# ---- morse_timing_ctrl ----
**morse_timing_ctrl: the clock network**

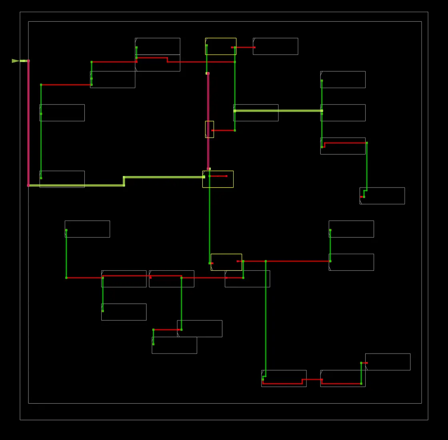

`src/rtl/morse_pkg.sv`:
```
`default_nettype none
// ============================================================================
// Module  : morse_pkg
// Brief   : Shared state encodings, default thresholds and speed modes for
//           the Morse timing/decoder slice.
// Rev     : 1.0  initial release
// ============================================================================
package morse_pkg;

    localparam logic [1:0] c_idle  = 2'd0;
    localparam logic [1:0] c_mark  = 2'd1;
    localparam logic [1:0] c_space = 2'd2;

    localparam int c_cnt_w_dflt         = 12;
    localparam int c_dot_max_ms_dflt    = 200;
    localparam int c_letter_gap_ms_dflt = 600;
    localparam int c_word_gap_ms_dflt   = 1400;

    // Encodings understood by the timer chain's mode input.
    typedef enum logic [1:0] {
        SPEED_NORMAL = 2'd0,
        SPEED_FAST   = 2'd1,
        SPEED_SLOW   = 2'd2,
        SPEED_TEST   = 2'd3
    } speed_mode_e;

    typedef struct packed {
        logic dot;
        logic dash;
        logic letter_end;
        logic word_end;
    } sym_evt_t;

endpackage
`default_nettype wire

```
`src/rtl/ms_duration_counter.sv`:
```
`default_nettype none
// ============================================================================
// Module  : ms_duration_counter
// Brief   : Saturating millisecond duration counter with synchronous clear.
// Rev     : 1.0  initial release
// ============================================================================
module ms_duration_counter
    import morse_pkg::*;
#(
    parameter int CNT_W = c_cnt_w_dflt
) (
    input  logic             clk,
    input  logic             rst,
    input  logic             i_clear,
    input  logic             i_tick,
    output logic [CNT_W-1:0] o_count,
    output logic [CNT_W-1:0] o_count_inc
);

    localparam logic [CNT_W-1:0] c_max = '1;

    logic [CNT_W-1:0] r_count;

    // Saturated next value; exposed so the owner can act on a same-cycle tick.
    assign o_count_inc = (r_count == c_max) ? r_count : r_count + 1'b1;
    assign o_count     = r_count;

    always_ff @(posedge clk) begin
        if (rst || i_clear) begin
            r_count <= '0;
        end else if (i_tick) begin
            r_count <= o_count_inc;
        end
    end

endmodule
`default_nettype wire

```
`src/rtl/morse_timing_ctrl.sv`:
```
`default_nettype none
// ============================================================================
// Module  : morse_timing_ctrl
// Brief   : Gates/programs the ms timer and turns key mark/space durations
//           into one-cycle dot, dash, letter_end and word_end events.
// Rev     : 1.0  initial release
// ============================================================================
module morse_timing_ctrl
    import morse_pkg::*;
#(
    parameter int CNT_W         = c_cnt_w_dflt,
    parameter int DOT_MAX_MS    = c_dot_max_ms_dflt,
    parameter int LETTER_GAP_MS = c_letter_gap_ms_dflt,
    parameter int WORD_GAP_MS   = c_word_gap_ms_dflt
) (
    input  logic       clk,
    input  logic       rst,
    input  logic       key,
    input  logic       tick,
    input  logic [1:0] speed,
    output logic       timer_enable,
    output logic [1:0] timer_mode,
    output logic       timer_reconfig,
    output logic       dot,
    output logic       dash,
    output logic       letter_end,
    output logic       word_end,
    output logic       busy
);

    localparam logic [CNT_W-1:0] c_dot_max    = CNT_W'(DOT_MAX_MS);
    localparam logic [CNT_W-1:0] c_letter_gap = CNT_W'(LETTER_GAP_MS);
    localparam logic [CNT_W-1:0] c_word_gap   = CNT_W'(WORD_GAP_MS);

    logic [1:0]       r_state;
    logic             r_letter_done;
    logic [1:0]       r_speed_q;

    logic [1:0]       w_state_nxt;
    logic             w_letter_done_nxt;
    logic             w_speed_chg;
    logic             w_clear;
    logic             w_inc;
    logic [CNT_W-1:0] w_count;
    logic [CNT_W-1:0] w_count_inc;
    logic [CNT_W-1:0] w_final;
    sym_evt_t         w_evt;

    ms_duration_counter #(
        .CNT_W (CNT_W)
    ) u_dur_cnt (
        .clk         (clk),
        .rst         (rst),
        .i_clear     (w_clear),
        .i_tick      (w_inc),
        .o_count     (w_count),
        .o_count_inc (w_count_inc)
    );

    assign w_speed_chg = (speed != r_speed_q);
    // A tick arriving with the release still belongs to the mark.
    assign w_final     = tick ? w_count_inc : w_count;

    always_comb begin
        w_state_nxt       = r_state;
        w_letter_done_nxt = r_letter_done;
        w_clear           = 1'b0;
        w_inc             = 1'b0;
        w_evt             = '0;

        if (w_speed_chg) begin
            w_state_nxt = c_idle;
            w_clear     = 1'b1;
        end else begin
            case (r_state)
                c_idle: begin
                    if (key) begin
                        w_state_nxt       = c_mark;
                        w_clear           = 1'b1;
                        w_letter_done_nxt = 1'b0;
                    end
                end
                c_mark: begin
                    if (!key) begin
                        w_evt.dot   = (w_final < c_dot_max);
                        w_evt.dash  = !(w_final < c_dot_max);
                        w_state_nxt = c_space;
                        w_clear     = 1'b1;
                    end else begin
                        w_inc = tick;
                    end
                end
                c_space: begin
                    // A new press resumes the letter; a coincident tick is dropped.
                    if (key) begin
                        w_state_nxt       = c_mark;
                        w_clear           = 1'b1;
                        w_letter_done_nxt = 1'b0;
                    end else if (tick) begin
                        w_inc = 1'b1;
                        if (w_count_inc == c_word_gap) begin
                            w_evt.word_end = 1'b1;
                            w_state_nxt    = c_idle;
                            w_clear        = 1'b1;
                        end else if (w_count_inc == c_letter_gap && !r_letter_done) begin
                            w_evt.letter_end  = 1'b1;
                            w_letter_done_nxt = 1'b1;
                        end
                    end
                end
                default: begin
                    w_state_nxt = c_idle;
                    w_clear     = 1'b1;
                end
            endcase
        end
    end

    always_ff @(posedge clk) begin
        if (rst) begin
            r_state        <= c_idle;
            r_letter_done  <= 1'b0;
            r_speed_q      <= 2'd0;
            timer_enable   <= 1'b0;
            timer_reconfig <= 1'b0;
            dot            <= 1'b0;
            dash           <= 1'b0;
            letter_end     <= 1'b0;
            word_end       <= 1'b0;
            busy           <= 1'b0;
        end else begin
            r_state        <= w_state_nxt;
            r_letter_done  <= w_letter_done_nxt;
            r_speed_q      <= speed;
            timer_enable   <= (w_state_nxt != c_idle);
            timer_reconfig <= w_speed_chg;
            dot            <= w_evt.dot;
            dash           <= w_evt.dash;
            letter_end     <= w_evt.letter_end;
            word_end       <= w_evt.word_end;
            busy           <= (w_state_nxt != c_idle);
        end
    end

    assign timer_mode = r_speed_q;

endmodule
`default_nettype wire

```
`config.mk`:
```
export PLATFORM = sky130hd
export DESIGN_NAME = morse_timing_ctrl
export DESIGN_NICKNAME = d
export VERILOG_FILES = /design/src/rtl/morse_pkg.sv /design/src/rtl/ms_duration_counter.sv /design/src/rtl/morse_timing_ctrl.sv
export SDC_FILE = /design/constraint.sdc
export NUM_CORES = 1
export LEC_CHECK = 0
export CORE_UTILIZATION = 35
export DETAILED_ROUTE_END_ITERATION = 7
export PLACE_DENSITY = 0.58
export SYNTH_ARGS = -nofsm -noshare
export SYNTH_HDL_FRONTEND = slang
export SYNTH_HIERARCHICAL = 1
export SYNTH_SLANG_ARGS = --single-unit
export TNS_END_PERCENT = 10
```
`constraint.sdc`:
```
create_clock -name clk -period 3.1 [get_ports clk]
set_input_delay 0.31 -clock clk [delete_from_list [all_inputs] [get_ports clk]]
set_output_delay 0.31 -clock clk [all_outputs]
set_load 0.02 [all_outputs]
```
# ---- truth_table_sweeper ----
--- src/rtl/tt_sweep_pkg.sv ---
// tt_sweep_pkg: shared FSM state, reference table constants and dwell counter width for the truth-table sweeper.
package tt_sweep_pkg;

    typedef enum logic [1:0] {IDLE, APPLY, DONE} state_t;

    localparam logic [7:0] TT_XOR_XNOR = 8'h96;
    localparam logic [7:0] TT_NOR_NAND = 8'h71;
    localparam int         CNT_W       = 8;

endpackage

--- src/rtl/tt_dwell_cnt.sv ---
// tt_dwell_cnt: clear/enable dwell counter that wraps to zero and flags its terminal count at DWELL-1.
module tt_dwell_cnt import tt_sweep_pkg::*; #(
    parameter int DWELL = 4
) (
    input  logic clk,
    input  logic rst_n,
    input  logic clr,
    input  logic en,
    output logic tc
);

    logic [CNT_W-1:0] cnt_q, cnt_d;

    assign tc = cnt_q == CNT_W'(DWELL - 1);

    always_comb cnt_d = clr ? '0 : en ? (tc ? '0 : cnt_q + CNT_W'(1)) : cnt_q;

    always_ff @(posedge clk or negedge rst_n) begin
        if (!rst_n) cnt_q <= '0;
        else        cnt_q <= cnt_d;
    end

endmodule

--- src/rtl/truth_table_sweeper.sv ---
// truth_table_sweeper: drives every input row of a combinational table block in order and captures its truth table.
// Define TT_SWEEP_CHECK_EN to compare the capture against EXP and report pass/err_count.
module truth_table_sweeper import tt_sweep_pkg::*; #(
    parameter int                 N_IN  = 3,
    parameter int                 DWELL = 4,
    parameter logic [2**N_IN-1:0] EXP   = TT_XOR_XNOR
) (
    input  logic               clk,
    input  logic               rst_n,
    input  logic               start,
    output logic [N_IN-1:0]    dut_in,
    input  logic               dut_y,
    output logic               busy,
    output logic               done,
    output logic [2**N_IN-1:0] result,
    output logic               pass,
    output logic [N_IN:0]      err_count
);

    localparam int ROWS = 2**N_IN;
    localparam int EW   = N_IN + 1;

    state_t          state_q, state_d;
    logic [N_IN-1:0] idx_q, idx_d;
    logic [N_IN-1:0] dut_in_q, dut_in_d;
    logic            busy_q, busy_d;
    logic            done_q, done_d;
    logic [ROWS-1:0] result_q, result_d;
    logic            launch, last, tc;

    assign launch = (state_q == IDLE) && start;
    assign last   = idx_q == N_IN'(ROWS - 1);

    tt_dwell_cnt #(.DWELL(DWELL)) u_dwell (
        .clk   (clk),
        .rst_n (rst_n),
        .clr   (launch),
        .en    (state_q == APPLY),
        .tc    (tc)
    );

    always_comb begin
        state_d  = state_q;
        idx_d    = idx_q;
        dut_in_d = dut_in_q;
        busy_d   = busy_q;
        done_d   = 1'b0;
        result_d = result_q;
        case (state_q)
            IDLE: if (start) begin
                state_d  = APPLY;
                idx_d    = '0;
                dut_in_d = '0;
                busy_d   = 1'b1;
                result_d = '0;
            end
            APPLY: if (tc) begin
                result_d[idx_q] = dut_y;
                if (last) begin
                    state_d  = DONE;
                    busy_d   = 1'b0;
                    done_d   = 1'b1;
                    dut_in_d = '0;
                end else begin
                    idx_d    = idx_q + N_IN'(1);
                    dut_in_d = idx_q + N_IN'(1);
                end
            end
            default: state_d = IDLE;
        endcase
    end

    always_ff @(posedge clk or negedge rst_n) begin
        if (!rst_n) begin
            state_q  <= IDLE;
            idx_q    <= '0;
            dut_in_q <= '0;
            busy_q   <= 1'b0;
            done_q   <= 1'b0;
            result_q <= '0;
        end else begin
            state_q  <= state_d;
            idx_q    <= idx_d;
            dut_in_q <= dut_in_d;
            busy_q   <= busy_d;
            done_q   <= done_d;
            result_q <= result_d;
        end
    end

    assign dut_in = dut_in_q;
    assign busy   = busy_q;
    assign done   = done_q;
    assign result = result_q;

`ifdef TT_SWEEP_CHECK_EN
    logic          capture;
    logic          pass_q, pass_d;
    logic [EW-1:0] err_q, err_d;

    assign capture = (state_q == APPLY) && tc;

    // pass is settled on the last capture edge so it is already valid while done is high
    always_comb begin
        pass_d = launch ? 1'b0 : (capture && last) ? (result_d == EXP) : pass_q;
        err_d  = launch ? '0 : capture ? err_q + EW'(dut_y != EXP[idx_q]) : err_q;
    end

    always_ff @(posedge clk or negedge rst_n) begin
        if (!rst_n) begin
            pass_q <= 1'b0;
            err_q  <= '0;
        end else begin
            pass_q <= pass_d;
            err_q  <= err_d;
        end
    end

    assign pass      = pass_q;
    assign err_count = err_q;
`else
    // EXP only matters to the comparison, which this build leaves out
    assign pass      = 1'b0 & (^EXP);
    assign err_count = '0;
`endif

endmodule
--- config.mk ---
export PLATFORM = sky130hd
export DESIGN_NAME = truth_table_sweeper
export DESIGN_NICKNAME = d
export VERILOG_FILES = /design/src/rtl/tt_sweep_pkg.sv /design/src/rtl/tt_dwell_cnt.sv /design/src/rtl/truth_table_sweeper.sv
export SDC_FILE = /design/constraint.sdc
export NUM_CORES = 1
export LEC_CHECK = 0
export ABC_AREA = 1
export CAP_MARGIN = 20
export CORE_ASPECT_RATIO = 1.1
export CORE_MARGIN = 2
export CORE_UTILIZATION = 35
export DETAILED_ROUTE_END_ITERATION = 8
export PLACE_DENSITY = 0.6
export SYNTH_ARGS = -nofsm -noshare
export SYNTH_HDL_FRONTEND = slang
export SYNTH_SLANG_ARGS = --single-unit
--- constraint.sdc ---
create_clock -name clk -period 2.3 [get_ports clk]
set_clock_uncertainty 0.2 [all_clocks]
set_input_delay 0.23 -clock clk [delete_from_list [all_inputs] [get_ports clk]]
set_output_delay 0.23 -clock clk [all_outputs]
set_load 0.03 [all_outputs]
# ---- dino_motion_ctrl ----
`src/rtl/game_pkg.sv`:
```
// rtl/game_pkg.sv - shared game-state encodings and dino jump phases
package game_pkg;

    localparam int COORD_W_DEFAULT = 10;

    // Encodings shared with the game-state FSM; 2'b11 is never produced there.
    typedef logic [1:0] game_state_t;
    localparam game_state_t ST_INIT   = 2'b00;
    localparam game_state_t ST_INGAME = 2'b10;
    localparam game_state_t ST_DEAD   = 2'b01;

    typedef enum logic [1:0] {
        GROUND = 2'b00,
        RISE   = 2'b01,
        HANG   = 2'b10,
        FALL   = 2'b11
    } jump_phase_e;

endpackage

```
`src/rtl/dino_hitbox.sv`:
```
// rtl/dino_hitbox.sv - combinational dino/obstacle overlap comparator
module dino_hitbox #(
    parameter int COORD_W = 10,
    parameter int DINO_X  = 40,
    parameter int DINO_W  = 20,
    parameter int OBS_W   = 12,
    parameter int OBS_H   = 24
) (
    input  logic [COORD_W-1:0] obs_x_i,
    input  logic               obs_valid_i,
    input  logic [COORD_W-1:0] height_i,
    output logic               hit_o
);
    localparam logic [COORD_W:0] DINO_LEFT  = (COORD_W+1)'(DINO_X);
    localparam logic [COORD_W:0] DINO_RIGHT = (COORD_W+1)'(DINO_X + DINO_W);
    localparam logic [COORD_W:0] OBS_W_X    = (COORD_W+1)'(OBS_W);
    localparam logic [COORD_W:0] OBS_H_X    = (COORD_W+1)'(OBS_H);

    logic [COORD_W:0] obs_left;
    logic [COORD_W:0] obs_right;
    logic [COORD_W:0] height_x;

    // One extra bit so obstacles near the right screen edge cannot wrap.
    assign obs_left  = {1'b0, obs_x_i};
    assign obs_right = obs_left + OBS_W_X;
    assign height_x  = {1'b0, height_i};

    assign hit_o = obs_valid_i
                && (obs_left < DINO_RIGHT)
                && (obs_right > DINO_LEFT)
                && (height_x < OBS_H_X);

endmodule

```
`src/rtl/dino_motion_ctrl.sv`:
```
// rtl/dino_motion_ctrl.sv - per-frame dino jump trajectory and collision event
module dino_motion_ctrl
    import game_pkg::*;
#(
    parameter int COORD_W     = COORD_W_DEFAULT,
    parameter int GROUND_Y    = 200,
    parameter int JUMP_HEIGHT = 60,
    parameter int RISE_STEP   = 4,
    parameter int FALL_STEP   = 4,
    parameter int HANG_FRAMES = 6,
    parameter int DINO_X      = 40,
    parameter int DINO_W      = 20,
    parameter int OBS_W       = 12,
    parameter int OBS_H       = 24
) (
    input  logic               clk_i,
    input  logic               rst_ni,
    input  logic               frame_tick_i,
    input  game_state_t        state_i,
    input  logic               jump_i,
    input  logic [COORD_W-1:0] obs_x_i,
    input  logic               obs_valid_i,
    output logic [COORD_W-1:0] dino_y_o,
    output logic               airborne_o,
    output logic               collided_o
);
    localparam int HANG_W = (HANG_FRAMES > 1) ? $clog2(HANG_FRAMES) : 1;
    localparam logic [COORD_W:0]   RISE_X = (COORD_W+1)'(RISE_STEP);
    localparam logic [COORD_W:0]   FALL_X = (COORD_W+1)'(FALL_STEP);
    localparam logic [COORD_W:0]   APEX_X = (COORD_W+1)'(JUMP_HEIGHT);
    localparam logic [COORD_W-1:0] GROUND_Y_C = COORD_W'(GROUND_Y);

    jump_phase_e        phase_q, phase_d;
    logic [COORD_W-1:0] height_q, height_d;
    logic [HANG_W-1:0]  hang_q, hang_d;
    logic               jump_req_q, jump_req_d;
    logic               hit_seen_q, hit_seen_d;
    logic               upd_q, upd_d;
    logic               collided_q, collided_d;
    logic [COORD_W-1:0] dino_y_q;
    logic               airborne_q;

    logic               in_game;
    logic               in_dead;
    logic               overlap;
    logic [COORD_W:0]   rise_sum;
    logic [COORD_W:0]   height_x;

    assign in_game  = (state_i == ST_INGAME);
    assign in_dead  = (state_i == ST_DEAD);
    assign height_x = {1'b0, height_q};
    assign rise_sum = height_x + RISE_X;

    dino_hitbox #(
        .COORD_W (COORD_W),
        .DINO_X  (DINO_X),
        .DINO_W  (DINO_W),
        .OBS_W   (OBS_W),
        .OBS_H   (OBS_H)
    ) u_hitbox (
        .obs_x_i     (obs_x_i),
        .obs_valid_i (obs_valid_i),
        .height_i    (height_q),
        .hit_o       (overlap)
    );

    always_comb begin
        phase_d    = phase_q;
        height_d   = height_q;
        hang_d     = hang_q;
        jump_req_d = jump_req_q;
        hit_seen_d = hit_seen_q;
        upd_d      = 1'b0;
        collided_d = 1'b0;

        if (in_dead) begin
            jump_req_d = 1'b0;
        end else if (!in_game) begin
            // Init and the illegal 2'b11 both park the dino and rearm the hit latch.
            phase_d    = GROUND;
            height_d   = '0;
            hang_d     = '0;
            jump_req_d = 1'b0;
            hit_seen_d = 1'b0;
        end else begin
            if (frame_tick_i) begin
                jump_req_d = 1'b0;
                upd_d      = 1'b1;
                unique case (phase_q)
                    GROUND: begin
                        if (jump_req_q || jump_i) begin
                            phase_d  = RISE;
                            height_d = COORD_W'(RISE_STEP);
                        end
                    end
                    RISE: begin
                        if (rise_sum >= APEX_X) begin
                            phase_d  = HANG;
                            height_d = COORD_W'(JUMP_HEIGHT);
                            hang_d   = HANG_W'(HANG_FRAMES - 1);
                        end else begin
                            height_d = rise_sum[COORD_W-1:0];
                        end
                    end
                    HANG: begin
                        if (hang_q == '0) begin
                            phase_d = FALL;
                        end else begin
                            hang_d = hang_q - HANG_W'(1);
                        end
                    end
                    FALL: begin
                        if (height_x <= FALL_X) begin
                            phase_d  = GROUND;
                            height_d = '0;
                        end else begin
                            height_d = height_q - COORD_W'(FALL_STEP);
                        end
                    end
                    default: phase_d = GROUND;
                endcase
            end else if (jump_i && phase_q == GROUND) begin
                jump_req_d = 1'b1;
            end

            // The overlap is judged one cycle after the position moved.
            if (upd_q && overlap && !hit_seen_q) begin
                collided_d = 1'b1;
                hit_seen_d = 1'b1;
            end
        end
    end

    always_ff @(posedge clk_i or negedge rst_ni) begin
        if (!rst_ni) begin
            phase_q    <= GROUND;
            height_q   <= '0;
            hang_q     <= '0;
            jump_req_q <= 1'b0;
            hit_seen_q <= 1'b0;
            upd_q      <= 1'b0;
            collided_q <= 1'b0;
            dino_y_q   <= GROUND_Y_C;
            airborne_q <= 1'b0;
        end else begin
            phase_q    <= phase_d;
            height_q   <= height_d;
            hang_q     <= hang_d;
            jump_req_q <= jump_req_d;
            hit_seen_q <= hit_seen_d;
            upd_q      <= upd_d;
            collided_q <= collided_d;
            dino_y_q   <= GROUND_Y_C - height_d;
            airborne_q <= (phase_d != GROUND);
        end
    end

    assign dino_y_o   = dino_y_q;
    assign airborne_o = airborne_q;
    assign collided_o = collided_q;

endmodule

```
`config.mk`:
```
export PLATFORM = sky130hd
export DESIGN_NAME = dino_motion_ctrl
export DESIGN_NICKNAME = d
export VERILOG_FILES = /design/src/rtl/game_pkg.sv /design/src/rtl/dino_hitbox.sv /design/src/rtl/dino_motion_ctrl.sv
export SDC_FILE = /design/constraint.sdc
export NUM_CORES = 1
export LEC_CHECK = 0
export ABC_AREA = 0
export CAP_MARGIN = 40
export CORE_MARGIN = 2
export CORE_UTILIZATION = 37
export DETAILED_ROUTE_END_ITERATION = 8
export HOLD_SLACK_MARGIN = 0.12
export SYNTH_ARGS = -nofsm -noshare
export SYNTH_HDL_FRONTEND = slang
export SYNTH_HIERARCHICAL = 1
export SYNTH_SLANG_ARGS = --single-unit
```
`constraint.sdc`:
```
create_clock -name clk_i -period 2.4 [get_ports clk_i]
set_input_delay 0.36 -clock clk_i [delete_from_list [all_inputs] [get_ports clk_i]]
set_output_delay 0.36 -clock clk_i [all_outputs]
set_load 0.01 [all_outputs]
```
**morse_timing_ctrl: M2 wires**

Drawn at 8 px/um.
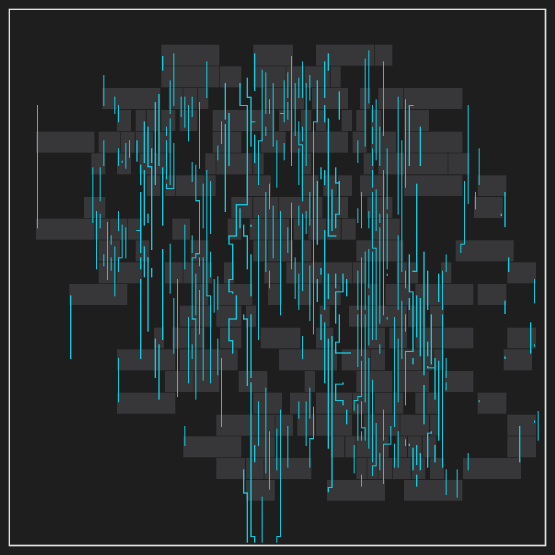
171 nets have wire on it. The layer carries 1600 um of wire. The longest straight run is 26.5 um.

About 'the clock network' of morse_timing_ctrl:
clock network power: 0.189 mW
Seq cells: 23
# clk buffers: 4
Setup Skew: 1.31 ps

==> ci_impl_report.md, morse_timing_ctrl <==
## Synthesis and layout report

| Metric | Value |
|---|---|
| DRC violations left | `0` |
| Drt total wl | `3470 um` |
| Crit-path slowest cell | `or3_4` |
| Fin util | `42.9%` |
| Aoi share | `14.8%` |
| Die area | `0.00447 mm2` |
| Gate power share | `9.5%` |
| CP endpoint kind | `register` |
| Tool warnings | `29` |
| Met2 Use GR | `28.3%` |
| Share of cells above drive strength 1 | `13.9%` |
| Cts repair resizes | `0` |
| Vias | `1348` |
| Cts hold-fix bufs | `0` |
| WL/cell | `14.2 um` |
| Slew Limit Fails | `0` |
| Sum Neg Setup Slack | `0 ps` |
| Peak supply drop | `0.126 mV` |
| Clk cell area share | `2.60%` |
| Die Wd | `66.8 um` |
| Simple Share, Synth | `35.5%` |
| FILL cells | `422` |
| Routing usage on met1 | `23.0%` |
| Max_cap viols | `0` |
| GR Layer Usage met3 | `2.23%` |
| Final nets | `206` |
| Number of DRC markers in iteration 0 | `69` |
| Top routing layer in use | `met4` |
| Antenna Cells | `0` |
| Clk latency late pin | `260 ps` |
| Multi-input logic cell count | `143` |
| Cell Type Count | `43` |
| Final hold vios | `0` |
| Most frequent cells in the layout | `23 x dfxtp_1, 18 x nor2_1, 16 x nand2_1, 14 x a21oi_1, 14 x clkdlybuf4s50_1` |
| Sequential element share of the synthesized area | `31.3%` |
| Required time worst endpoint | `3280 ps` |
| Max reg flops | `12` |
| Max transition margin | `69.0%` |
| Worst Path Arrival | `3060 ps` |
| CP Launch Type | `register` |
| Power in combinational cells | `0.0518 mW` |
| DIE HEIGHT | `66.8 um` |
| Total CTS buffers | `3` |
| Logic share of the area | `55.4%` |
| Hold slack | `528 ps` |
| Antenna violations before repair | `0` |
| Reg area | `460 um2` |
| Adder Area Share | `4.25%` |
| Global route overflow | `0` |
| Vias in the first global route | `1254` |
| Outcome | `finished, final reports clean` |
| H-Tree Depth | `1` |
| Final cell count without fillers | `244` |
| Final Instance Area | `0.00173 mm2` |
| Seq. pwr | `0.302 mW` |
| Family with the most delay on the worst path | `simple AND/OR/NAND/NOR gates` |
| Core Area | `0.00403 mm2` |
| Worst-margin pin slew | `462 ps` |
-- morse_timing_ctrl: worst paths after layout --
kind	from	endpoint	slack [ps]	cells past startpoint
worst max-delay path	u_dur_cnt/o_count[0]	u_dur_cnt/o_count[11]	210	10
worst min register to register	u_dur_cnt/o_count[1]	u_dur_cnt/o_count[1]	530	2
worst min-delay path	u_dur_cnt/o_count[1]	u_dur_cnt/o_count[1]	530	2
worst max register to register	u_dur_cnt/o_count[0]	u_dur_cnt/o_count[11]	210	10
-- morse_timing_ctrl: worst min-delay path, cell delays in order (launching register included) --
cell     delay (ps)
dfxtp_1         360
nand2_1          70
a21oi_1          60
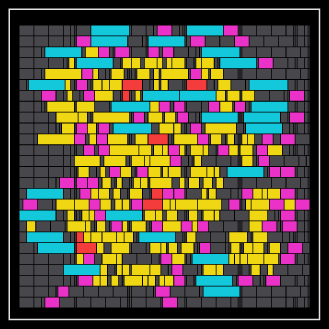
**Above:** dino_motion_ctrl (cells colored by class).
Drawn at 4 px/um. Fill, decap, tap and diode cells in gray.
remaining logic cells: drawn in yellow, cells 173, share of their area 48%. sequential cells: drawn in cyan, cells 29, share of their area 26%. remaining buffers and delay cells: drawn in magenta, cells 78, share of their area 23%. clock drivers and dummy loads: drawn in red, cells 8, share of their area 3.1%.

==> ci_impl_report.md, dino_motion_ctrl <==
## Synthesis and layout report

| Metric | Value |
|---|---|
| Core Area | `0.00514 mm2` |
| Sw Share | `28.2%` |
| Crit path time final | `2560 ps` |
| Failing checks | `negative setup slack` |
| Tot Pwr | `1.15 mW` |
| Seq cells | `29` |
| Crit-path slowest cell | `dfrtp_2` |
| Avg Cell Area, Syn | `9.53 um2` |
| Outcome | `complete, but fails checks` |
| Post-synth ARST share | `100%` |
| Xor/xnor share | `5.74%` |
| Aoi share | `22.1%` |
| Vias in the first global route | `1785` |
| Final setup violating endpoints | `3` |
| Reg area | `732 um2` |
| Well Taps | `70` |
| LEAKAGE | `1.34 nW` |
| Final nets | `314` |
| Buffers, non-clock | `78` |
| Final setup margin | `-161 ps` |
| Non-CTS inverters | `13` |
| Cells in synth_stat.txt | `208` |
| Seq pwr share | `44.6%` |
| Worst Hold Depth | `1` |
-- dino_motion_ctrl: metal layers --
| layer | wire length [um] | up-vias | GRT usage (%) |
|---|---|---|---|
| met4 | 87 | 0 | 5.54 |
| met5 | 0 | - | 0 |
| li1 | - | 912 | - |
| met2 | 2320 | 37 | 29.0 |
| met3 | 203 | 8 | 4.47 |
| met1 | 2410 | 870 | 22.9 |
-- dino_motion_ctrl: metrics by stage --
step,area [um2],hold slack (ps)
after CTS,2780,452
after floorplan,2000,64.4
after detailed placement,2660,443
final,2900,450
after global routing,2900,478
after global placement,2660,438
**truth_table_sweeper: routed clock nets over the placement**

Drawn at 6 px/um.
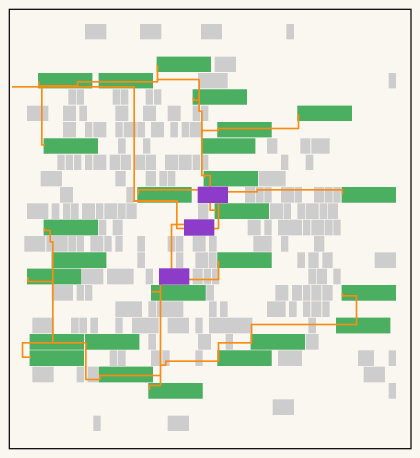
clock-net drivers: drawn in purple, count 3. flip-flops: drawn in green, count 26. clock wires: drawn in orange, length 343 um.
Position of the flops: spread over the die. There are 4 routed clock nets.

**truth_table_sweeper: nets reached from selected ports**

Drawn at 4 px/um.
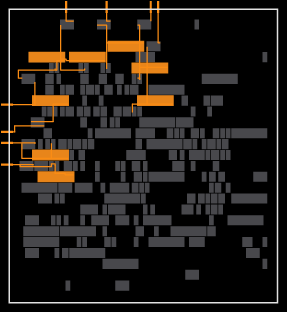
result: drawn in orange, bits 8, direction output, edge 4 west, 4 north, end cells 8, buffers 8, wire 217 um.

==> ci_impl_report.md, truth_table_sweeper <==
## Synthesis and layout report

| Metric | Value |
|---|---|
| First-pass GRT wire length | `5280 um` |
| Buffers, non-clock | `17` |
| Total CTS buffers | `3` |
| CTS Buffer Depth | `2` |
| Cts hold-fix bufs | `0` |
| Slew Limit Fails | `0` |
| Worst Reg-to-Reg Cells | `5` |
| Tot Pwr | `2.07 mW` |
| Worst hold path type | `in2async` |
| Clk cell area share | `3.20%` |
| Global route overflow | `0` |
| Die area | `0.00487 mm2` |
| Power per cell area | `1200 mW/mm2` |
| Post-DP HPWL | `2080 um` |
| Switching power | `0.920 mW` |
| Area leader share | `43.0%` |
| Area growth from synthesis to layout | `13.7%` |
| Fin util | `40.8%` |
| I/O pin count | `22` |
| Final nets | `210` |
| Top_reg_cell synth | `dfrtp_1` |
| FILL cells | `449` |
| Clock Sink Count | `26` |
| Final setup margin | `549 ps` |
| Cell Type Count | `26` |
| Worst-margin pin slew | `533 ps` |
| R2r setup slk | `550 ps` |
| Internal | `1.15 mW` |
| Reg area | `651 um2` |
| Placement Setup Slack | `550 ps` |
| Final setup violating endpoints | `0` |
| Multi-input logic cell count | `125` |
| Placed insts | `252` |
| Outcome | `finished, final reports clean` |
| Setup Buffers After CTS | `0` |
| Unrepaired setup endpoints after global routing | `no` |
| Well Taps | `54` |
truth_table_sweeper: layout by cell type, fill, tap and decap left out, types with 2 or more instances in the layout:
cell	count
nand2_1	51
dfrtp_1	26
inv_1	25
nand4_1	18
clkdlybuf4s50_1	16
nand3_1	14
o21ai_0	6
inv_2	5
nor2_1	5
conb_1	5
o21ai_1	4
clkbuf_8	4
nand2_2	3
nor2_2	3
ha_1	3
nand3_2	2
nand4_2	2
xor2_1	2
o22ai_1	2
truth_table_sweeper: cell families after synthesis:
logic type      after synthesis
compound gates               13
simple gates                101
fa+ha+maj                     3
flops                        26
xor+xnor                      3
other cells                   1
buf+inv                      41

# ---- uart_byte_fifo ----
**uart_byte_fifo: M2 wires**

Drawn at 4 px/um.
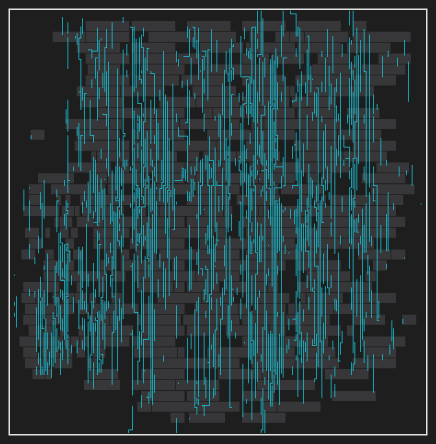

**src/rtl/uart_byte_fifo.sv**
```systemverilog
// Show-ahead byte FIFO between a UART receiver and transmitter.
// Valid/ready on both sides, synchronous flush, count and almost_full.
module uart_byte_fifo #(
    parameter int DEPTH       = 16,
    parameter int AFULL_LEVEL = 12
) (
    input  logic                     clock,
    input  logic                     reset_n,
    input  logic [7:0]               in_byte,
    input  logic                     in_valid,
    output logic                     in_ready,
    output logic [7:0]               out_byte,
    output logic                     out_valid,
    input  logic                     out_ready,
    input  logic                     flush,
    output logic [$clog2(DEPTH):0]   count,
    output logic                     almost_full
);

    localparam int AW = $clog2(DEPTH);
    localparam int CW = AW + 1;

    logic [7:0]    mem [DEPTH];
    logic [AW-1:0] wr_ptr_q, wr_ptr_d;
    logic [AW-1:0] rd_ptr_q, rd_ptr_d;
    logic [CW-1:0] count_q, count_d;
    logic          push;
    logic          pop;

    always_comb begin
        in_ready    = (count_q < CW'(DEPTH)) && !flush;
        out_valid   = (count_q != '0);
        out_byte    = mem[rd_ptr_q];
        count       = count_q;
        almost_full = (count_q >= CW'(AFULL_LEVEL));
        push        = in_valid && in_ready;
        pop         = out_valid && out_ready;
    end

    // Flush wins over any handshake on the same edge.
    always_comb begin
        wr_ptr_d = wr_ptr_q;
        rd_ptr_d = rd_ptr_q;
        count_d  = count_q;
        if (flush) begin
            wr_ptr_d = '0;
            rd_ptr_d = '0;
            count_d  = '0;
        end else begin
            if (push) wr_ptr_d = wr_ptr_q + AW'(1);
            if (pop)  rd_ptr_d = rd_ptr_q + AW'(1);
            unique case ({push, pop})
                2'b10:   count_d = count_q + CW'(1);
                2'b01:   count_d = count_q - CW'(1);
                default: count_d = count_q;
            endcase
        end
    end

    always_ff @(posedge clock or negedge reset_n) begin
        if (!reset_n) begin
            wr_ptr_q <= '0;
            rd_ptr_q <= '0;
            count_q  <= '0;
        end else begin
            wr_ptr_q <= wr_ptr_d;
            rd_ptr_q <= rd_ptr_d;
            count_q  <= count_d;
        end
    end

    // Storage carries no reset; out_byte is ignored while out_valid is low.
    always_ff @(posedge clock) begin
        if (push) mem[wr_ptr_q] <= in_byte;
    end

endmodule
```
**config.mk**
```make
export PLATFORM = sky130hd
export DESIGN_NAME = uart_byte_fifo
export DESIGN_NICKNAME = d
export VERILOG_FILES = /design/src/rtl/uart_byte_fifo.sv
export SDC_FILE = /design/constraint.sdc
export NUM_CORES = 1
export LEC_CHECK = 0
export CORE_AREA = 2 2 102 104
export DETAILED_ROUTE_END_ITERATION = 6
export DIE_AREA = 0 0 104 106
export GPL_ROUTABILITY_DRIVEN = 0
export GPL_TIMING_DRIVEN = 0
export HOLD_SLACK_MARGIN = 0.08
export PLACE_DENSITY = 0.79
export SLEW_MARGIN = 5
export SYNTH_ARGS = -nofsm -noshare
export SYNTH_HDL_FRONTEND = slang
export SYNTH_SLANG_ARGS = --single-unit
```
**constraint.sdc**
```tcl
create_clock -name clock -period 3.7 [get_ports clock]
set_input_delay 0.74 -clock clock [delete_from_list [all_inputs] [get_ports clock]]
set_output_delay 0.74 -clock clock [all_outputs]
set_load 0.005 [all_outputs]
```
# ---- ram_burst_ctrl ----
--- config.mk ---
export PLATFORM = sky130hd
export DESIGN_NAME = ram_burst_ctrl
export DESIGN_NICKNAME = d
export VERILOG_FILES = /design/src/rtl/ram_burst_ctrl.sv
export SDC_FILE = /design/constraint.sdc
export NUM_CORES = 1
export LEC_CHECK = 0
export CAP_MARGIN = 0
export CORE_MARGIN = 2
export CORE_UTILIZATION = 30
export CTS_CLUSTER_SIZE = 30
export DETAILED_ROUTE_END_ITERATION = 6
export GPL_ROUTABILITY_DRIVEN = 1
export PLACE_DENSITY = 0.58
export SLEW_MARGIN = 0
export SYNTH_ARGS = -nofsm -noshare
export SYNTH_HDL_FRONTEND = slang
export SYNTH_SLANG_ARGS = --single-unit
export TNS_END_PERCENT = 30
--- constraint.sdc ---
create_clock -name CLK -period 6.39 [get_ports CLK]
set_input_delay 1.917 -clock CLK [delete_from_list [all_inputs] [get_ports CLK]]
set_output_delay 1.917 -clock CLK [all_outputs]
set_load 0.01 [all_outputs]
--- src/rtl/ram_burst_ctrl.sv ---
// ram_burst_ctrl: burst controller for a 512 x 32 byte-writable single-port RAM.
// Write bursts stream wr_data beats straight onto the RAM port. Read bursts
// issue addresses into a two-entry skid buffer, which gives one word per
// cycle with rd_ready high and loses nothing under backpressure.
// Optional macro RAM_BURST_CTRL_WRAP_CHECK_EN adds an err port. With it, a
// command whose burst would cross address 511 is accepted and dropped. Without
// it, addresses wrap from 511 to 0.
module ram_burst_ctrl (
   input  logic        CLK,
   input  logic        RST_N,
   input  logic        cmd_valid,
   output logic        cmd_ready,
   input  logic        cmd_write,
   input  logic [8:0]  cmd_addr,
   input  logic [8:0]  cmd_len,
   input  logic        wr_valid,
   output logic        wr_ready,
   input  logic [31:0] wr_data,
   input  logic [3:0]  wr_be,
   output logic        rd_valid,
   input  logic        rd_ready,
   output logic [31:0] rd_data,
   output logic        rd_last,
   output logic        done,
   output logic        busy,
   output logic        ram_en,
   output logic [3:0]  ram_we,
   output logic [8:0]  ram_a,
   output logic [31:0] ram_di,
`ifdef RAM_BURST_CTRL_WRAP_CHECK_EN
   output logic        err,
`endif
   input  logic [31:0] ram_do
);

   typedef enum logic [1:0] {IDLE, WRITE, READ, DRAIN} state_t;

   state_t      state_q, state_d;
   logic [8:0]  addr_q, addr_d;
   logic [8:0]  cnt_q, cnt_d;
   logic        cmd_ready_q, cmd_ready_d;
   logic        busy_q, busy_d;
   logic        done_q, done_d;
   logic        infl_q, infl_d;
   logic        infl_last_q, infl_last_d;
   logic [1:0]  occ_q, occ_d;
   logic [31:0] buf0_q, buf0_d, buf1_q, buf1_d;
   logic        last0_q, last0_d, last1_q, last1_d;
`ifdef RAM_BURST_CTRL_WRAP_CHECK_EN
   logic        err_q, err_d;
   logic [9:0]  end_addr;
`endif

   logic        cmd_fire, wr_fire, rd_valid_w, pop, issue;
   logic [2:0]  room;

   // Handshakes and read-issue decision. A word in flight counts as buffered,
   // so buffer slots plus the in-flight word can never exceed two.
   always_comb begin
      cmd_fire   = cmd_valid && cmd_ready_q;
      wr_fire    = (state_q == WRITE) && wr_valid;
      rd_valid_w = (occ_q != 2'd0) || infl_q;
      pop        = rd_valid_w && rd_ready;
      room       = {1'b0, occ_q} + {2'b00, infl_q} - {2'b00, pop};
      issue      = (state_q == READ) && (room < 3'd2);
   end

   // Next-state logic for the burst FSM, counters and skid buffer.
   always_comb begin
      state_d     = state_q;
      addr_d      = addr_q;
      cnt_d       = cnt_q;
      done_d      = 1'b0;
      infl_d      = issue;
      infl_last_d = issue && (cnt_q == 9'd0);
      occ_d       = occ_q;
      buf0_d      = buf0_q;
      buf1_d      = buf1_q;
      last0_d     = last0_q;
      last1_d     = last1_q;
`ifdef RAM_BURST_CTRL_WRAP_CHECK_EN
      err_d       = 1'b0;
      end_addr    = {1'b0, cmd_addr} + {1'b0, cmd_len};
`endif
      case (state_q)
         IDLE: begin
            if (cmd_fire) begin
`ifdef RAM_BURST_CTRL_WRAP_CHECK_EN
               if (end_addr > 10'd511) begin
                  err_d = 1'b1;
               end else begin
                  state_d = cmd_write ? WRITE : READ;
                  addr_d  = cmd_addr;
                  cnt_d   = cmd_len;
               end
`else
               state_d = cmd_write ? WRITE : READ;
               addr_d  = cmd_addr;
               cnt_d   = cmd_len;
`endif
            end
         end
         WRITE: begin
            if (wr_fire) begin
               addr_d = addr_q + 9'd1;
               if (cnt_q == 9'd0) begin
                  state_d = IDLE;
                  done_d  = 1'b1;
               end else begin
                  cnt_d = cnt_q - 9'd1;
               end
            end
         end
         READ: begin
            if (issue) begin
               addr_d = addr_q + 9'd1;
               if (cnt_q == 9'd0) state_d = DRAIN;
               else               cnt_d   = cnt_q - 9'd1;
            end
         end
         default: begin
            if ((occ_q == 2'd0) && !infl_q) begin
               state_d = IDLE;
               done_d  = 1'b1;
            end
         end
      endcase

      // The word returning from RAM is either handed straight out (buffer
      // empty and consumer ready) or appended behind any older entries.
      case (occ_q)
         2'd0: begin
            if (infl_q && !pop) begin
               buf0_d  = ram_do;
               last0_d = infl_last_q;
               occ_d   = 2'd1;
            end
         end
         2'd1: begin
            if (infl_q && pop) begin
               buf0_d  = ram_do;
               last0_d = infl_last_q;
            end else if (pop) begin
               occ_d = 2'd0;
            end else if (infl_q) begin
               buf1_d  = ram_do;
               last1_d = infl_last_q;
               occ_d   = 2'd2;
            end
         end
         default: begin
            if (pop) begin
               buf0_d  = buf1_q;
               last0_d = last1_q;
               if (infl_q) begin
                  buf1_d  = ram_do;
                  last1_d = infl_last_q;
               end else begin
                  occ_d = 2'd1;
               end
            end
         end
      endcase

      cmd_ready_d = (state_d == IDLE);
      busy_d      = (state_d != IDLE);
   end

   // State register with synchronous active-low reset.
   always_ff @(posedge CLK) begin
      if (!RST_N) begin
         state_q     <= IDLE;
         addr_q      <= 9'd0;
         cnt_q       <= 9'd0;
         cmd_ready_q <= 1'b0;
         busy_q      <= 1'b0;
         done_q      <= 1'b0;
         infl_q      <= 1'b0;
         infl_last_q <= 1'b0;
         occ_q       <= 2'd0;
         buf0_q      <= 32'd0;
         buf1_q      <= 32'd0;
         last0_q     <= 1'b0;
         last1_q     <= 1'b0;
`ifdef RAM_BURST_CTRL_WRAP_CHECK_EN
         err_q       <= 1'b0;
`endif
      end else begin
         state_q     <= state_d;
         addr_q      <= addr_d;
         cnt_q       <= cnt_d;
         cmd_ready_q <= cmd_ready_d;
         busy_q      <= busy_d;
         done_q      <= done_d;
         infl_q      <= infl_d;
         infl_last_q <= infl_last_d;
         occ_q       <= occ_d;
         buf0_q      <= buf0_d;
         buf1_q      <= buf1_d;
         last0_q     <= last0_d;
         last1_q     <= last1_d;
`ifdef RAM_BURST_CTRL_WRAP_CHECK_EN
         err_q       <= err_d;
`endif
      end
   end

   // Output drive: write beats go to the RAM port in the cycle they are accepted.
   always_comb begin
      cmd_ready = cmd_ready_q;
      busy      = busy_q;
      done      = done_q;
      wr_ready  = (state_q == WRITE);
      rd_valid  = rd_valid_w;
      rd_data   = (occ_q != 2'd0) ? buf0_q  : (infl_q ? ram_do : 32'd0);
      rd_last   = (occ_q != 2'd0) ? last0_q : (infl_q && infl_last_q);
      ram_en    = wr_fire || issue;
      ram_we    = wr_fire ? wr_be : 4'd0;
      ram_a     = addr_q;
      ram_di    = wr_fire ? wr_data : 32'd0;
`ifdef RAM_BURST_CTRL_WRAP_CHECK_EN
      err       = err_q;
`endif
   end

endmodule

# ---- gray_rx ----
[config.mk]
export PLATFORM = sky130hd
export DESIGN_NAME = gray_rx
export DESIGN_NICKNAME = d
export VERILOG_FILES = /design/src/rtl/gray_rx.sv
export SDC_FILE = /design/constraint.sdc
export NUM_CORES = 1
export LEC_CHECK = 0
export ABC_AREA = 1
export CORE_UTILIZATION = 45
export DETAILED_ROUTE_END_ITERATION = 8
export PLACE_DENSITY_LB_ADDON = 0.25
export SLEW_MARGIN = 15
export SYNTH_ARGS = -nofsm -noshare
export SYNTH_HDL_FRONTEND = slang
export SYNTH_SLANG_ARGS = --single-unit
[constraint.sdc]
create_clock -name clk -period 4.7 [get_ports clk]
set_input_delay 1.175 -clock clk [delete_from_list [all_inputs] [get_ports clk]]
set_output_delay 1.175 -clock clk [all_outputs]
set_load 0.05 [all_outputs]
[src/rtl/gray_rx.sv]
// Gray-code receiver: decodes an up-counting Gray stream, checks each step
// against the previous value and tracks lock after LOCK_N clean advances.
module gray_rx #(
  parameter int WIDTH  = 3,
  parameter int LOCK_N = 4
) (
  input  logic             clk,
  input  logic             rst,
  input  logic             in_valid,
  input  logic [WIDTH-1:0] gray_in,
  output logic [WIDTH-1:0] bin_out,
  output logic             out_valid,
  output logic             step_err,
  output logic             locked,
  output logic [7:0]       err_cnt
);

  typedef enum logic [1:0] {
    ST_IDLE    = 2'd0,
    ST_ACQUIRE = 2'd1,
    ST_LOCKED  = 2'd2
  } state_t;

  localparam logic [3:0]       LP_LOCK = 4'(LOCK_N);
  localparam logic [WIDTH-1:0] LP_ONE  = {{(WIDTH-1){1'b0}}, 1'b1};

  state_t           r_state;
  state_t           w_state_next;
  logic [3:0]       r_run;
  logic [3:0]       w_run_next;
  logic [3:0]       w_run_inc;
  logic [WIDTH-1:0] r_ref;
  logic [WIDTH-1:0] r_bin;
  logic [WIDTH-1:0] w_bin;
  logic [WIDTH-1:0] w_ref_inc;
  logic             r_out_valid;
  logic             r_step_err;
  logic [7:0]       r_err_cnt;
  logic             w_adv;
  logic             w_hold;
  logic             w_err;

  // Each binary bit is the XOR of all Gray bits at or above it.
  assign w_bin[WIDTH-1] = gray_in[WIDTH-1];
  generate
    for (genvar gi = 0; gi < WIDTH - 1; gi++) begin : g_decode
      assign w_bin[gi] = ^gray_in[WIDTH-1:gi];
    end
  endgenerate

  assign w_ref_inc = r_ref + LP_ONE;
  assign w_run_inc = r_run + 4'd1;
  assign w_adv     = (w_bin == w_ref_inc);
  assign w_hold    = (w_bin == r_ref);

  always_comb begin
    w_state_next = r_state;
    w_run_next   = r_run;
    w_err        = 1'b0;
    if (in_valid) begin
      case (r_state)
        ST_IDLE: begin
          w_state_next = ST_ACQUIRE;
          w_run_next   = 4'd0;
        end
        ST_ACQUIRE: begin
          if (w_adv) begin
            w_run_next = w_run_inc;
            if (w_run_inc == LP_LOCK) w_state_next = ST_LOCKED;
          end else if (!w_hold) begin
            w_run_next = 4'd0;
            w_err      = 1'b1;
          end
        end
        ST_LOCKED: begin
          if (!w_adv && !w_hold) begin
            w_state_next = ST_ACQUIRE;
            w_run_next   = 4'd0;
            w_err        = 1'b1;
          end
        end
        default: begin
          w_state_next = ST_IDLE;
          w_run_next   = 4'd0;
        end
      endcase
    end
  end

  always_ff @(posedge clk) begin
    if (rst) begin
      r_state     <= ST_IDLE;
      r_run       <= 4'd0;
      r_ref       <= '0;
      r_bin       <= '0;
      r_out_valid <= 1'b0;
      r_step_err  <= 1'b0;
      r_err_cnt   <= 8'd0;
    end else begin
      r_state     <= w_state_next;
      r_run       <= w_run_next;
      r_out_valid <= in_valid;
      r_step_err  <= w_err;
      if (in_valid) begin
        r_ref <= w_bin;
        r_bin <= w_bin;
      end
      if (w_err && r_err_cnt != 8'hFF) r_err_cnt <= r_err_cnt + 8'd1;
    end
  end

  assign bin_out   = r_bin;
  assign out_valid = r_out_valid;
  assign step_err  = r_step_err;
  assign locked    = (r_state == ST_LOCKED);
  assign err_cnt   = r_err_cnt;

endmodule


==> screenshots <==
Routed clock nets over the placement.
image #1
Drawn at 4 px/um.
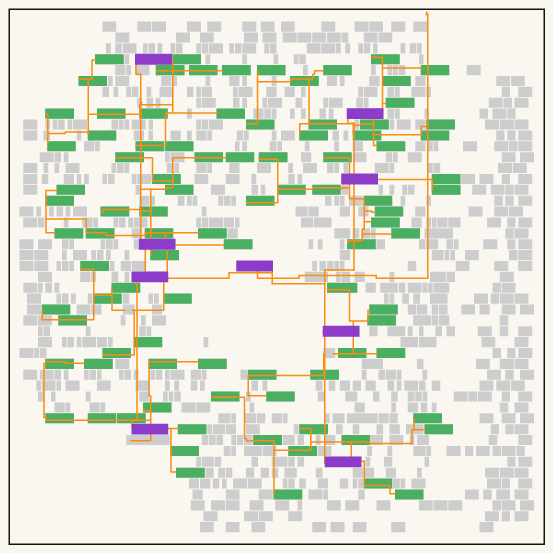
image #2
Drawn at 8 px/um.
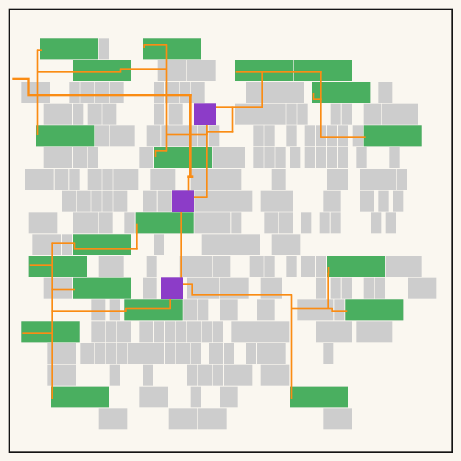
image #3
Drawn at 4 px/um.
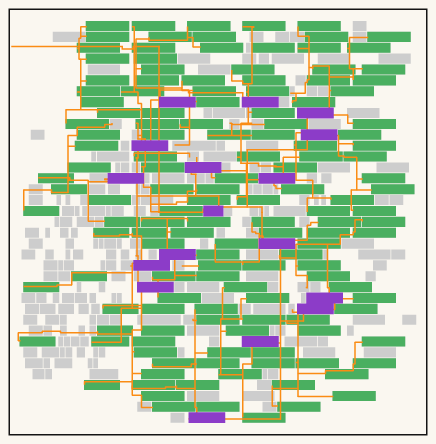
Of these, fewest sequential cells: image #2
Of these, largest die: image #1
For gray_rx, see image #2.
For uart_byte_fifo, see image #3.
For ram_burst_ctrl, see image #1.

**gray_rx: the clock network**

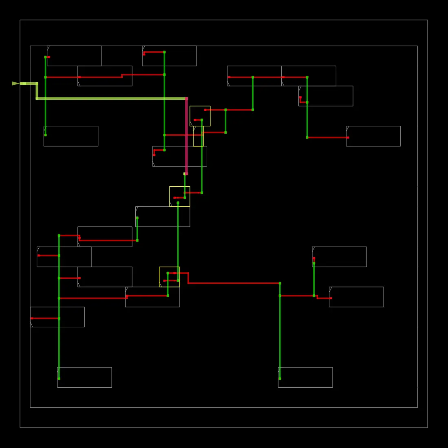
Seq cells: 19
# clk buffers: 4
total CTS buffers: 3
clock network power: 0.0840 mW

==> ci_impl_report.md, gray_rx <==
## Synthesis and layout report

| Metric | Value |
|---|---|
| Crit path time final | `3050 ps` |
| CP Launch Point | `r_state[0]` |
| Drt via density | `5.23` |
| Final Instance Area | `0.00151 mm2` |
| Clk slew on worst S/H paths | `110 ps` |
| WL/cell | `12.2 um` |
| Peak supply drop | `0.216 mV` |
| CP Launch Type | `register` |
| Cts hold-fix bufs | `0` |
| Clk latency late pin | `290 ps` |
| Cells in synth_stat.txt | `172` |
| Global route overflow | `0` |
| Die Wd | `55.2 um` |
| Outcome | `finished, final reports clean` |
| Vias in the first global route | `1076` |
| Fin util | `58.9%` |
| Area leader, netlist | `dfxtp_1` |
| Post-DP HPWL | `2050 um` |
| Worst reg2reg path startpoint | `r_state[0]` |
| DIE HEIGHT | `55.2 um` |
| Area growth from synthesis to layout | `18.9%` |
| Worst Path Arrival | `1880 ps` |
| Worst Reg-to-Reg Cells | `7` |
| Cell count along the critical path | `3` |
| Cell Type Count | `29` |
| Max transition margin | `62.7%` |
| Critical-path cell list | `inv_1 -> ha_1 -> clkdlybuf4s50_1` |
| H-Tree Depth | `1` |
| Unrepaired setup endpoints after global routing | `no` |
| Synth warn | `0` |
| Met1 WL | `1270 um` |
| Xor/xnor share | `3.44%` |
| Tool warnings | `30` |
| F_max | `0.328 GHz` |
| Worst-margin pin slew | `556 ps` |
| Slew Limit Fails | `0` |
| Setup Buffers After CTS | `0` |
| GR Layer Usage met3 | `3.83%` |
| Power in combinational cells | `0.117 mW` |
| Simple Share, Synth | `43.3%` |
| Crit path largest cell delay | `840 ps` |
| Most numerous cell in the Yosys netlist | `nand2_1` |
| Mapped Area | `0.00127 mm2` |
| Flip-flops with a built-in enable | `0` |
| Sequential element share of the synthesized area | `29.9%` |
| Power per cell area | `250 mW/mm2` |
| Worst Hold Path EP | `err_cnt[7]` |
## gray_rx: layout make-up
cell class                      count  area [um2]  area share (%)
Tap cell                           30        37.5            2.48
Sequential cell                    19         380            25.1
Multi-Input combinational cell    129         800            52.9
Inverter                           21        78.8            5.21
Clock buffer                        4        26.3            1.74
Timing Repair Buffer               19         190            12.6
## gray_rx: per-stage QoR
stage | cells | setup slack, ps
after floorplan | 172 | 2450
after global placement | 218 | 1770
after detailed placement | 218 | 1720
after CTS | 222 | 1620
after global routing | 222 | 1500
final | 222 | 1650
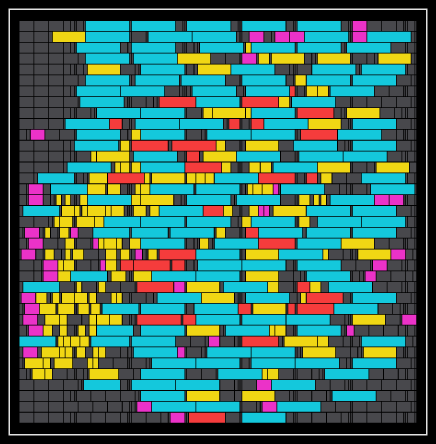
**Above:** uart_byte_fifo (cells colored by class).
Drawn at 4 px/um. Fill, decap, tap and diode cells in gray.
clock drivers and dummy loads: drawn in red, cells 32, share of their area 8.7%. sequential cells: drawn in cyan, cells 141, share of their area 63%. remaining logic cells: drawn in yellow, cells 156, share of their area 23%. remaining buffers and delay cells: drawn in magenta, cells 40, share of their area 5.2%.

## Picture notes: 'M2 wires' of uart_byte_fifo
The layer carries 5920 um of wire. The layer holds 51% of the routed length. The longest straight run is 53.7 um.

==> ci_impl_report.md, uart_byte_fifo <==
## Synthesis and layout report

| Metric | Value |
|---|---|
| Cts repair resizes | `7` |
| Clk cell area share | `8.49%` |
| Signal buffers share of area | `5.02%` |
| Area growth from synthesis to layout | `17.9%` |
| Area leader share | `66.7%` |
| Most frequent cells after synthesis | `128 x edfxtp_1, 32 x mux4_2, 17 x and2_1, 16 x a22oi_1, 14 x nor2_1` |
| Comb gate area | `0.00152 mm2` |
| Clk slew on worst S/H paths | `60 ps` |
| Top logic cell by instance count in the layout | `edfxtp_1` |
| Worst hold path type | `in2async` |
| CP endpoint | `out_byte[2]` |
| Avg Cell Area, Syn | `18.5 um2` |
| Cell Type Count | `38` |
| Routing usage on met1 | `31.8%` |
| Final setup violating endpoints | `0` |
| Worst Path Arrival | `2770 ps` |
| Port Buffers | `28` |
| Biggest Area Class | `flip-flops and latches` |
| Placed inst area | `0.00622 mm2` |
| Most numerous cell in the Yosys netlist | `edfxtp_1` |
| Outcome | `finished, final reports clean` |
| Non-CTS inverters | `6` |
| Worst reg2reg path startpoint | `count[1]` |
| LEAKAGE | `2.30 nW` |
| # clk buffers | `17` |
| CTS Buffer Depth | `2` |
| Unrepaired setup endpoints after global routing | `no` |
| Global route overflow | `0` |
| Clk latency late pin | `520 ps` |
| Internal | `3.22 mW` |
| Crit Path Max Fanout | `10` |
| Power in combinational cells | `0.885 mW` |
| Cell count along the critical path | `5` |
| Top area cells in the synthesized netlist | `edfxtp_1 67%, mux4_2 13%, dfrtp_1 5.6%, a22oi_1 2.1%, and2_1 1.8%` |
-- uart_byte_fifo: sequential cells by signal, indices dropped and copies added, names as in the netlist --
name      flops
mem         128
rd_ptr_q      4
count         5
wr_ptr_q      4
-- uart_byte_fifo: logic make-up (layout without fill, tap and decap cells) --
kind of cell | Yosys count | count (layout) | synth area share [%]
DFF | 141 | 141 | 72.3
and+or+nand+nor | 67 | 67 | 6.49
xor gates and xnor gates | 6 | 6 | 0.911
AOI/OAI and AO/OA | 35 | 35 | 4.15
muxes | 33 | 33 | 12.7
buffers and inverters | 20 | 78 | 1.39
adders and majority gates | 9 | 9 | 2.08
**ram_burst_ctrl: cells colored by class**

Drawn at 3 px/um. Fill, decap, tap and diode cells in gray.
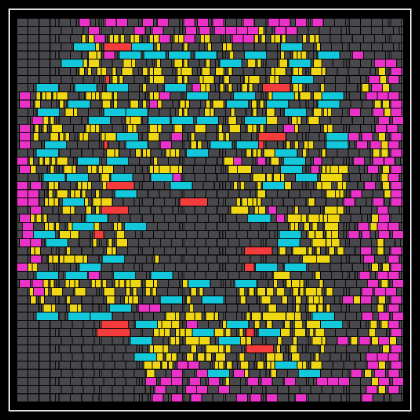
remaining logic cells: drawn in yellow, cells 515, share of their area 42%. remaining buffers and delay cells: drawn in magenta, cells 185, share of their area 27%. sequential cells: drawn in cyan, cells 93, share of their area 27%. clock drivers and dummy loads: drawn in red, cells 16, share of their area 4.3%.

**ram_burst_ctrl: the clock network**

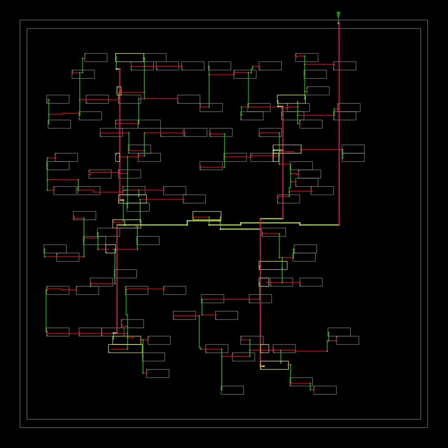
Setup Skew: 8.69 ps
# clk buffers: 11
Seq cells: 93

==> ci_impl_report.md, ram_burst_ctrl <==
## Synthesis and layout report

| Metric | Value |
|---|---|
| Comb gate area | `0.00286 mm2` |
| Avg Cell Area, Syn | `7.54 um2` |
| Final nets | `903` |
| Multi-input logic cell count | `505` |
| Number of DRC markers in iteration 0 | `317` |
| Hold slack | `454 ps` |
| Peak supply drop | `0.145 mV` |
| F_max | `0.168 GHz` |
| Biggest Area Class | `combinational gates` |
| Antenna Cells | `0` |
| Synth flops | `93` |
| Port Buffers | `175` |
| Clock network power share | `23.9%` |
| Sequential element share of the synthesized area | `37.1%` |
| Worst hold path type | `reg2reg` |
| Cts repair resizes | `0` |
| Top_reg_cell synth | `dfxtp_1` |
| Global route overflow | `0` |
| Crit Path Max Fanout | `4` |
| Final Instance Area | `0.00716 mm2` |
| Gr usage total | `16.5%` |
| Outcome | `finished, final reports clean` |
| RePlAce Congestion | `0.800` |
## ram_burst_ctrl: metal layers
metal | routed length [um] | share of wire, %
met1 | 6730 | 46
met2 | 6680 | 46
met3 | 866 | 6.0
met4 | 267 | 1.8
met5 | 0 | 0
## ram_burst_ctrl: worst reg2reg max path, stage by stage (launching register included)
cell and delay [ps]:
dfxtp_2 320, buf_4 580, nor2_1 110, nor3b_1 270, fa_1 480, inv_1 80
o21ai_2 80, nand2_1 490, a21oi_1 100, o221a_2 300

# ---- wide_mul_seq ----
**wide_mul_seq: M2 wires**

Drawn at 2 px/um.
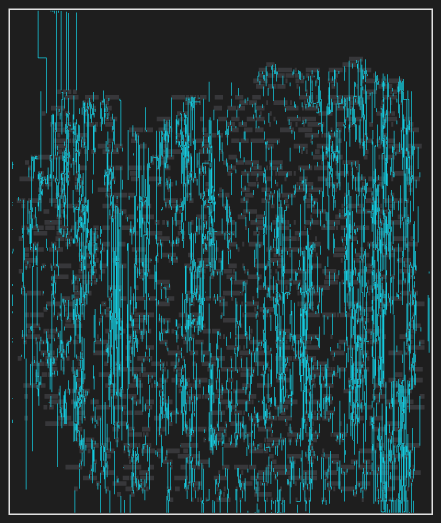

File: config.mk
export PLATFORM = sky130hd
export DESIGN_NAME = wide_mul_seq
export DESIGN_NICKNAME = d
export VERILOG_FILES = /design/src/rtl/wide_mul_seq.sv
export SDC_FILE = /design/constraint.sdc
export NUM_CORES = 1
export LEC_CHECK = 0
export CORE_ASPECT_RATIO = 1.2
export CORE_MARGIN = 3
export CORE_UTILIZATION = 30
export CTS_CLUSTER_DIAMETER = 80
export DETAILED_ROUTE_END_ITERATION = 8
export DONT_BUFFER_PORTS = 1
export PLACE_DENSITY_LB_ADDON = 0.08
export SETUP_SLACK_MARGIN = 0.1
export SYNTH_ARGS = -nofsm -noshare
export SYNTH_HDL_FRONTEND = slang
export SYNTH_SLANG_ARGS = --single-unit
File: constraint.sdc
create_clock -name clk -period 7.3 [get_ports clk]
set_input_delay 1.46 -clock clk [delete_from_list [all_inputs] [get_ports clk]]
set_output_delay 1.46 -clock clk [all_outputs]
set_load 0.005 [all_outputs]
File: src/rtl/wide_mul_seq.sv
// rtl/wide_mul_seq.sv - sequential wide multiplier built from one narrow multiplier pass per multiplier slice
//
// Computes out = a * b mod 2^OUT_WIDTH. Each pass multiplies the latched
// multiplicand by one SLICE_WIDTH-bit slice of the latched multiplier. The
// shifted partial products are summed into an accumulator.
//
// Ports:
//   clk        rising-edge clock
//   rst        synchronous active-high reset
//   in_valid   operand pair valid           in_ready   block can accept operands
//   a          multiplicand (A_WIDTH)       b          multiplier (B_WIDTH)
//   out_valid  result valid                 out_ready  consumer accepts result
//   out        product (OUT_WIDTH), 0 while out_valid is low
//   busy       high whenever not idle
module wide_mul_seq #(
    parameter int A_WIDTH     = 16,
    parameter int B_WIDTH     = 32,
    parameter int SLICE_WIDTH = 16,
    parameter int OUT_WIDTH   = 32
) (
    input  logic                 clk,
    input  logic                 rst,
    input  logic                 in_valid,
    output logic                 in_ready,
    input  logic [A_WIDTH-1:0]   a,
    input  logic [B_WIDTH-1:0]   b,
    output logic                 out_valid,
    input  logic                 out_ready,
    output logic [OUT_WIDTH-1:0] out,
    output logic                 busy
);

    localparam int N  = B_WIDTH / SLICE_WIDTH;
    localparam int KW = (N > 1) ? $clog2(N) : 1;
    localparam int PW = A_WIDTH + SLICE_WIDTH;
    localparam int EW = (OUT_WIDTH > PW) ? OUT_WIDTH : PW;

    generate
        if ((B_WIDTH % SLICE_WIDTH) != 0 || N < 1) begin : g_bad_params
            $error("wide_mul_seq: B_WIDTH must be a non-zero multiple of SLICE_WIDTH");
        end
    endgenerate

    typedef enum logic [1:0] {
        IDLE  = 2'd0,
        RUN   = 2'd1,
        DRAIN = 2'd2,
        DONE  = 2'd3
    } state_t;

    state_t               state_q, state_d;
    logic [A_WIDTH-1:0]   a_q, a_d;
    logic [B_WIDTH-1:0]   b_q, b_d;
    logic [KW-1:0]        k_q, k_d;
    logic [PW-1:0]        prod_q, prod_d;
    // Slice index whose partial product currently sits in prod_q, and
    // whether prod_q holds a partial product of this operation at all.
    logic [KW-1:0]        pk_q, pk_d;
    logic                 pvld_q, pvld_d;
    logic [OUT_WIDTH-1:0] acc_q, acc_d;

    logic [SLICE_WIDTH-1:0] slice;
    logic [PW-1:0]          mul;
    logic [31:0]            shamt;
    logic [EW-1:0]          partial;
    logic [OUT_WIDTH-1:0]   acc_sum;

    // The only multiplier in the block.
    always_comb begin
        slice   = b_q[k_q*SLICE_WIDTH +: SLICE_WIDTH];
        mul     = PW'(a_q) * PW'(slice);
        shamt   = 32'(pk_q) * 32'(SLICE_WIDTH);
        partial = EW'(prod_q) << shamt;
        // Carries above OUT_WIDTH are discarded by truncation here.
        acc_sum = acc_q + partial[OUT_WIDTH-1:0];
    end

    always_ff @(posedge clk) begin
        if (rst) begin
            state_q <= IDLE;
        end else begin
            state_q <= state_d;
        end
    end

    always_comb begin
        state_d   = state_q;
        a_d       = a_q;
        b_d       = b_q;
        k_d       = k_q;
        prod_d    = prod_q;
        pk_d      = pk_q;
        pvld_d    = pvld_q;
        acc_d     = acc_q;
        in_ready  = 1'b0;
        out_valid = 1'b0;
        out       = '0;
        busy      = 1'b1;
        case (state_q)
            IDLE: begin
                in_ready = 1'b1;
                busy     = 1'b0;
                if (in_valid) begin
                    a_d     = a;
                    b_d     = b;
                    acc_d   = '0;
                    k_d     = '0;
                    pvld_d  = 1'b0;
                    state_d = RUN;
                end
            end
            RUN: begin
                prod_d = mul;
                pk_d   = k_q;
                pvld_d = 1'b1;
                // The first RUN cycle has no partial product yet.
                if (pvld_q) begin
                    acc_d = acc_sum;
                end
                if (k_q == KW'(N - 1)) begin
                    k_d     = '0;
                    state_d = DRAIN;
                end else begin
                    k_d = k_q + KW'(1);
                end
            end
            DRAIN: begin
                acc_d   = acc_sum;
                pvld_d  = 1'b0;
                state_d = DONE;
            end
            DONE: begin
                out_valid = 1'b1;
                out       = acc_q;
                if (out_ready) begin
                    state_d = IDLE;
                end
            end
            default: begin
                state_d = IDLE;
            end
        endcase
    end

    always_ff @(posedge clk) begin
        if (rst) begin
            a_q    <= '0;
            b_q    <= '0;
            k_q    <= '0;
            prod_q <= '0;
            pk_q   <= '0;
            pvld_q <= 1'b0;
            acc_q  <= '0;
        end else begin
            a_q    <= a_d;
            b_q    <= b_d;
            k_q    <= k_d;
            prod_q <= prod_d;
            pk_q   <= pk_d;
            pvld_q <= pvld_d;
            acc_q  <= acc_d;
        end
    end

endmodule

# ---- sensor_pattern_gen_flat ----
--- config.mk ---
export PLATFORM = sky130hd
export DESIGN_NAME = sensor_pattern_gen_flat
export DESIGN_NICKNAME = d
export VERILOG_FILES = /design/src/rtl/sensor_pattern_gen_if.sv /design/src/rtl/sensor_pattern_gen.sv /design/src/flat_wrapper.sv
export SDC_FILE = /design/constraint.sdc
export NUM_CORES = 1
export LEC_CHECK = 0
export ABC_AREA = 1
export ABC_CLOCK_PERIOD_IN_PS = 4800
export CAP_MARGIN = 20
export CORE_MARGIN = 2
export CORE_UTILIZATION = 40
export DETAILED_ROUTE_END_ITERATION = 7
export GPL_TIMING_DRIVEN = 0
export PLACE_DENSITY = 0.61
export SLEW_MARGIN = 20
export SYNTH_ARGS = -nofsm -noshare
export SYNTH_HDL_FRONTEND = slang
export SYNTH_SLANG_ARGS = --single-unit
--- constraint.sdc ---
create_clock -name clk -period 4.8 [get_ports clk]
set_input_delay 0.96 -clock clk [delete_from_list [all_inputs] [get_ports clk]]
set_output_delay 0.96 -clock clk [all_outputs]
set_load 0.05 [all_outputs]
--- src/rtl/sensor_pattern_gen_if.sv ---
// sensor_pattern_gen_if
//   Bundles the request handshake and the photocell/status outputs of
//   sensor_pattern_gen.
//   Signals:
//     req_valid    request present (master -> slave)
//     req_dir      1 = enter, 0 = exit (master -> slave)
//     req_ready    queue can accept a request (slave -> master)
//     wej, wyj     entry / exit photocell lines, 1 = beam clear
//     busy         queue non-empty or generator not idle
//     expected_cnt net generated occupancy, modulo 2^CW
interface sensor_pattern_gen_if #(
    parameter int CW = 8
) ();
    logic          req_valid;
    logic          req_dir;
    logic          req_ready;
    logic          wej;
    logic          wyj;
    logic          busy;
    logic [CW-1:0] expected_cnt;

    modport master (
        output req_valid, req_dir,
        input  req_ready, wej, wyj, busy, expected_cnt
    );

    modport slave (
        input  req_valid, req_dir,
        output req_ready, wej, wyj, busy, expected_cnt
    );
endinterface

--- src/rtl/sensor_pattern_gen.sv ---
// sensor_pattern_gen
//   Turns queued enter/exit requests into timed wej/wyj photocell waveforms
//   (idle 11, enter 01, exit 10) and tracks the net occupancy it generated.
//   Ports:
//     clk  clock, all logic on the rising edge
//     rst  synchronous active-high reset
//     bus  sensor_pattern_gen_if.slave: req_valid/req_dir/req_ready handshake,
//          registered wej/wyj/expected_cnt, combinational busy
module sensor_pattern_gen #(
    parameter int HOLD  = 4,
    parameter int GAP   = 2,
    parameter int DEPTH = 4,
    parameter int CW    = 8
) (
    input  logic                 clk,
    input  logic                 rst,
    sensor_pattern_gen_if.slave  bus
);
    localparam int AW     = (DEPTH > 1) ? $clog2(DEPTH) : 1;
    localparam int HW     = (HOLD > 1) ? $clog2(HOLD) : 1;
    localparam int GW     = (GAP > 1) ? $clog2(GAP) : 1;
    localparam int GAP_LD = (GAP > 0) ? GAP - 1 : 0;

    typedef enum logic [1:0] {
        S_IDLE   = 2'd0,
        S_ACTIVE = 2'd1,
        S_GAP    = 2'd2
    } state_t;

    // Request queue
    logic          r_q [DEPTH];
    logic [AW-1:0] r_wr_ptr;
    logic [AW-1:0] r_rd_ptr;
    logic [AW:0]   r_count;

    // FSM and registered outputs
    state_t        r_state;
    state_t        w_state_nxt;
    logic          r_wej;
    logic          r_wyj;
    logic          r_dir;
    logic [HW-1:0] r_hold;
    logic [GW-1:0] r_gap;
    logic [CW-1:0] r_cnt;

    logic          w_full;
    logic          w_empty;
    logic          w_push;
    logic          w_pop;
    logic          w_head;
    logic          w_wej_nxt;
    logic          w_wyj_nxt;
    logic          w_dir_nxt;
    logic [HW-1:0] w_hold_nxt;
    logic [GW-1:0] w_gap_nxt;
    logic [CW-1:0] w_cnt_nxt;

    // Ready depends only on fullness, never on a same-cycle pop.
    assign w_full  = (r_count == (AW+1)'(DEPTH));
    assign w_empty = (r_count == '0);
    assign w_push  = bus.req_valid && !w_full;
    assign w_pop   = (r_state == S_IDLE) && !w_empty;
    assign w_head  = r_q[r_rd_ptr];

    // State register
    always_ff @(posedge clk) begin
        if (rst) begin
            r_state <= S_IDLE;
        end else begin
            r_state <= w_state_nxt;
        end
    end

    // Next-state logic
    always_comb begin
        w_state_nxt = r_state;
        case (r_state)
            S_IDLE:   if (!w_empty) w_state_nxt = S_ACTIVE;
            S_ACTIVE: if (r_hold == '0) w_state_nxt = (GAP == 0) ? S_IDLE : S_GAP;
            S_GAP:    if (r_gap == '0) w_state_nxt = S_IDLE;
            default:  w_state_nxt = S_IDLE;
        endcase
    end

    // Output logic: next values of the registered lines, timers and counter
    always_comb begin
        w_wej_nxt  = 1'b1;
        w_wyj_nxt  = 1'b1;
        w_dir_nxt  = r_dir;
        w_hold_nxt = r_hold;
        w_gap_nxt  = r_gap;
        w_cnt_nxt  = r_cnt;
        case (r_state)
            S_IDLE: begin
                if (w_pop) begin
                    // enter drives 01, exit drives 10; never 00
                    w_wej_nxt  = !w_head;
                    w_wyj_nxt  = w_head;
                    w_dir_nxt  = w_head;
                    w_hold_nxt = HW'(HOLD - 1);
                end
            end
            S_ACTIVE: begin
                if (r_hold == '0) begin
                    w_cnt_nxt = r_dir ? r_cnt + CW'(1) : r_cnt - CW'(1);
                    w_gap_nxt = GW'(GAP_LD);
                end else begin
                    w_wej_nxt  = r_wej;
                    w_wyj_nxt  = r_wyj;
                    w_hold_nxt = r_hold - HW'(1);
                end
            end
            S_GAP: begin
                if (r_gap != '0) w_gap_nxt = r_gap - GW'(1);
            end
            default: ;
        endcase
    end

    // Control and output registers
    always_ff @(posedge clk) begin
        if (rst) begin
            r_wej    <= 1'b1;
            r_wyj    <= 1'b1;
            r_cnt    <= '0;
            r_wr_ptr <= '0;
            r_rd_ptr <= '0;
            r_count  <= '0;
        end else begin
            r_wej <= w_wej_nxt;
            r_wyj <= w_wyj_nxt;
            r_cnt <= w_cnt_nxt;
            if (w_push) r_wr_ptr <= r_wr_ptr + AW'(1);
            if (w_pop)  r_rd_ptr <= r_rd_ptr + AW'(1);
            case ({w_push, w_pop})
                2'b10:   r_count <= r_count + (AW+1)'(1);
                2'b01:   r_count <= r_count - (AW+1)'(1);
                default: r_count <= r_count;
            endcase
        end
    end

    // Queue storage and timers only matter while qualified by state/count
    always_ff @(posedge clk) begin
        if (w_push) r_q[r_wr_ptr] <= bus.req_dir;
        r_dir  <= w_dir_nxt;
        r_hold <= w_hold_nxt;
        r_gap  <= w_gap_nxt;
    end

    assign bus.req_ready    = !w_full;
    assign bus.busy         = !w_empty || (r_state != S_IDLE);
    assign bus.wej          = r_wej;
    assign bus.wyj          = r_wyj;
    assign bus.expected_cnt = r_cnt;
endmodule

--- src/flat_wrapper.sv ---
// flat-port wrapper written by rule: the top's interface ports become plain ports
module sensor_pattern_gen_flat 
#(
    parameter int HOLD  = 4,
    parameter int GAP   = 2,
    parameter int DEPTH = 4,
    parameter int CW    = 8
)
  (clk, rst, bus_req_valid, bus_req_dir, bus_req_ready, bus_wej, bus_wyj, bus_busy, bus_expected_cnt);
  sensor_pattern_gen_if #(.CW(CW)) bus_i ();
  input  logic clk;
  input  logic rst;
  input wire logic [$bits(bus_i.req_valid)-1:0] bus_req_valid;
  input wire logic [$bits(bus_i.req_dir)-1:0] bus_req_dir;
  output wire logic [$bits(bus_i.req_ready)-1:0] bus_req_ready;
  output wire logic [$bits(bus_i.wej)-1:0] bus_wej;
  output wire logic [$bits(bus_i.wyj)-1:0] bus_wyj;
  output wire logic [$bits(bus_i.busy)-1:0] bus_busy;
  output wire logic [$bits(bus_i.expected_cnt)-1:0] bus_expected_cnt;
  assign bus_i.req_valid = bus_req_valid;
  assign bus_i.req_dir = bus_req_dir;
  assign bus_req_ready = bus_i.req_ready;
  assign bus_wej = bus_i.wej;
  assign bus_wyj = bus_i.wyj;
  assign bus_busy = bus_i.busy;
  assign bus_expected_cnt = bus_i.expected_cnt;
  sensor_pattern_gen #(.HOLD(HOLD), .GAP(GAP), .DEPTH(DEPTH), .CW(CW)) u_core (.clk(clk), .rst(rst), .bus(bus_i));
endmodule
# ---- vga_syncgen_flat ----
<file path="config.mk">
export PLATFORM = sky130hd
export DESIGN_NAME = vga_syncgen_flat
export DESIGN_NICKNAME = d
export VERILOG_FILES = /design/src/rtl/vga_syncgen_pkg.sv /design/src/rtl/vga_syncgen_if.sv /design/src/rtl/vga_axis_cnt.sv /design/src/rtl/vga_syncgen.sv /design/src/flat_wrapper.sv
export SDC_FILE = /design/constraint.sdc
export NUM_CORES = 1
export LEC_CHECK = 0
export ABC_AREA = 1
export CAP_MARGIN = 20
export CORE_ASPECT_RATIO = 1.1
export CORE_MARGIN = 5
export CORE_UTILIZATION = 40
export DETAILED_ROUTE_END_ITERATION = 7
export GPL_ROUTABILITY_DRIVEN = 0
export HOLD_SLACK_MARGIN = 0.02
export PLACE_DENSITY = 0.73
export SKIP_CTS_REPAIR_TIMING = 1
export SLEW_MARGIN = 15
export SYNTH_ARGS = -nofsm -noshare
export SYNTH_HDL_FRONTEND = slang
export SYNTH_SLANG_ARGS = --single-unit
</file>
<file path="constraint.sdc">
create_clock -name PCK -period 1.4 [get_ports PCK]
set_input_delay 0.28 -clock PCK [delete_from_list [all_inputs] [get_ports PCK]]
set_output_delay 0.28 -clock PCK [all_outputs]
set_load 0.01 [all_outputs]
</file>
<file path="src/rtl/vga_syncgen_pkg.sv">
// Shared raster timing defaults and FSM encoding for the VGA sync generator
// and the pattern generator downstream of it.
`timescale 1ns/1ps
package vga_syncgen_pkg;
  localparam int CNT_W = 10;
  localparam int FC_W  = 16;

  // 640x480 @ 60 Hz with a 25.175 MHz pixel clock
  localparam int DEF_H_SYNC_INTERVAL = 800;
  localparam int DEF_H_FRONT         = 16;
  localparam int DEF_H_PULSE_WIDTH   = 96;
  localparam int DEF_H_BRANK         = 160;
  localparam int DEF_V_SYNC_INTERVAL = 525;
  localparam int DEF_V_FRONT         = 10;
  localparam int DEF_V_PULSE_WIDTH   = 2;
  localparam int DEF_V_BRANK         = 45;

  typedef enum logic [1:0] {
    IDLE      = 2'd0,
    RUN       = 2'd1,
    STOP_PEND = 2'd2
  } state_e;
endpackage

</file>
<file path="src/rtl/vga_syncgen_if.sv">
// Run request in, raster counters and delayed sync/enable strobes out.
`timescale 1ns/1ps
interface vga_syncgen_if;
  import vga_syncgen_pkg::*;

  logic             EN;
  logic [CNT_W-1:0] HCNT;
  logic [CNT_W-1:0] VCNT;
  logic             VGA_HS;
  logic             VGA_VS;
  logic             VGA_DE;
  logic             FRAME_START;
  logic [FC_W-1:0]  FRAME_CNT;
  logic             RUNNING;

  modport slave (
    input  EN,
    output HCNT, VCNT, VGA_HS, VGA_VS, VGA_DE, FRAME_START, FRAME_CNT, RUNNING
  );

  modport master (
    output EN,
    input  HCNT, VCNT, VGA_HS, VGA_VS, VGA_DE, FRAME_START, FRAME_CNT, RUNNING
  );
endinterface

</file>
<file path="src/rtl/vga_axis_cnt.sv">
// One raster axis: wrap counter with clear, plus sync-window and active-window
// decode of the current count.
`timescale 1ns/1ps
module vga_axis_cnt
  import vga_syncgen_pkg::*;
#(
  parameter int LIMIT      = DEF_H_SYNC_INTERVAL,
  parameter int SYNC_START = DEF_H_FRONT,
  parameter int SYNC_WIDTH = DEF_H_PULSE_WIDTH,
  parameter int ACT_START  = DEF_H_BRANK
) (
  input  logic             clk,
  input  logic             rst,
  input  logic             en_i,
  input  logic             clr_i,
  output logic [CNT_W-1:0] cnt_o,
  output logic             wrap_o,
  output logic             sync_o,
  output logic             act_o
);
  localparam logic [CNT_W-1:0] LAST    = CNT_W'(LIMIT - 1);
  localparam logic [CNT_W-1:0] SYNC_LO = CNT_W'(SYNC_START);
  localparam logic [CNT_W-1:0] SYNC_HI = CNT_W'(SYNC_START + SYNC_WIDTH);
  localparam logic [CNT_W-1:0] ACT_LO  = CNT_W'(ACT_START);

  logic [CNT_W-1:0] cnt_q, cnt_d;

  assign wrap_o = (cnt_q == LAST);

  always_comb begin
    cnt_d = cnt_q;
    if (clr_i) begin
      cnt_d = '0;
    end else if (en_i) begin
      cnt_d = wrap_o ? '0 : cnt_q + 1'b1;
    end
  end

  always_ff @(posedge clk or posedge rst) begin
    if (rst) begin
      cnt_q <= '0;
    end else begin
      cnt_q <= cnt_d;
    end
  end

  assign cnt_o  = cnt_q;
  assign sync_o = (cnt_q >= SYNC_LO) && (cnt_q < SYNC_HI);
  assign act_o  = (cnt_q >= ACT_LO);
endmodule

</file>
<file path="src/rtl/vga_syncgen.sv">
// VGA raster timing generator: run/stop FSM that only halts on a frame
// boundary, H/V counters, and sync/enable strobes registered one cycle late.
`timescale 1ns/1ps
module vga_syncgen
  import vga_syncgen_pkg::*;
#(
  parameter int H_SYNC_INTERVAL = DEF_H_SYNC_INTERVAL,
  parameter int H_FRONT         = DEF_H_FRONT,
  parameter int H_PULSE_WIDTH   = DEF_H_PULSE_WIDTH,
  parameter int H_BRANK         = DEF_H_BRANK,
  parameter int V_SYNC_INTERVAL = DEF_V_SYNC_INTERVAL,
  parameter int V_FRONT         = DEF_V_FRONT,
  parameter int V_PULSE_WIDTH   = DEF_V_PULSE_WIDTH,
  parameter int V_BRANK         = DEF_V_BRANK
) (
  input  logic         PCK,
  input  logic         RST,
  vga_syncgen_if.slave bus
);
  state_e           state_q, state_d;
  logic             run_w, last_px;
  logic [CNT_W-1:0] hcnt, vcnt;
  logic             h_wrap, v_wrap, h_sync, v_sync, h_act, v_act;
  logic             hs_q, vs_q, de_q, fs_q;
  logic             hs_d, vs_d, de_d, fs_d;
  logic [FC_W-1:0]  fc_q, fc_d;

  assign run_w   = (state_q != IDLE);
  assign last_px = h_wrap && v_wrap;

  // Counters sit at zero while idle; the vertical axis steps on the horizontal wrap
  vga_axis_cnt #(
    .LIMIT(H_SYNC_INTERVAL), .SYNC_START(H_FRONT),
    .SYNC_WIDTH(H_PULSE_WIDTH), .ACT_START(H_BRANK)
  ) u_hcnt (
    .clk(PCK), .rst(RST), .en_i(run_w), .clr_i(!run_w),
    .cnt_o(hcnt), .wrap_o(h_wrap), .sync_o(h_sync), .act_o(h_act)
  );

  vga_axis_cnt #(
    .LIMIT(V_SYNC_INTERVAL), .SYNC_START(V_FRONT),
    .SYNC_WIDTH(V_PULSE_WIDTH), .ACT_START(V_BRANK)
  ) u_vcnt (
    .clk(PCK), .rst(RST), .en_i(run_w && h_wrap), .clr_i(!run_w),
    .cnt_o(vcnt), .wrap_o(v_wrap), .sync_o(v_sync), .act_o(v_act)
  );

  always_ff @(posedge PCK or posedge RST) begin
    if (RST) begin
      state_q <= IDLE;
    end else begin
      state_q <= state_d;
    end
  end

  // A stop request is only honoured on the last pixel of a frame
  always_comb begin
    state_d = state_q;
    unique case (state_q)
      IDLE:      if (bus.EN) state_d = RUN;
      RUN:       if (!bus.EN) state_d = STOP_PEND;
      STOP_PEND: begin
        if (bus.EN) begin
          state_d = RUN;
        end else if (last_px) begin
          state_d = IDLE;
        end
      end
      default:   state_d = IDLE;
    endcase
  end

  always_comb begin
    hs_d = !(run_w && h_sync);
    vs_d = !(run_w && v_sync);
    de_d = run_w && h_act && v_act;
    fs_d = run_w && (hcnt == '0) && (vcnt == '0);
    fc_d = fs_d ? fc_q + 1'b1 : fc_q;
  end

  // Strobes lag the counters by one cycle to line up with registered RGB
  always_ff @(posedge PCK or posedge RST) begin
    if (RST) begin
      hs_q <= 1'b1;
      vs_q <= 1'b1;
      de_q <= 1'b0;
      fs_q <= 1'b0;
      fc_q <= '0;
    end else begin
      hs_q <= hs_d;
      vs_q <= vs_d;
      de_q <= de_d;
      fs_q <= fs_d;
      fc_q <= fc_d;
    end
  end

  assign bus.HCNT        = hcnt;
  assign bus.VCNT        = vcnt;
  assign bus.VGA_HS      = hs_q;
  assign bus.VGA_VS      = vs_q;
  assign bus.VGA_DE      = de_q;
  assign bus.FRAME_START = fs_q;
  assign bus.FRAME_CNT   = fc_q;
  assign bus.RUNNING     = run_w;
endmodule

</file>
<file path="src/flat_wrapper.sv">
// flat-port wrapper written by rule: the top's interface ports become plain ports
module vga_syncgen_flat import vga_syncgen_pkg::*;
#(
  parameter int H_SYNC_INTERVAL = DEF_H_SYNC_INTERVAL,
  parameter int H_FRONT         = DEF_H_FRONT,
  parameter int H_PULSE_WIDTH   = DEF_H_PULSE_WIDTH,
  parameter int H_BRANK         = DEF_H_BRANK,
  parameter int V_SYNC_INTERVAL = DEF_V_SYNC_INTERVAL,
  parameter int V_FRONT         = DEF_V_FRONT,
  parameter int V_PULSE_WIDTH   = DEF_V_PULSE_WIDTH,
  parameter int V_BRANK         = DEF_V_BRANK
)
  (PCK, RST, bus_EN, bus_HCNT, bus_VCNT, bus_VGA_HS, bus_VGA_VS, bus_VGA_DE, bus_FRAME_START, bus_FRAME_CNT, bus_RUNNING);
  vga_syncgen_if bus_i ();
  input  logic PCK;
  input  logic RST;
  input wire logic [$bits(bus_i.EN)-1:0] bus_EN;
  output wire logic [$bits(bus_i.HCNT)-1:0] bus_HCNT;
  output wire logic [$bits(bus_i.VCNT)-1:0] bus_VCNT;
  output wire logic [$bits(bus_i.VGA_HS)-1:0] bus_VGA_HS;
  output wire logic [$bits(bus_i.VGA_VS)-1:0] bus_VGA_VS;
  output wire logic [$bits(bus_i.VGA_DE)-1:0] bus_VGA_DE;
  output wire logic [$bits(bus_i.FRAME_START)-1:0] bus_FRAME_START;
  output wire logic [$bits(bus_i.FRAME_CNT)-1:0] bus_FRAME_CNT;
  output wire logic [$bits(bus_i.RUNNING)-1:0] bus_RUNNING;
  assign bus_i.EN = bus_EN;
  assign bus_HCNT = bus_i.HCNT;
  assign bus_VCNT = bus_i.VCNT;
  assign bus_VGA_HS = bus_i.VGA_HS;
  assign bus_VGA_VS = bus_i.VGA_VS;
  assign bus_VGA_DE = bus_i.VGA_DE;
  assign bus_FRAME_START = bus_i.FRAME_START;
  assign bus_FRAME_CNT = bus_i.FRAME_CNT;
  assign bus_RUNNING = bus_i.RUNNING;
  vga_syncgen #(.H_SYNC_INTERVAL(H_SYNC_INTERVAL), .H_FRONT(H_FRONT), .H_PULSE_WIDTH(H_PULSE_WIDTH), .H_BRANK(H_BRANK), .V_SYNC_INTERVAL(V_SYNC_INTERVAL), .V_FRONT(V_FRONT), .V_PULSE_WIDTH(V_PULSE_WIDTH), .V_BRANK(V_BRANK)) u_core (.PCK(PCK), .RST(RST), .bus(bus_i));
endmodule
</file>
# ---- amp_step_ctrl ----
**config.mk**
```make
export PLATFORM = sky130hd
export DESIGN_NAME = amp_step_ctrl
export DESIGN_NICKNAME = d
export VERILOG_FILES = /design/src/rtl/amp_step_ctrl.sv
export SDC_FILE = /design/constraint.sdc
export NUM_CORES = 1
export LEC_CHECK = 0
export ABC_AREA = 1
export CAP_MARGIN = 40
export CORE_MARGIN = 4
export CORE_UTILIZATION = 55
export CTS_CLUSTER_DIAMETER = 30
export CTS_CLUSTER_SIZE = 10
export DETAILED_ROUTE_END_ITERATION = 8
export PLACE_DENSITY = 0.81
export SETUP_SLACK_MARGIN = 0.2
export SLEW_MARGIN = 0
export SYNTH_ARGS = -nofsm -noshare
export SYNTH_HDL_FRONTEND = slang
export SYNTH_SLANG_ARGS = --single-unit
```
**constraint.sdc**
```tcl
create_clock -name clk -period 1.7 [get_ports clk]
set_input_delay 0.34 -clock clk [delete_from_list [all_inputs] [get_ports clk]]
set_output_delay 0.34 -clock clk [all_outputs]
set_load 0.03 [all_outputs]
```
**src/rtl/amp_step_ctrl.sv**
```systemverilog
// Amplitude-code sequencer: debounced key or counted phase wraps request a step,
// applied on the next phase wrap. Define AMP_PINGPONG_EN for an up/down code sweep.
module amp_step_ctrl #(
  parameter int unsigned DEB_CYCLES    = 1000000,
  parameter int unsigned SWEEP_PERIODS = 64,
  parameter int unsigned AMP_MAX       = 3
) (
  input  logic       clk,
  input  logic       rst_n,
  input  logic       key_n,
  input  logic       mode_auto,
  input  logic       phase_wrap,
  output logic [1:0] amp_sel,
  output logic       pending,
  output logic       step_done
);

  localparam int unsigned DEB_W = (DEB_CYCLES > 1) ? $clog2(DEB_CYCLES) : 1;
  localparam int unsigned SW_W  = (SWEEP_PERIODS > 1) ? $clog2(SWEEP_PERIODS) : 1;
  localparam logic [DEB_W-1:0] DEB_LAST = DEB_W'(DEB_CYCLES - 1);
  localparam logic [SW_W-1:0]  SW_LAST  = SW_W'(SWEEP_PERIODS - 1);
  localparam logic [1:0]       AMP_TOP  = 2'(AMP_MAX);

  typedef enum logic {
    IDLE      = 1'b0,
    WAIT_WRAP = 1'b1
  } state_t;

  state_t           state, state_nxt;
  logic             key_s1, key_s2;
  logic             key_stable, key_stable_d;
  logic [DEB_W-1:0] deb_cnt;
  logic [SW_W-1:0]  sweep_cnt;
  logic             key_req, sweep_req, apply;
  logic [1:0]       amp_nxt;

  // Key synchroniser
  always_ff @(posedge clk or negedge rst_n) begin
    if (!rst_n) begin
      key_s1 <= 1'b1;
      key_s2 <= 1'b1;
    end else begin
      key_s1 <= key_n;
      key_s2 <= key_s1;
    end
  end

  // Debounce: a new level is accepted only after DEB_CYCLES consecutive differing samples
  always_ff @(posedge clk or negedge rst_n) begin
    if (!rst_n) begin
      deb_cnt      <= '0;
      key_stable   <= 1'b1;
      key_stable_d <= 1'b1;
    end else begin
      key_stable_d <= key_stable;
      if (key_s2 == key_stable) begin
        deb_cnt <= '0;
      end else if (deb_cnt == DEB_LAST) begin
        key_stable <= key_s2;
        deb_cnt    <= '0;
      end else begin
        deb_cnt <= deb_cnt + 1'b1;
      end
    end
  end

  assign key_req = key_stable_d & ~key_stable & ~mode_auto;

  // Sweep counter is held at zero in manual mode so each auto entry counts a full period
  assign sweep_req = mode_auto & phase_wrap & (sweep_cnt == SW_LAST);

  always_ff @(posedge clk or negedge rst_n) begin
    if (!rst_n) begin
      sweep_cnt <= '0;
    end else if (!mode_auto) begin
      sweep_cnt <= '0;
    end else if (phase_wrap) begin
      if (sweep_cnt == SW_LAST) sweep_cnt <= '0;
      else                      sweep_cnt <= sweep_cnt + 1'b1;
    end
  end

  // Step FSM
  always_comb begin
    state_nxt = state;
    apply     = 1'b0;
    unique case (state)
      IDLE: begin
        if (key_req || sweep_req) state_nxt = WAIT_WRAP;
      end
      WAIT_WRAP: begin
        if (phase_wrap) begin
          state_nxt = IDLE;
          apply     = 1'b1;
        end
      end
      default: state_nxt = IDLE;
    endcase
  end

  always_ff @(posedge clk or negedge rst_n) begin
    if (!rst_n) state <= IDLE;
    else        state <= state_nxt;
  end

  assign pending = (state == WAIT_WRAP);

`ifdef AMP_PINGPONG_EN
  logic dir_up, dir_up_nxt;

  always_comb begin
    dir_up_nxt = dir_up;
    if (dir_up) begin
      amp_nxt = (amp_sel >= AMP_TOP) ? AMP_TOP : amp_sel + 2'd1;
      if (amp_nxt == AMP_TOP) dir_up_nxt = 1'b0;
    end else begin
      if (amp_sel > AMP_TOP)      amp_nxt = AMP_TOP;
      else if (amp_sel == 2'd0)   amp_nxt = 2'd0;
      else                        amp_nxt = amp_sel - 2'd1;
      if (amp_nxt == 2'd0) dir_up_nxt = 1'b1;
    end
  end

  always_ff @(posedge clk or negedge rst_n) begin
    if (!rst_n)     dir_up <= 1'b1;
    else if (apply) dir_up <= dir_up_nxt;
  end
`else
  always_comb begin
    amp_nxt = (amp_sel >= AMP_TOP) ? 2'd0 : amp_sel + 2'd1;
  end
`endif

  always_ff @(posedge clk or negedge rst_n) begin
    if (!rst_n) begin
      amp_sel   <= '0;
      step_done <= 1'b0;
    end else begin
      step_done <= apply;
      if (apply) amp_sel <= amp_nxt;
    end
  end

endmodule

```
**vga_syncgen_flat: routed clock nets over the placement**

Drawn at 4 px/um.
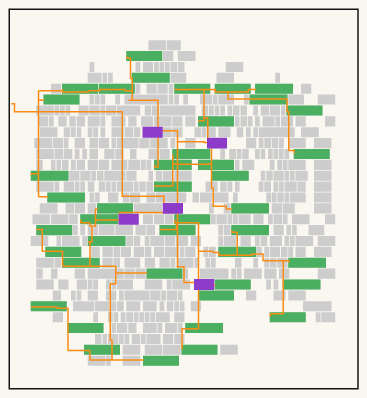
clock-net drivers: drawn in purple, count 5. flip-flops: drawn in green, count 42. clock wires: drawn in orange, length 592 um.
There are 6 routed clock nets.

==> ci_impl_report.md, vga_syncgen_flat <==
## Synthesis and layout report

| Metric | Value |
|---|---|
| Cell Type Count | `36` |
| Most frequent cells after synthesis | `77 x nand2_1, 40 x dfrtp_1, 39 x inv_1, 38 x nor2_1, 22 x nand3_1` |
| Gate power share | `34.4%` |
| Failing checks | `negative setup slack` |
| DRC violations left | `0` |
| Drt via density | `5.21` |
| Mapped Area | `0.00259 mm2` |
| Most numerous cell in the Yosys netlist | `nand2_1` |
| Worst Path Arrival | `1800 ps` |
| Final nets | `468` |
| Outcome | `complete, but fails checks` |
| Final hold vios | `0` |
| Crit Path Max Fanout | `6` |
| Aoi share | `9.35%` |
| Final Instance Area | `0.00408 mm2` |
| Die Wd | `86.8 um` |
| Top logic family | `simple AND/OR/NAND/NOR gates` |
| Final setup margin | `-182 ps` |
| Worst-margin pin slew | `345 ps` |
| Final setup violating endpoints | `33` |
| Critical-path cell list | `buf_4 -> inv_4 -> nand2_2 -> nor2_4 -> nand4_4 -> nor2_4 -> clkbuf_16 -> nand2_4 -> o21ai_2` |
| Simple Share, Synth | `32.2%` |
| Routed length on met2 | `4070 um` |
## vga_syncgen_flat: worst register-to-register path: cells and delay by family (launching register included)
kind,cells,cell delay (ps)
simple gates,5,630
buf+inv,3,440
flops,1,420
compound gates,1,50
## vga_syncgen_flat: area by class of cell
type                            instances  area (um2)  area share (%)
Clock buffer                            7        76.3            1.87
Tap cell                               80         100            2.45
Inverter                               47         183            4.48
Multi-Input combinational cell        242        1470            36.1
Timing Repair Buffer                  119        1140            28.0
Clock inverter                          1        30.0           0.736
Sequential cell                        42        1070            26.3
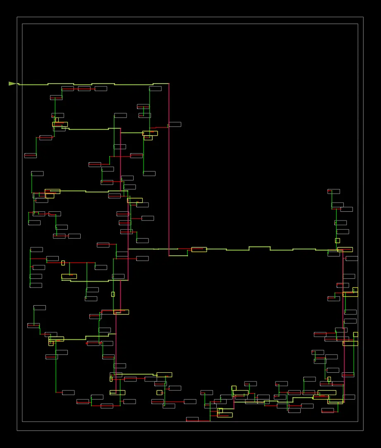
**Above:** wide_mul_seq (the clock network).
# clk buffers: 20
total CTS buffers: 17

**wide_mul_seq: nets reached from selected ports**

Drawn at 1.5 px/um.
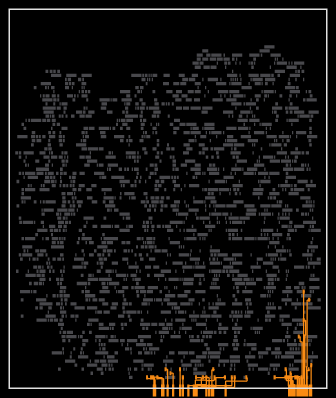
b: drawn in orange, bits 32, direction input, edge south, end cells 32, buffers 0, wire 599 um.

Notes on 'M2 wires' of wide_mul_seq above:
The longest straight run is 94.7 um. The wires run mostly vertical. The layer carries 20.3 mm of wire. The layer holds 49% of the routed length. 1727 nets have wire on it.

==> ci_impl_report.md, wide_mul_seq <==
## Synthesis and layout report

| Metric | Value |
|---|---|
| Outcome | `finished, final reports clean` |
| Placed inst area | `0.0156 mm2` |
| Worst Reg-to-Reg Cells | `21` |
| Biggest Area Class | `combinational gates` |
| Metal3 WL | `1190 um` |
| HP Start | `b_q[6]` |
| Pre-antenna DRT Iters | `6` |
| WL/cell | `17.6 um` |
| Cell Type Count | `73` |
| Cells in synth_stat.txt | `1775` |
| Vias in the first global route | `12.6k` |
| Sequential element share of the synthesized area | `15.5%` |
| Final cell count without fillers | `2376` |
| Die area | `0.0530 mm2` |
| Critical Path Most Common Cell | `fa_1` |
| Global route overflow | `0` |
| Final setup margin | `494 ps` |
| Placement Rows | `89` |
| Simple Share, Synth | `19.4%` |
| Peak supply drop | `0.144 mV` |
| Slew Limit Fails | `0` |
| H-Tree Depth | `4` |
| Biggest regs | `acc_q (32), b_q (32), prod_q (32)` |
| Well Taps | `637` |
| Cts repair resizes | `0` |
| Flop share of the area | `14.5%` |
| F_max | `0.147 GHz` |
| I/O pin count | `87` |
| RePlAce Congestion | `0.796` |
| Clock Sink Count | `117` |
| CP endpoint | `prod_q[28]` |
| Gr usage total | `16.7%` |
| Required time worst endpoint | `7670 ps` |
| FILL cells | `5244` |
| Multi-input logic cell count | `1336` |
| Max transition margin | `31.0%` |
| Final Cycle Share | `93.2%` |
## wide_mul_seq: power by group
part	internal [mW]	switching, mW	total [mW]
clock	0.482	0.337	0.819
sequential	0.728	0.132	0.860
combinational	0.571	1.02	1.59
## wide_mul_seq: critical path: cells and delay by family (launching register included)
family / cells / cell delay [ps]
AND-OR/OR-AND: 6 / 1470
multiplexers: 1 / 510
AND/OR/NAND/NOR: 2 / 450
buffers and inverters: 5 / 500
flip-flops: 1 / 400
adder cells (fa/ha/maj): 7 / 3370
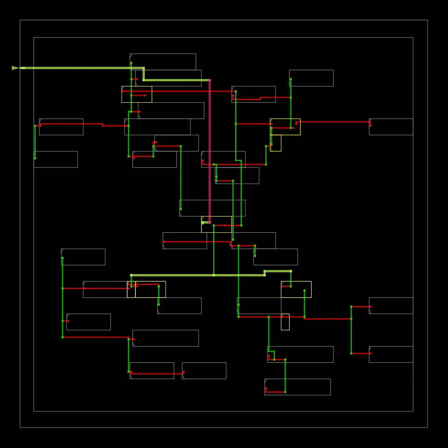
**Above:** sensor_pattern_gen_flat (the clock network).
Setup Skew: 7.51 ps
clk latency late pin: 280 ps

==> ci_impl_report.md, sensor_pattern_gen_flat <==
## Synthesis and layout report

| Metric | Value |
|---|---|
| Avg Cell Area, Syn | `8.20 um2` |
| Cells in synth_stat.txt | `201` |
| CP Launch Type | `register` |
| Flip-flops with a built-in enable | `8` |
| Outcome | `finished, final reports clean` |
| Worst Hold Depth | `2` |
| Hold slack | `467 ps` |
| Area leader, netlist | `dfxtp_1` |
| Busiest grt layer | `met2` |
| Sw Share | `43.1%` |
| Reg area | `661 um2` |
| Antenna violations before repair | `0` |
| Top logic family | `simple AND/OR/NAND/NOR gates` |
| Post-DP HPWL | `2120 um` |
| Final setup margin | `1860 ps` |
| Largest net degree at the start of global routing | `11` |
| CP endpoint | `bus_busy` |
| Cell count along the critical path | `4` |
| Antenna Cells | `0` |
| Max reg flops | `8` |
| Clock Sink Count | `29` |
| Met2 Use GR | `24.5%` |
| R2r endpoint | `u_core.r_count[2]` |
| Slew Limit Fails | `0` |
| Final hold vios | `0` |
| Signal buffers share of area | `8.56%` |
| Vias in the first global route | `1199` |
| Worst-margin pin slew | `492 ps` |
| Fin util | `48.9%` |
| Switching power | `0.459 mW` |
| Internal | `0.607 mW` |
| Share of cells above drive strength 1 | `11.2%` |
| Cts repair resizes | `0` |
| Multi-input logic cell count | `135` |
| CP endpoint kind | `output port` |
| Buffers, non-clock | `17` |
| Mapped Area | `0.00165 mm2` |
| Final Cycle Share | `61.2%` |
| Met1 WL | `1370 um` |
| Drt total wl | `2830 um` |
| Required time worst endpoint | `3840 ps` |
| Crit path time final | `2940 ps` |
| Final Instance Area | `0.00194 mm2` |
| Peak supply drop | `0.272 mV` |
| Final setup violating endpoints | `0` |
sensor_pattern_gen_flat: power groups by stage:
stage | Combinational (mW) | Sequential (mW) | Clock [mW]
finish | 0.522 | 0.356 | 0.188
global route | 0.596 | 0.363 | 0.207
CTS | 0.529 | 0.356 | 0.196
detailed placement | 0.527 | 0.361 | 0
global placement | 0.526 | 0.361 | 0
floorplan | 0.380 | 0.393 | 0
**amp_step_ctrl: nets reached from selected ports**

Drawn at 6 px/um.
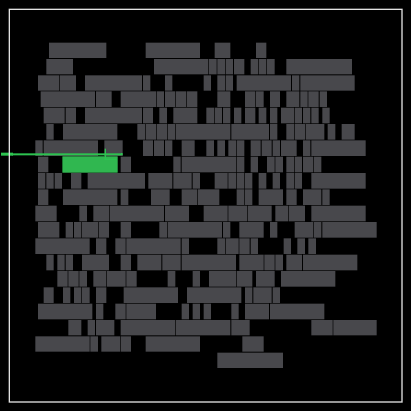
step_done: drawn in green, bits 1, direction output, edge west, end cells 1, buffers 1, wire 21.9 um.

==> ci_impl_report.md, amp_step_ctrl <==
## Synthesis and layout report

| Metric | Value |
|---|---|
| Logic share of the area | `41.8%` |
| Final hold vios | `0` |
| Floorplan Utilization | `58.0%` |
| Placed inst area | `0.00196 mm2` |
| Seq pwr share | `49.6%` |
| Pre-antenna DRT Iters | `4` |
| Final nets | `235` |
| Global route overflow | `0` |
| Outcome | `finished, final reports clean` |
| Syn Inst Count | `210` |
| Sum Neg Setup Slack | `0 ps` |
| CP Launch Type | `register` |
| Share of cells above drive strength 1 | `16.7%` |
| Core Area | `0.00310 mm2` |
| Placement Rows | `20` |
| Final Cycle Share | `85.9%` |
| Max transition margin | `73.4%` |
| Worst Setup Path Type | `reg2out` |
| Final cell count without fillers | `272` |
| Cells in synth_stat.txt | `210` |
| Max_cap viols | `0` |
| CTS Buffer Depth | `2` |
| CTS root buf | `clkbuf_4` |
| Switching power | `0.329 mW` |
| Final Instance Area | `0.00207 mm2` |
| Drt total wl | `3210 um` |
amp_step_ctrl: worst max path at each step:
stage                           from           end  slack [ps]  depth (start not counted)
final                     amp_sel[0]    amp_sel[0]         240                          1
after global routing      amp_sel[0]    amp_sel[0]         150                          1
after CTS                 amp_sel[0]    amp_sel[0]         190                          1
after global placement    phase_wrap  sweep_cnt[0]         280                          5
after detailed placement  phase_wrap  sweep_cnt[3]         200                          5
after floorplan           deb_cnt[0]    deb_cnt[9]         450                          6
amp_step_ctrl: what timing repair did:
action | 4_1_cts | 5_1_grt
setup buffers | 0 | 0
setup endpoints to repair | 4 | 14
resized | 5 | 6


==> screenshots <==
The clock network.
(a)
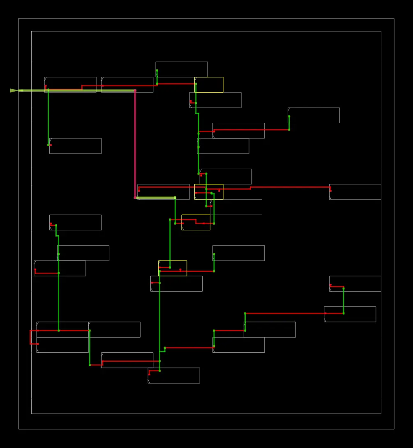
(b)
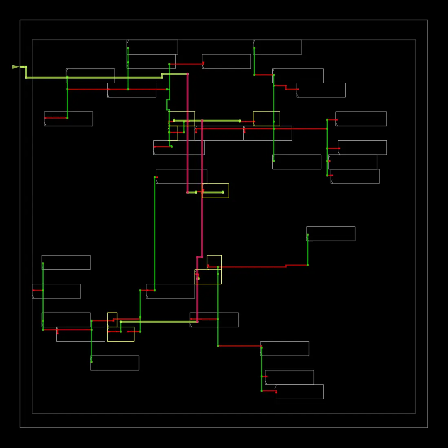
(c)
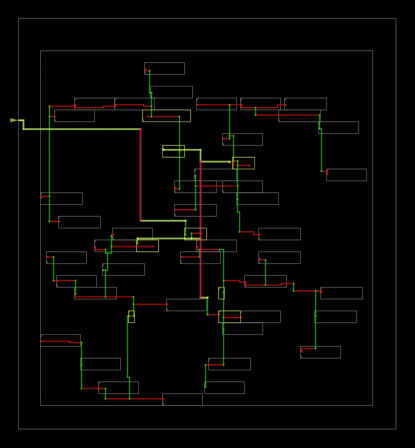
(d)
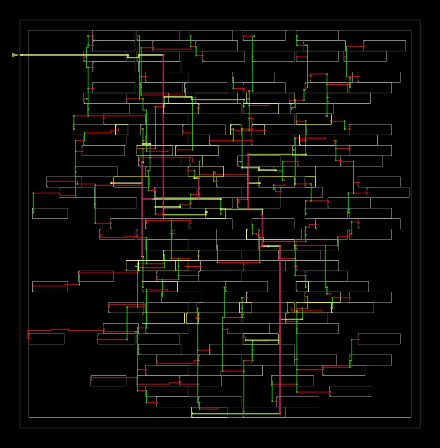
uart_byte_fifo is (d).
dino_motion_ctrl is (b).
truth_table_sweeper is (a).
vga_syncgen_flat is (c).
Of these, most sequential cells: (d)
Of these, most clock buffers: (d)


==> layout pictures side by side <==
Routed clock nets over the placement.
panel A
Drawn at 8 px/um.
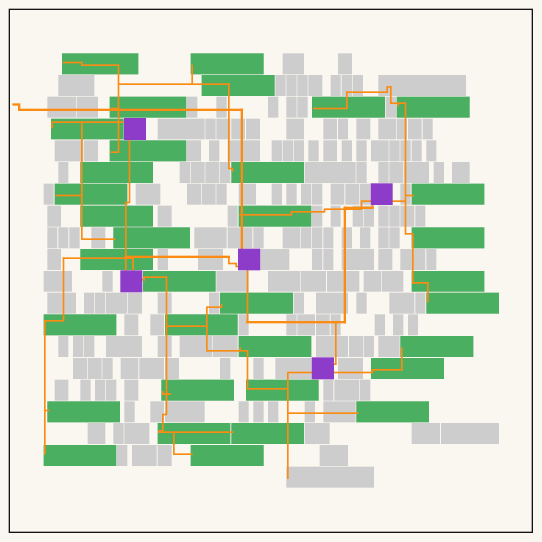
panel B
Drawn at 6 px/um.
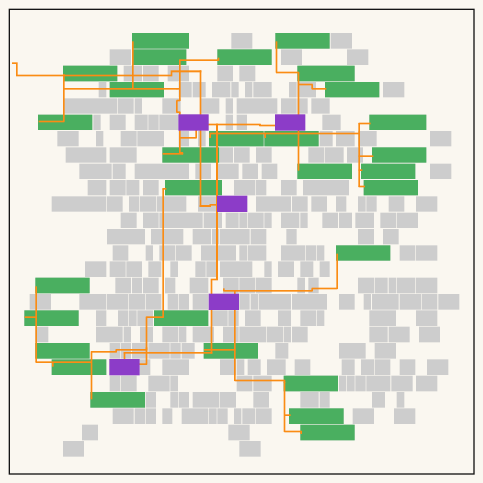
panel C
Drawn at 8 px/um.
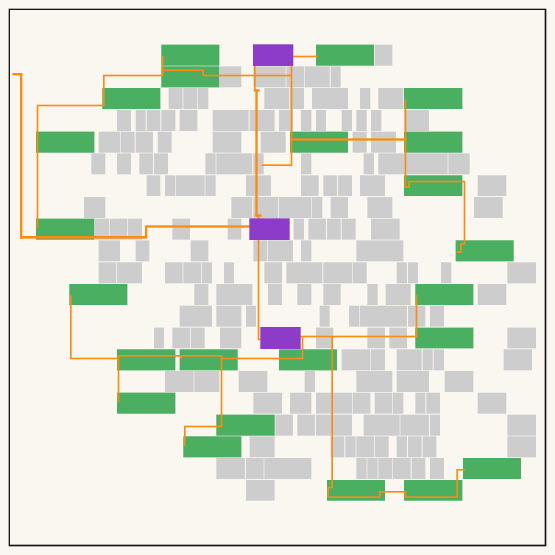
panel D
Drawn at 2 px/um.
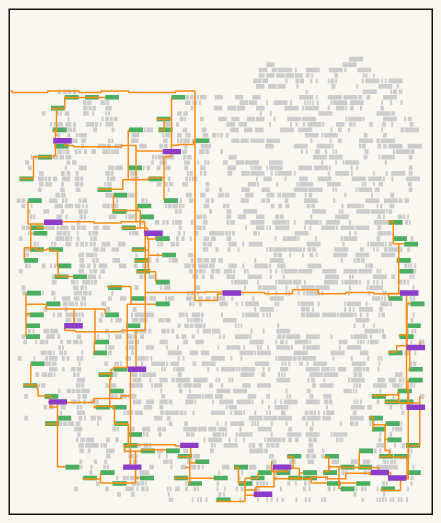
panel E
Drawn at 6 px/um.
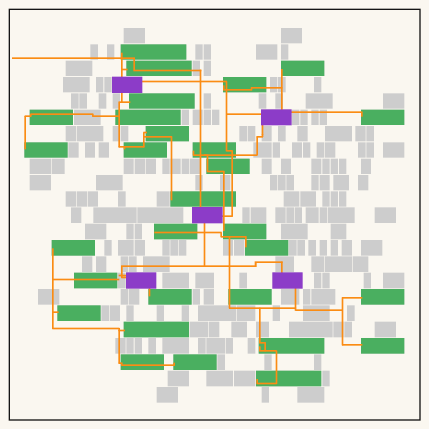
panel D: wide_mul_seq
panel B: dino_motion_ctrl
panel A: amp_step_ctrl
panel E: sensor_pattern_gen_flat
panel C: morse_timing_ctrl
- most sequential cells: panel D
- largest die: panel D

Power and IR drop assume default switching activity.
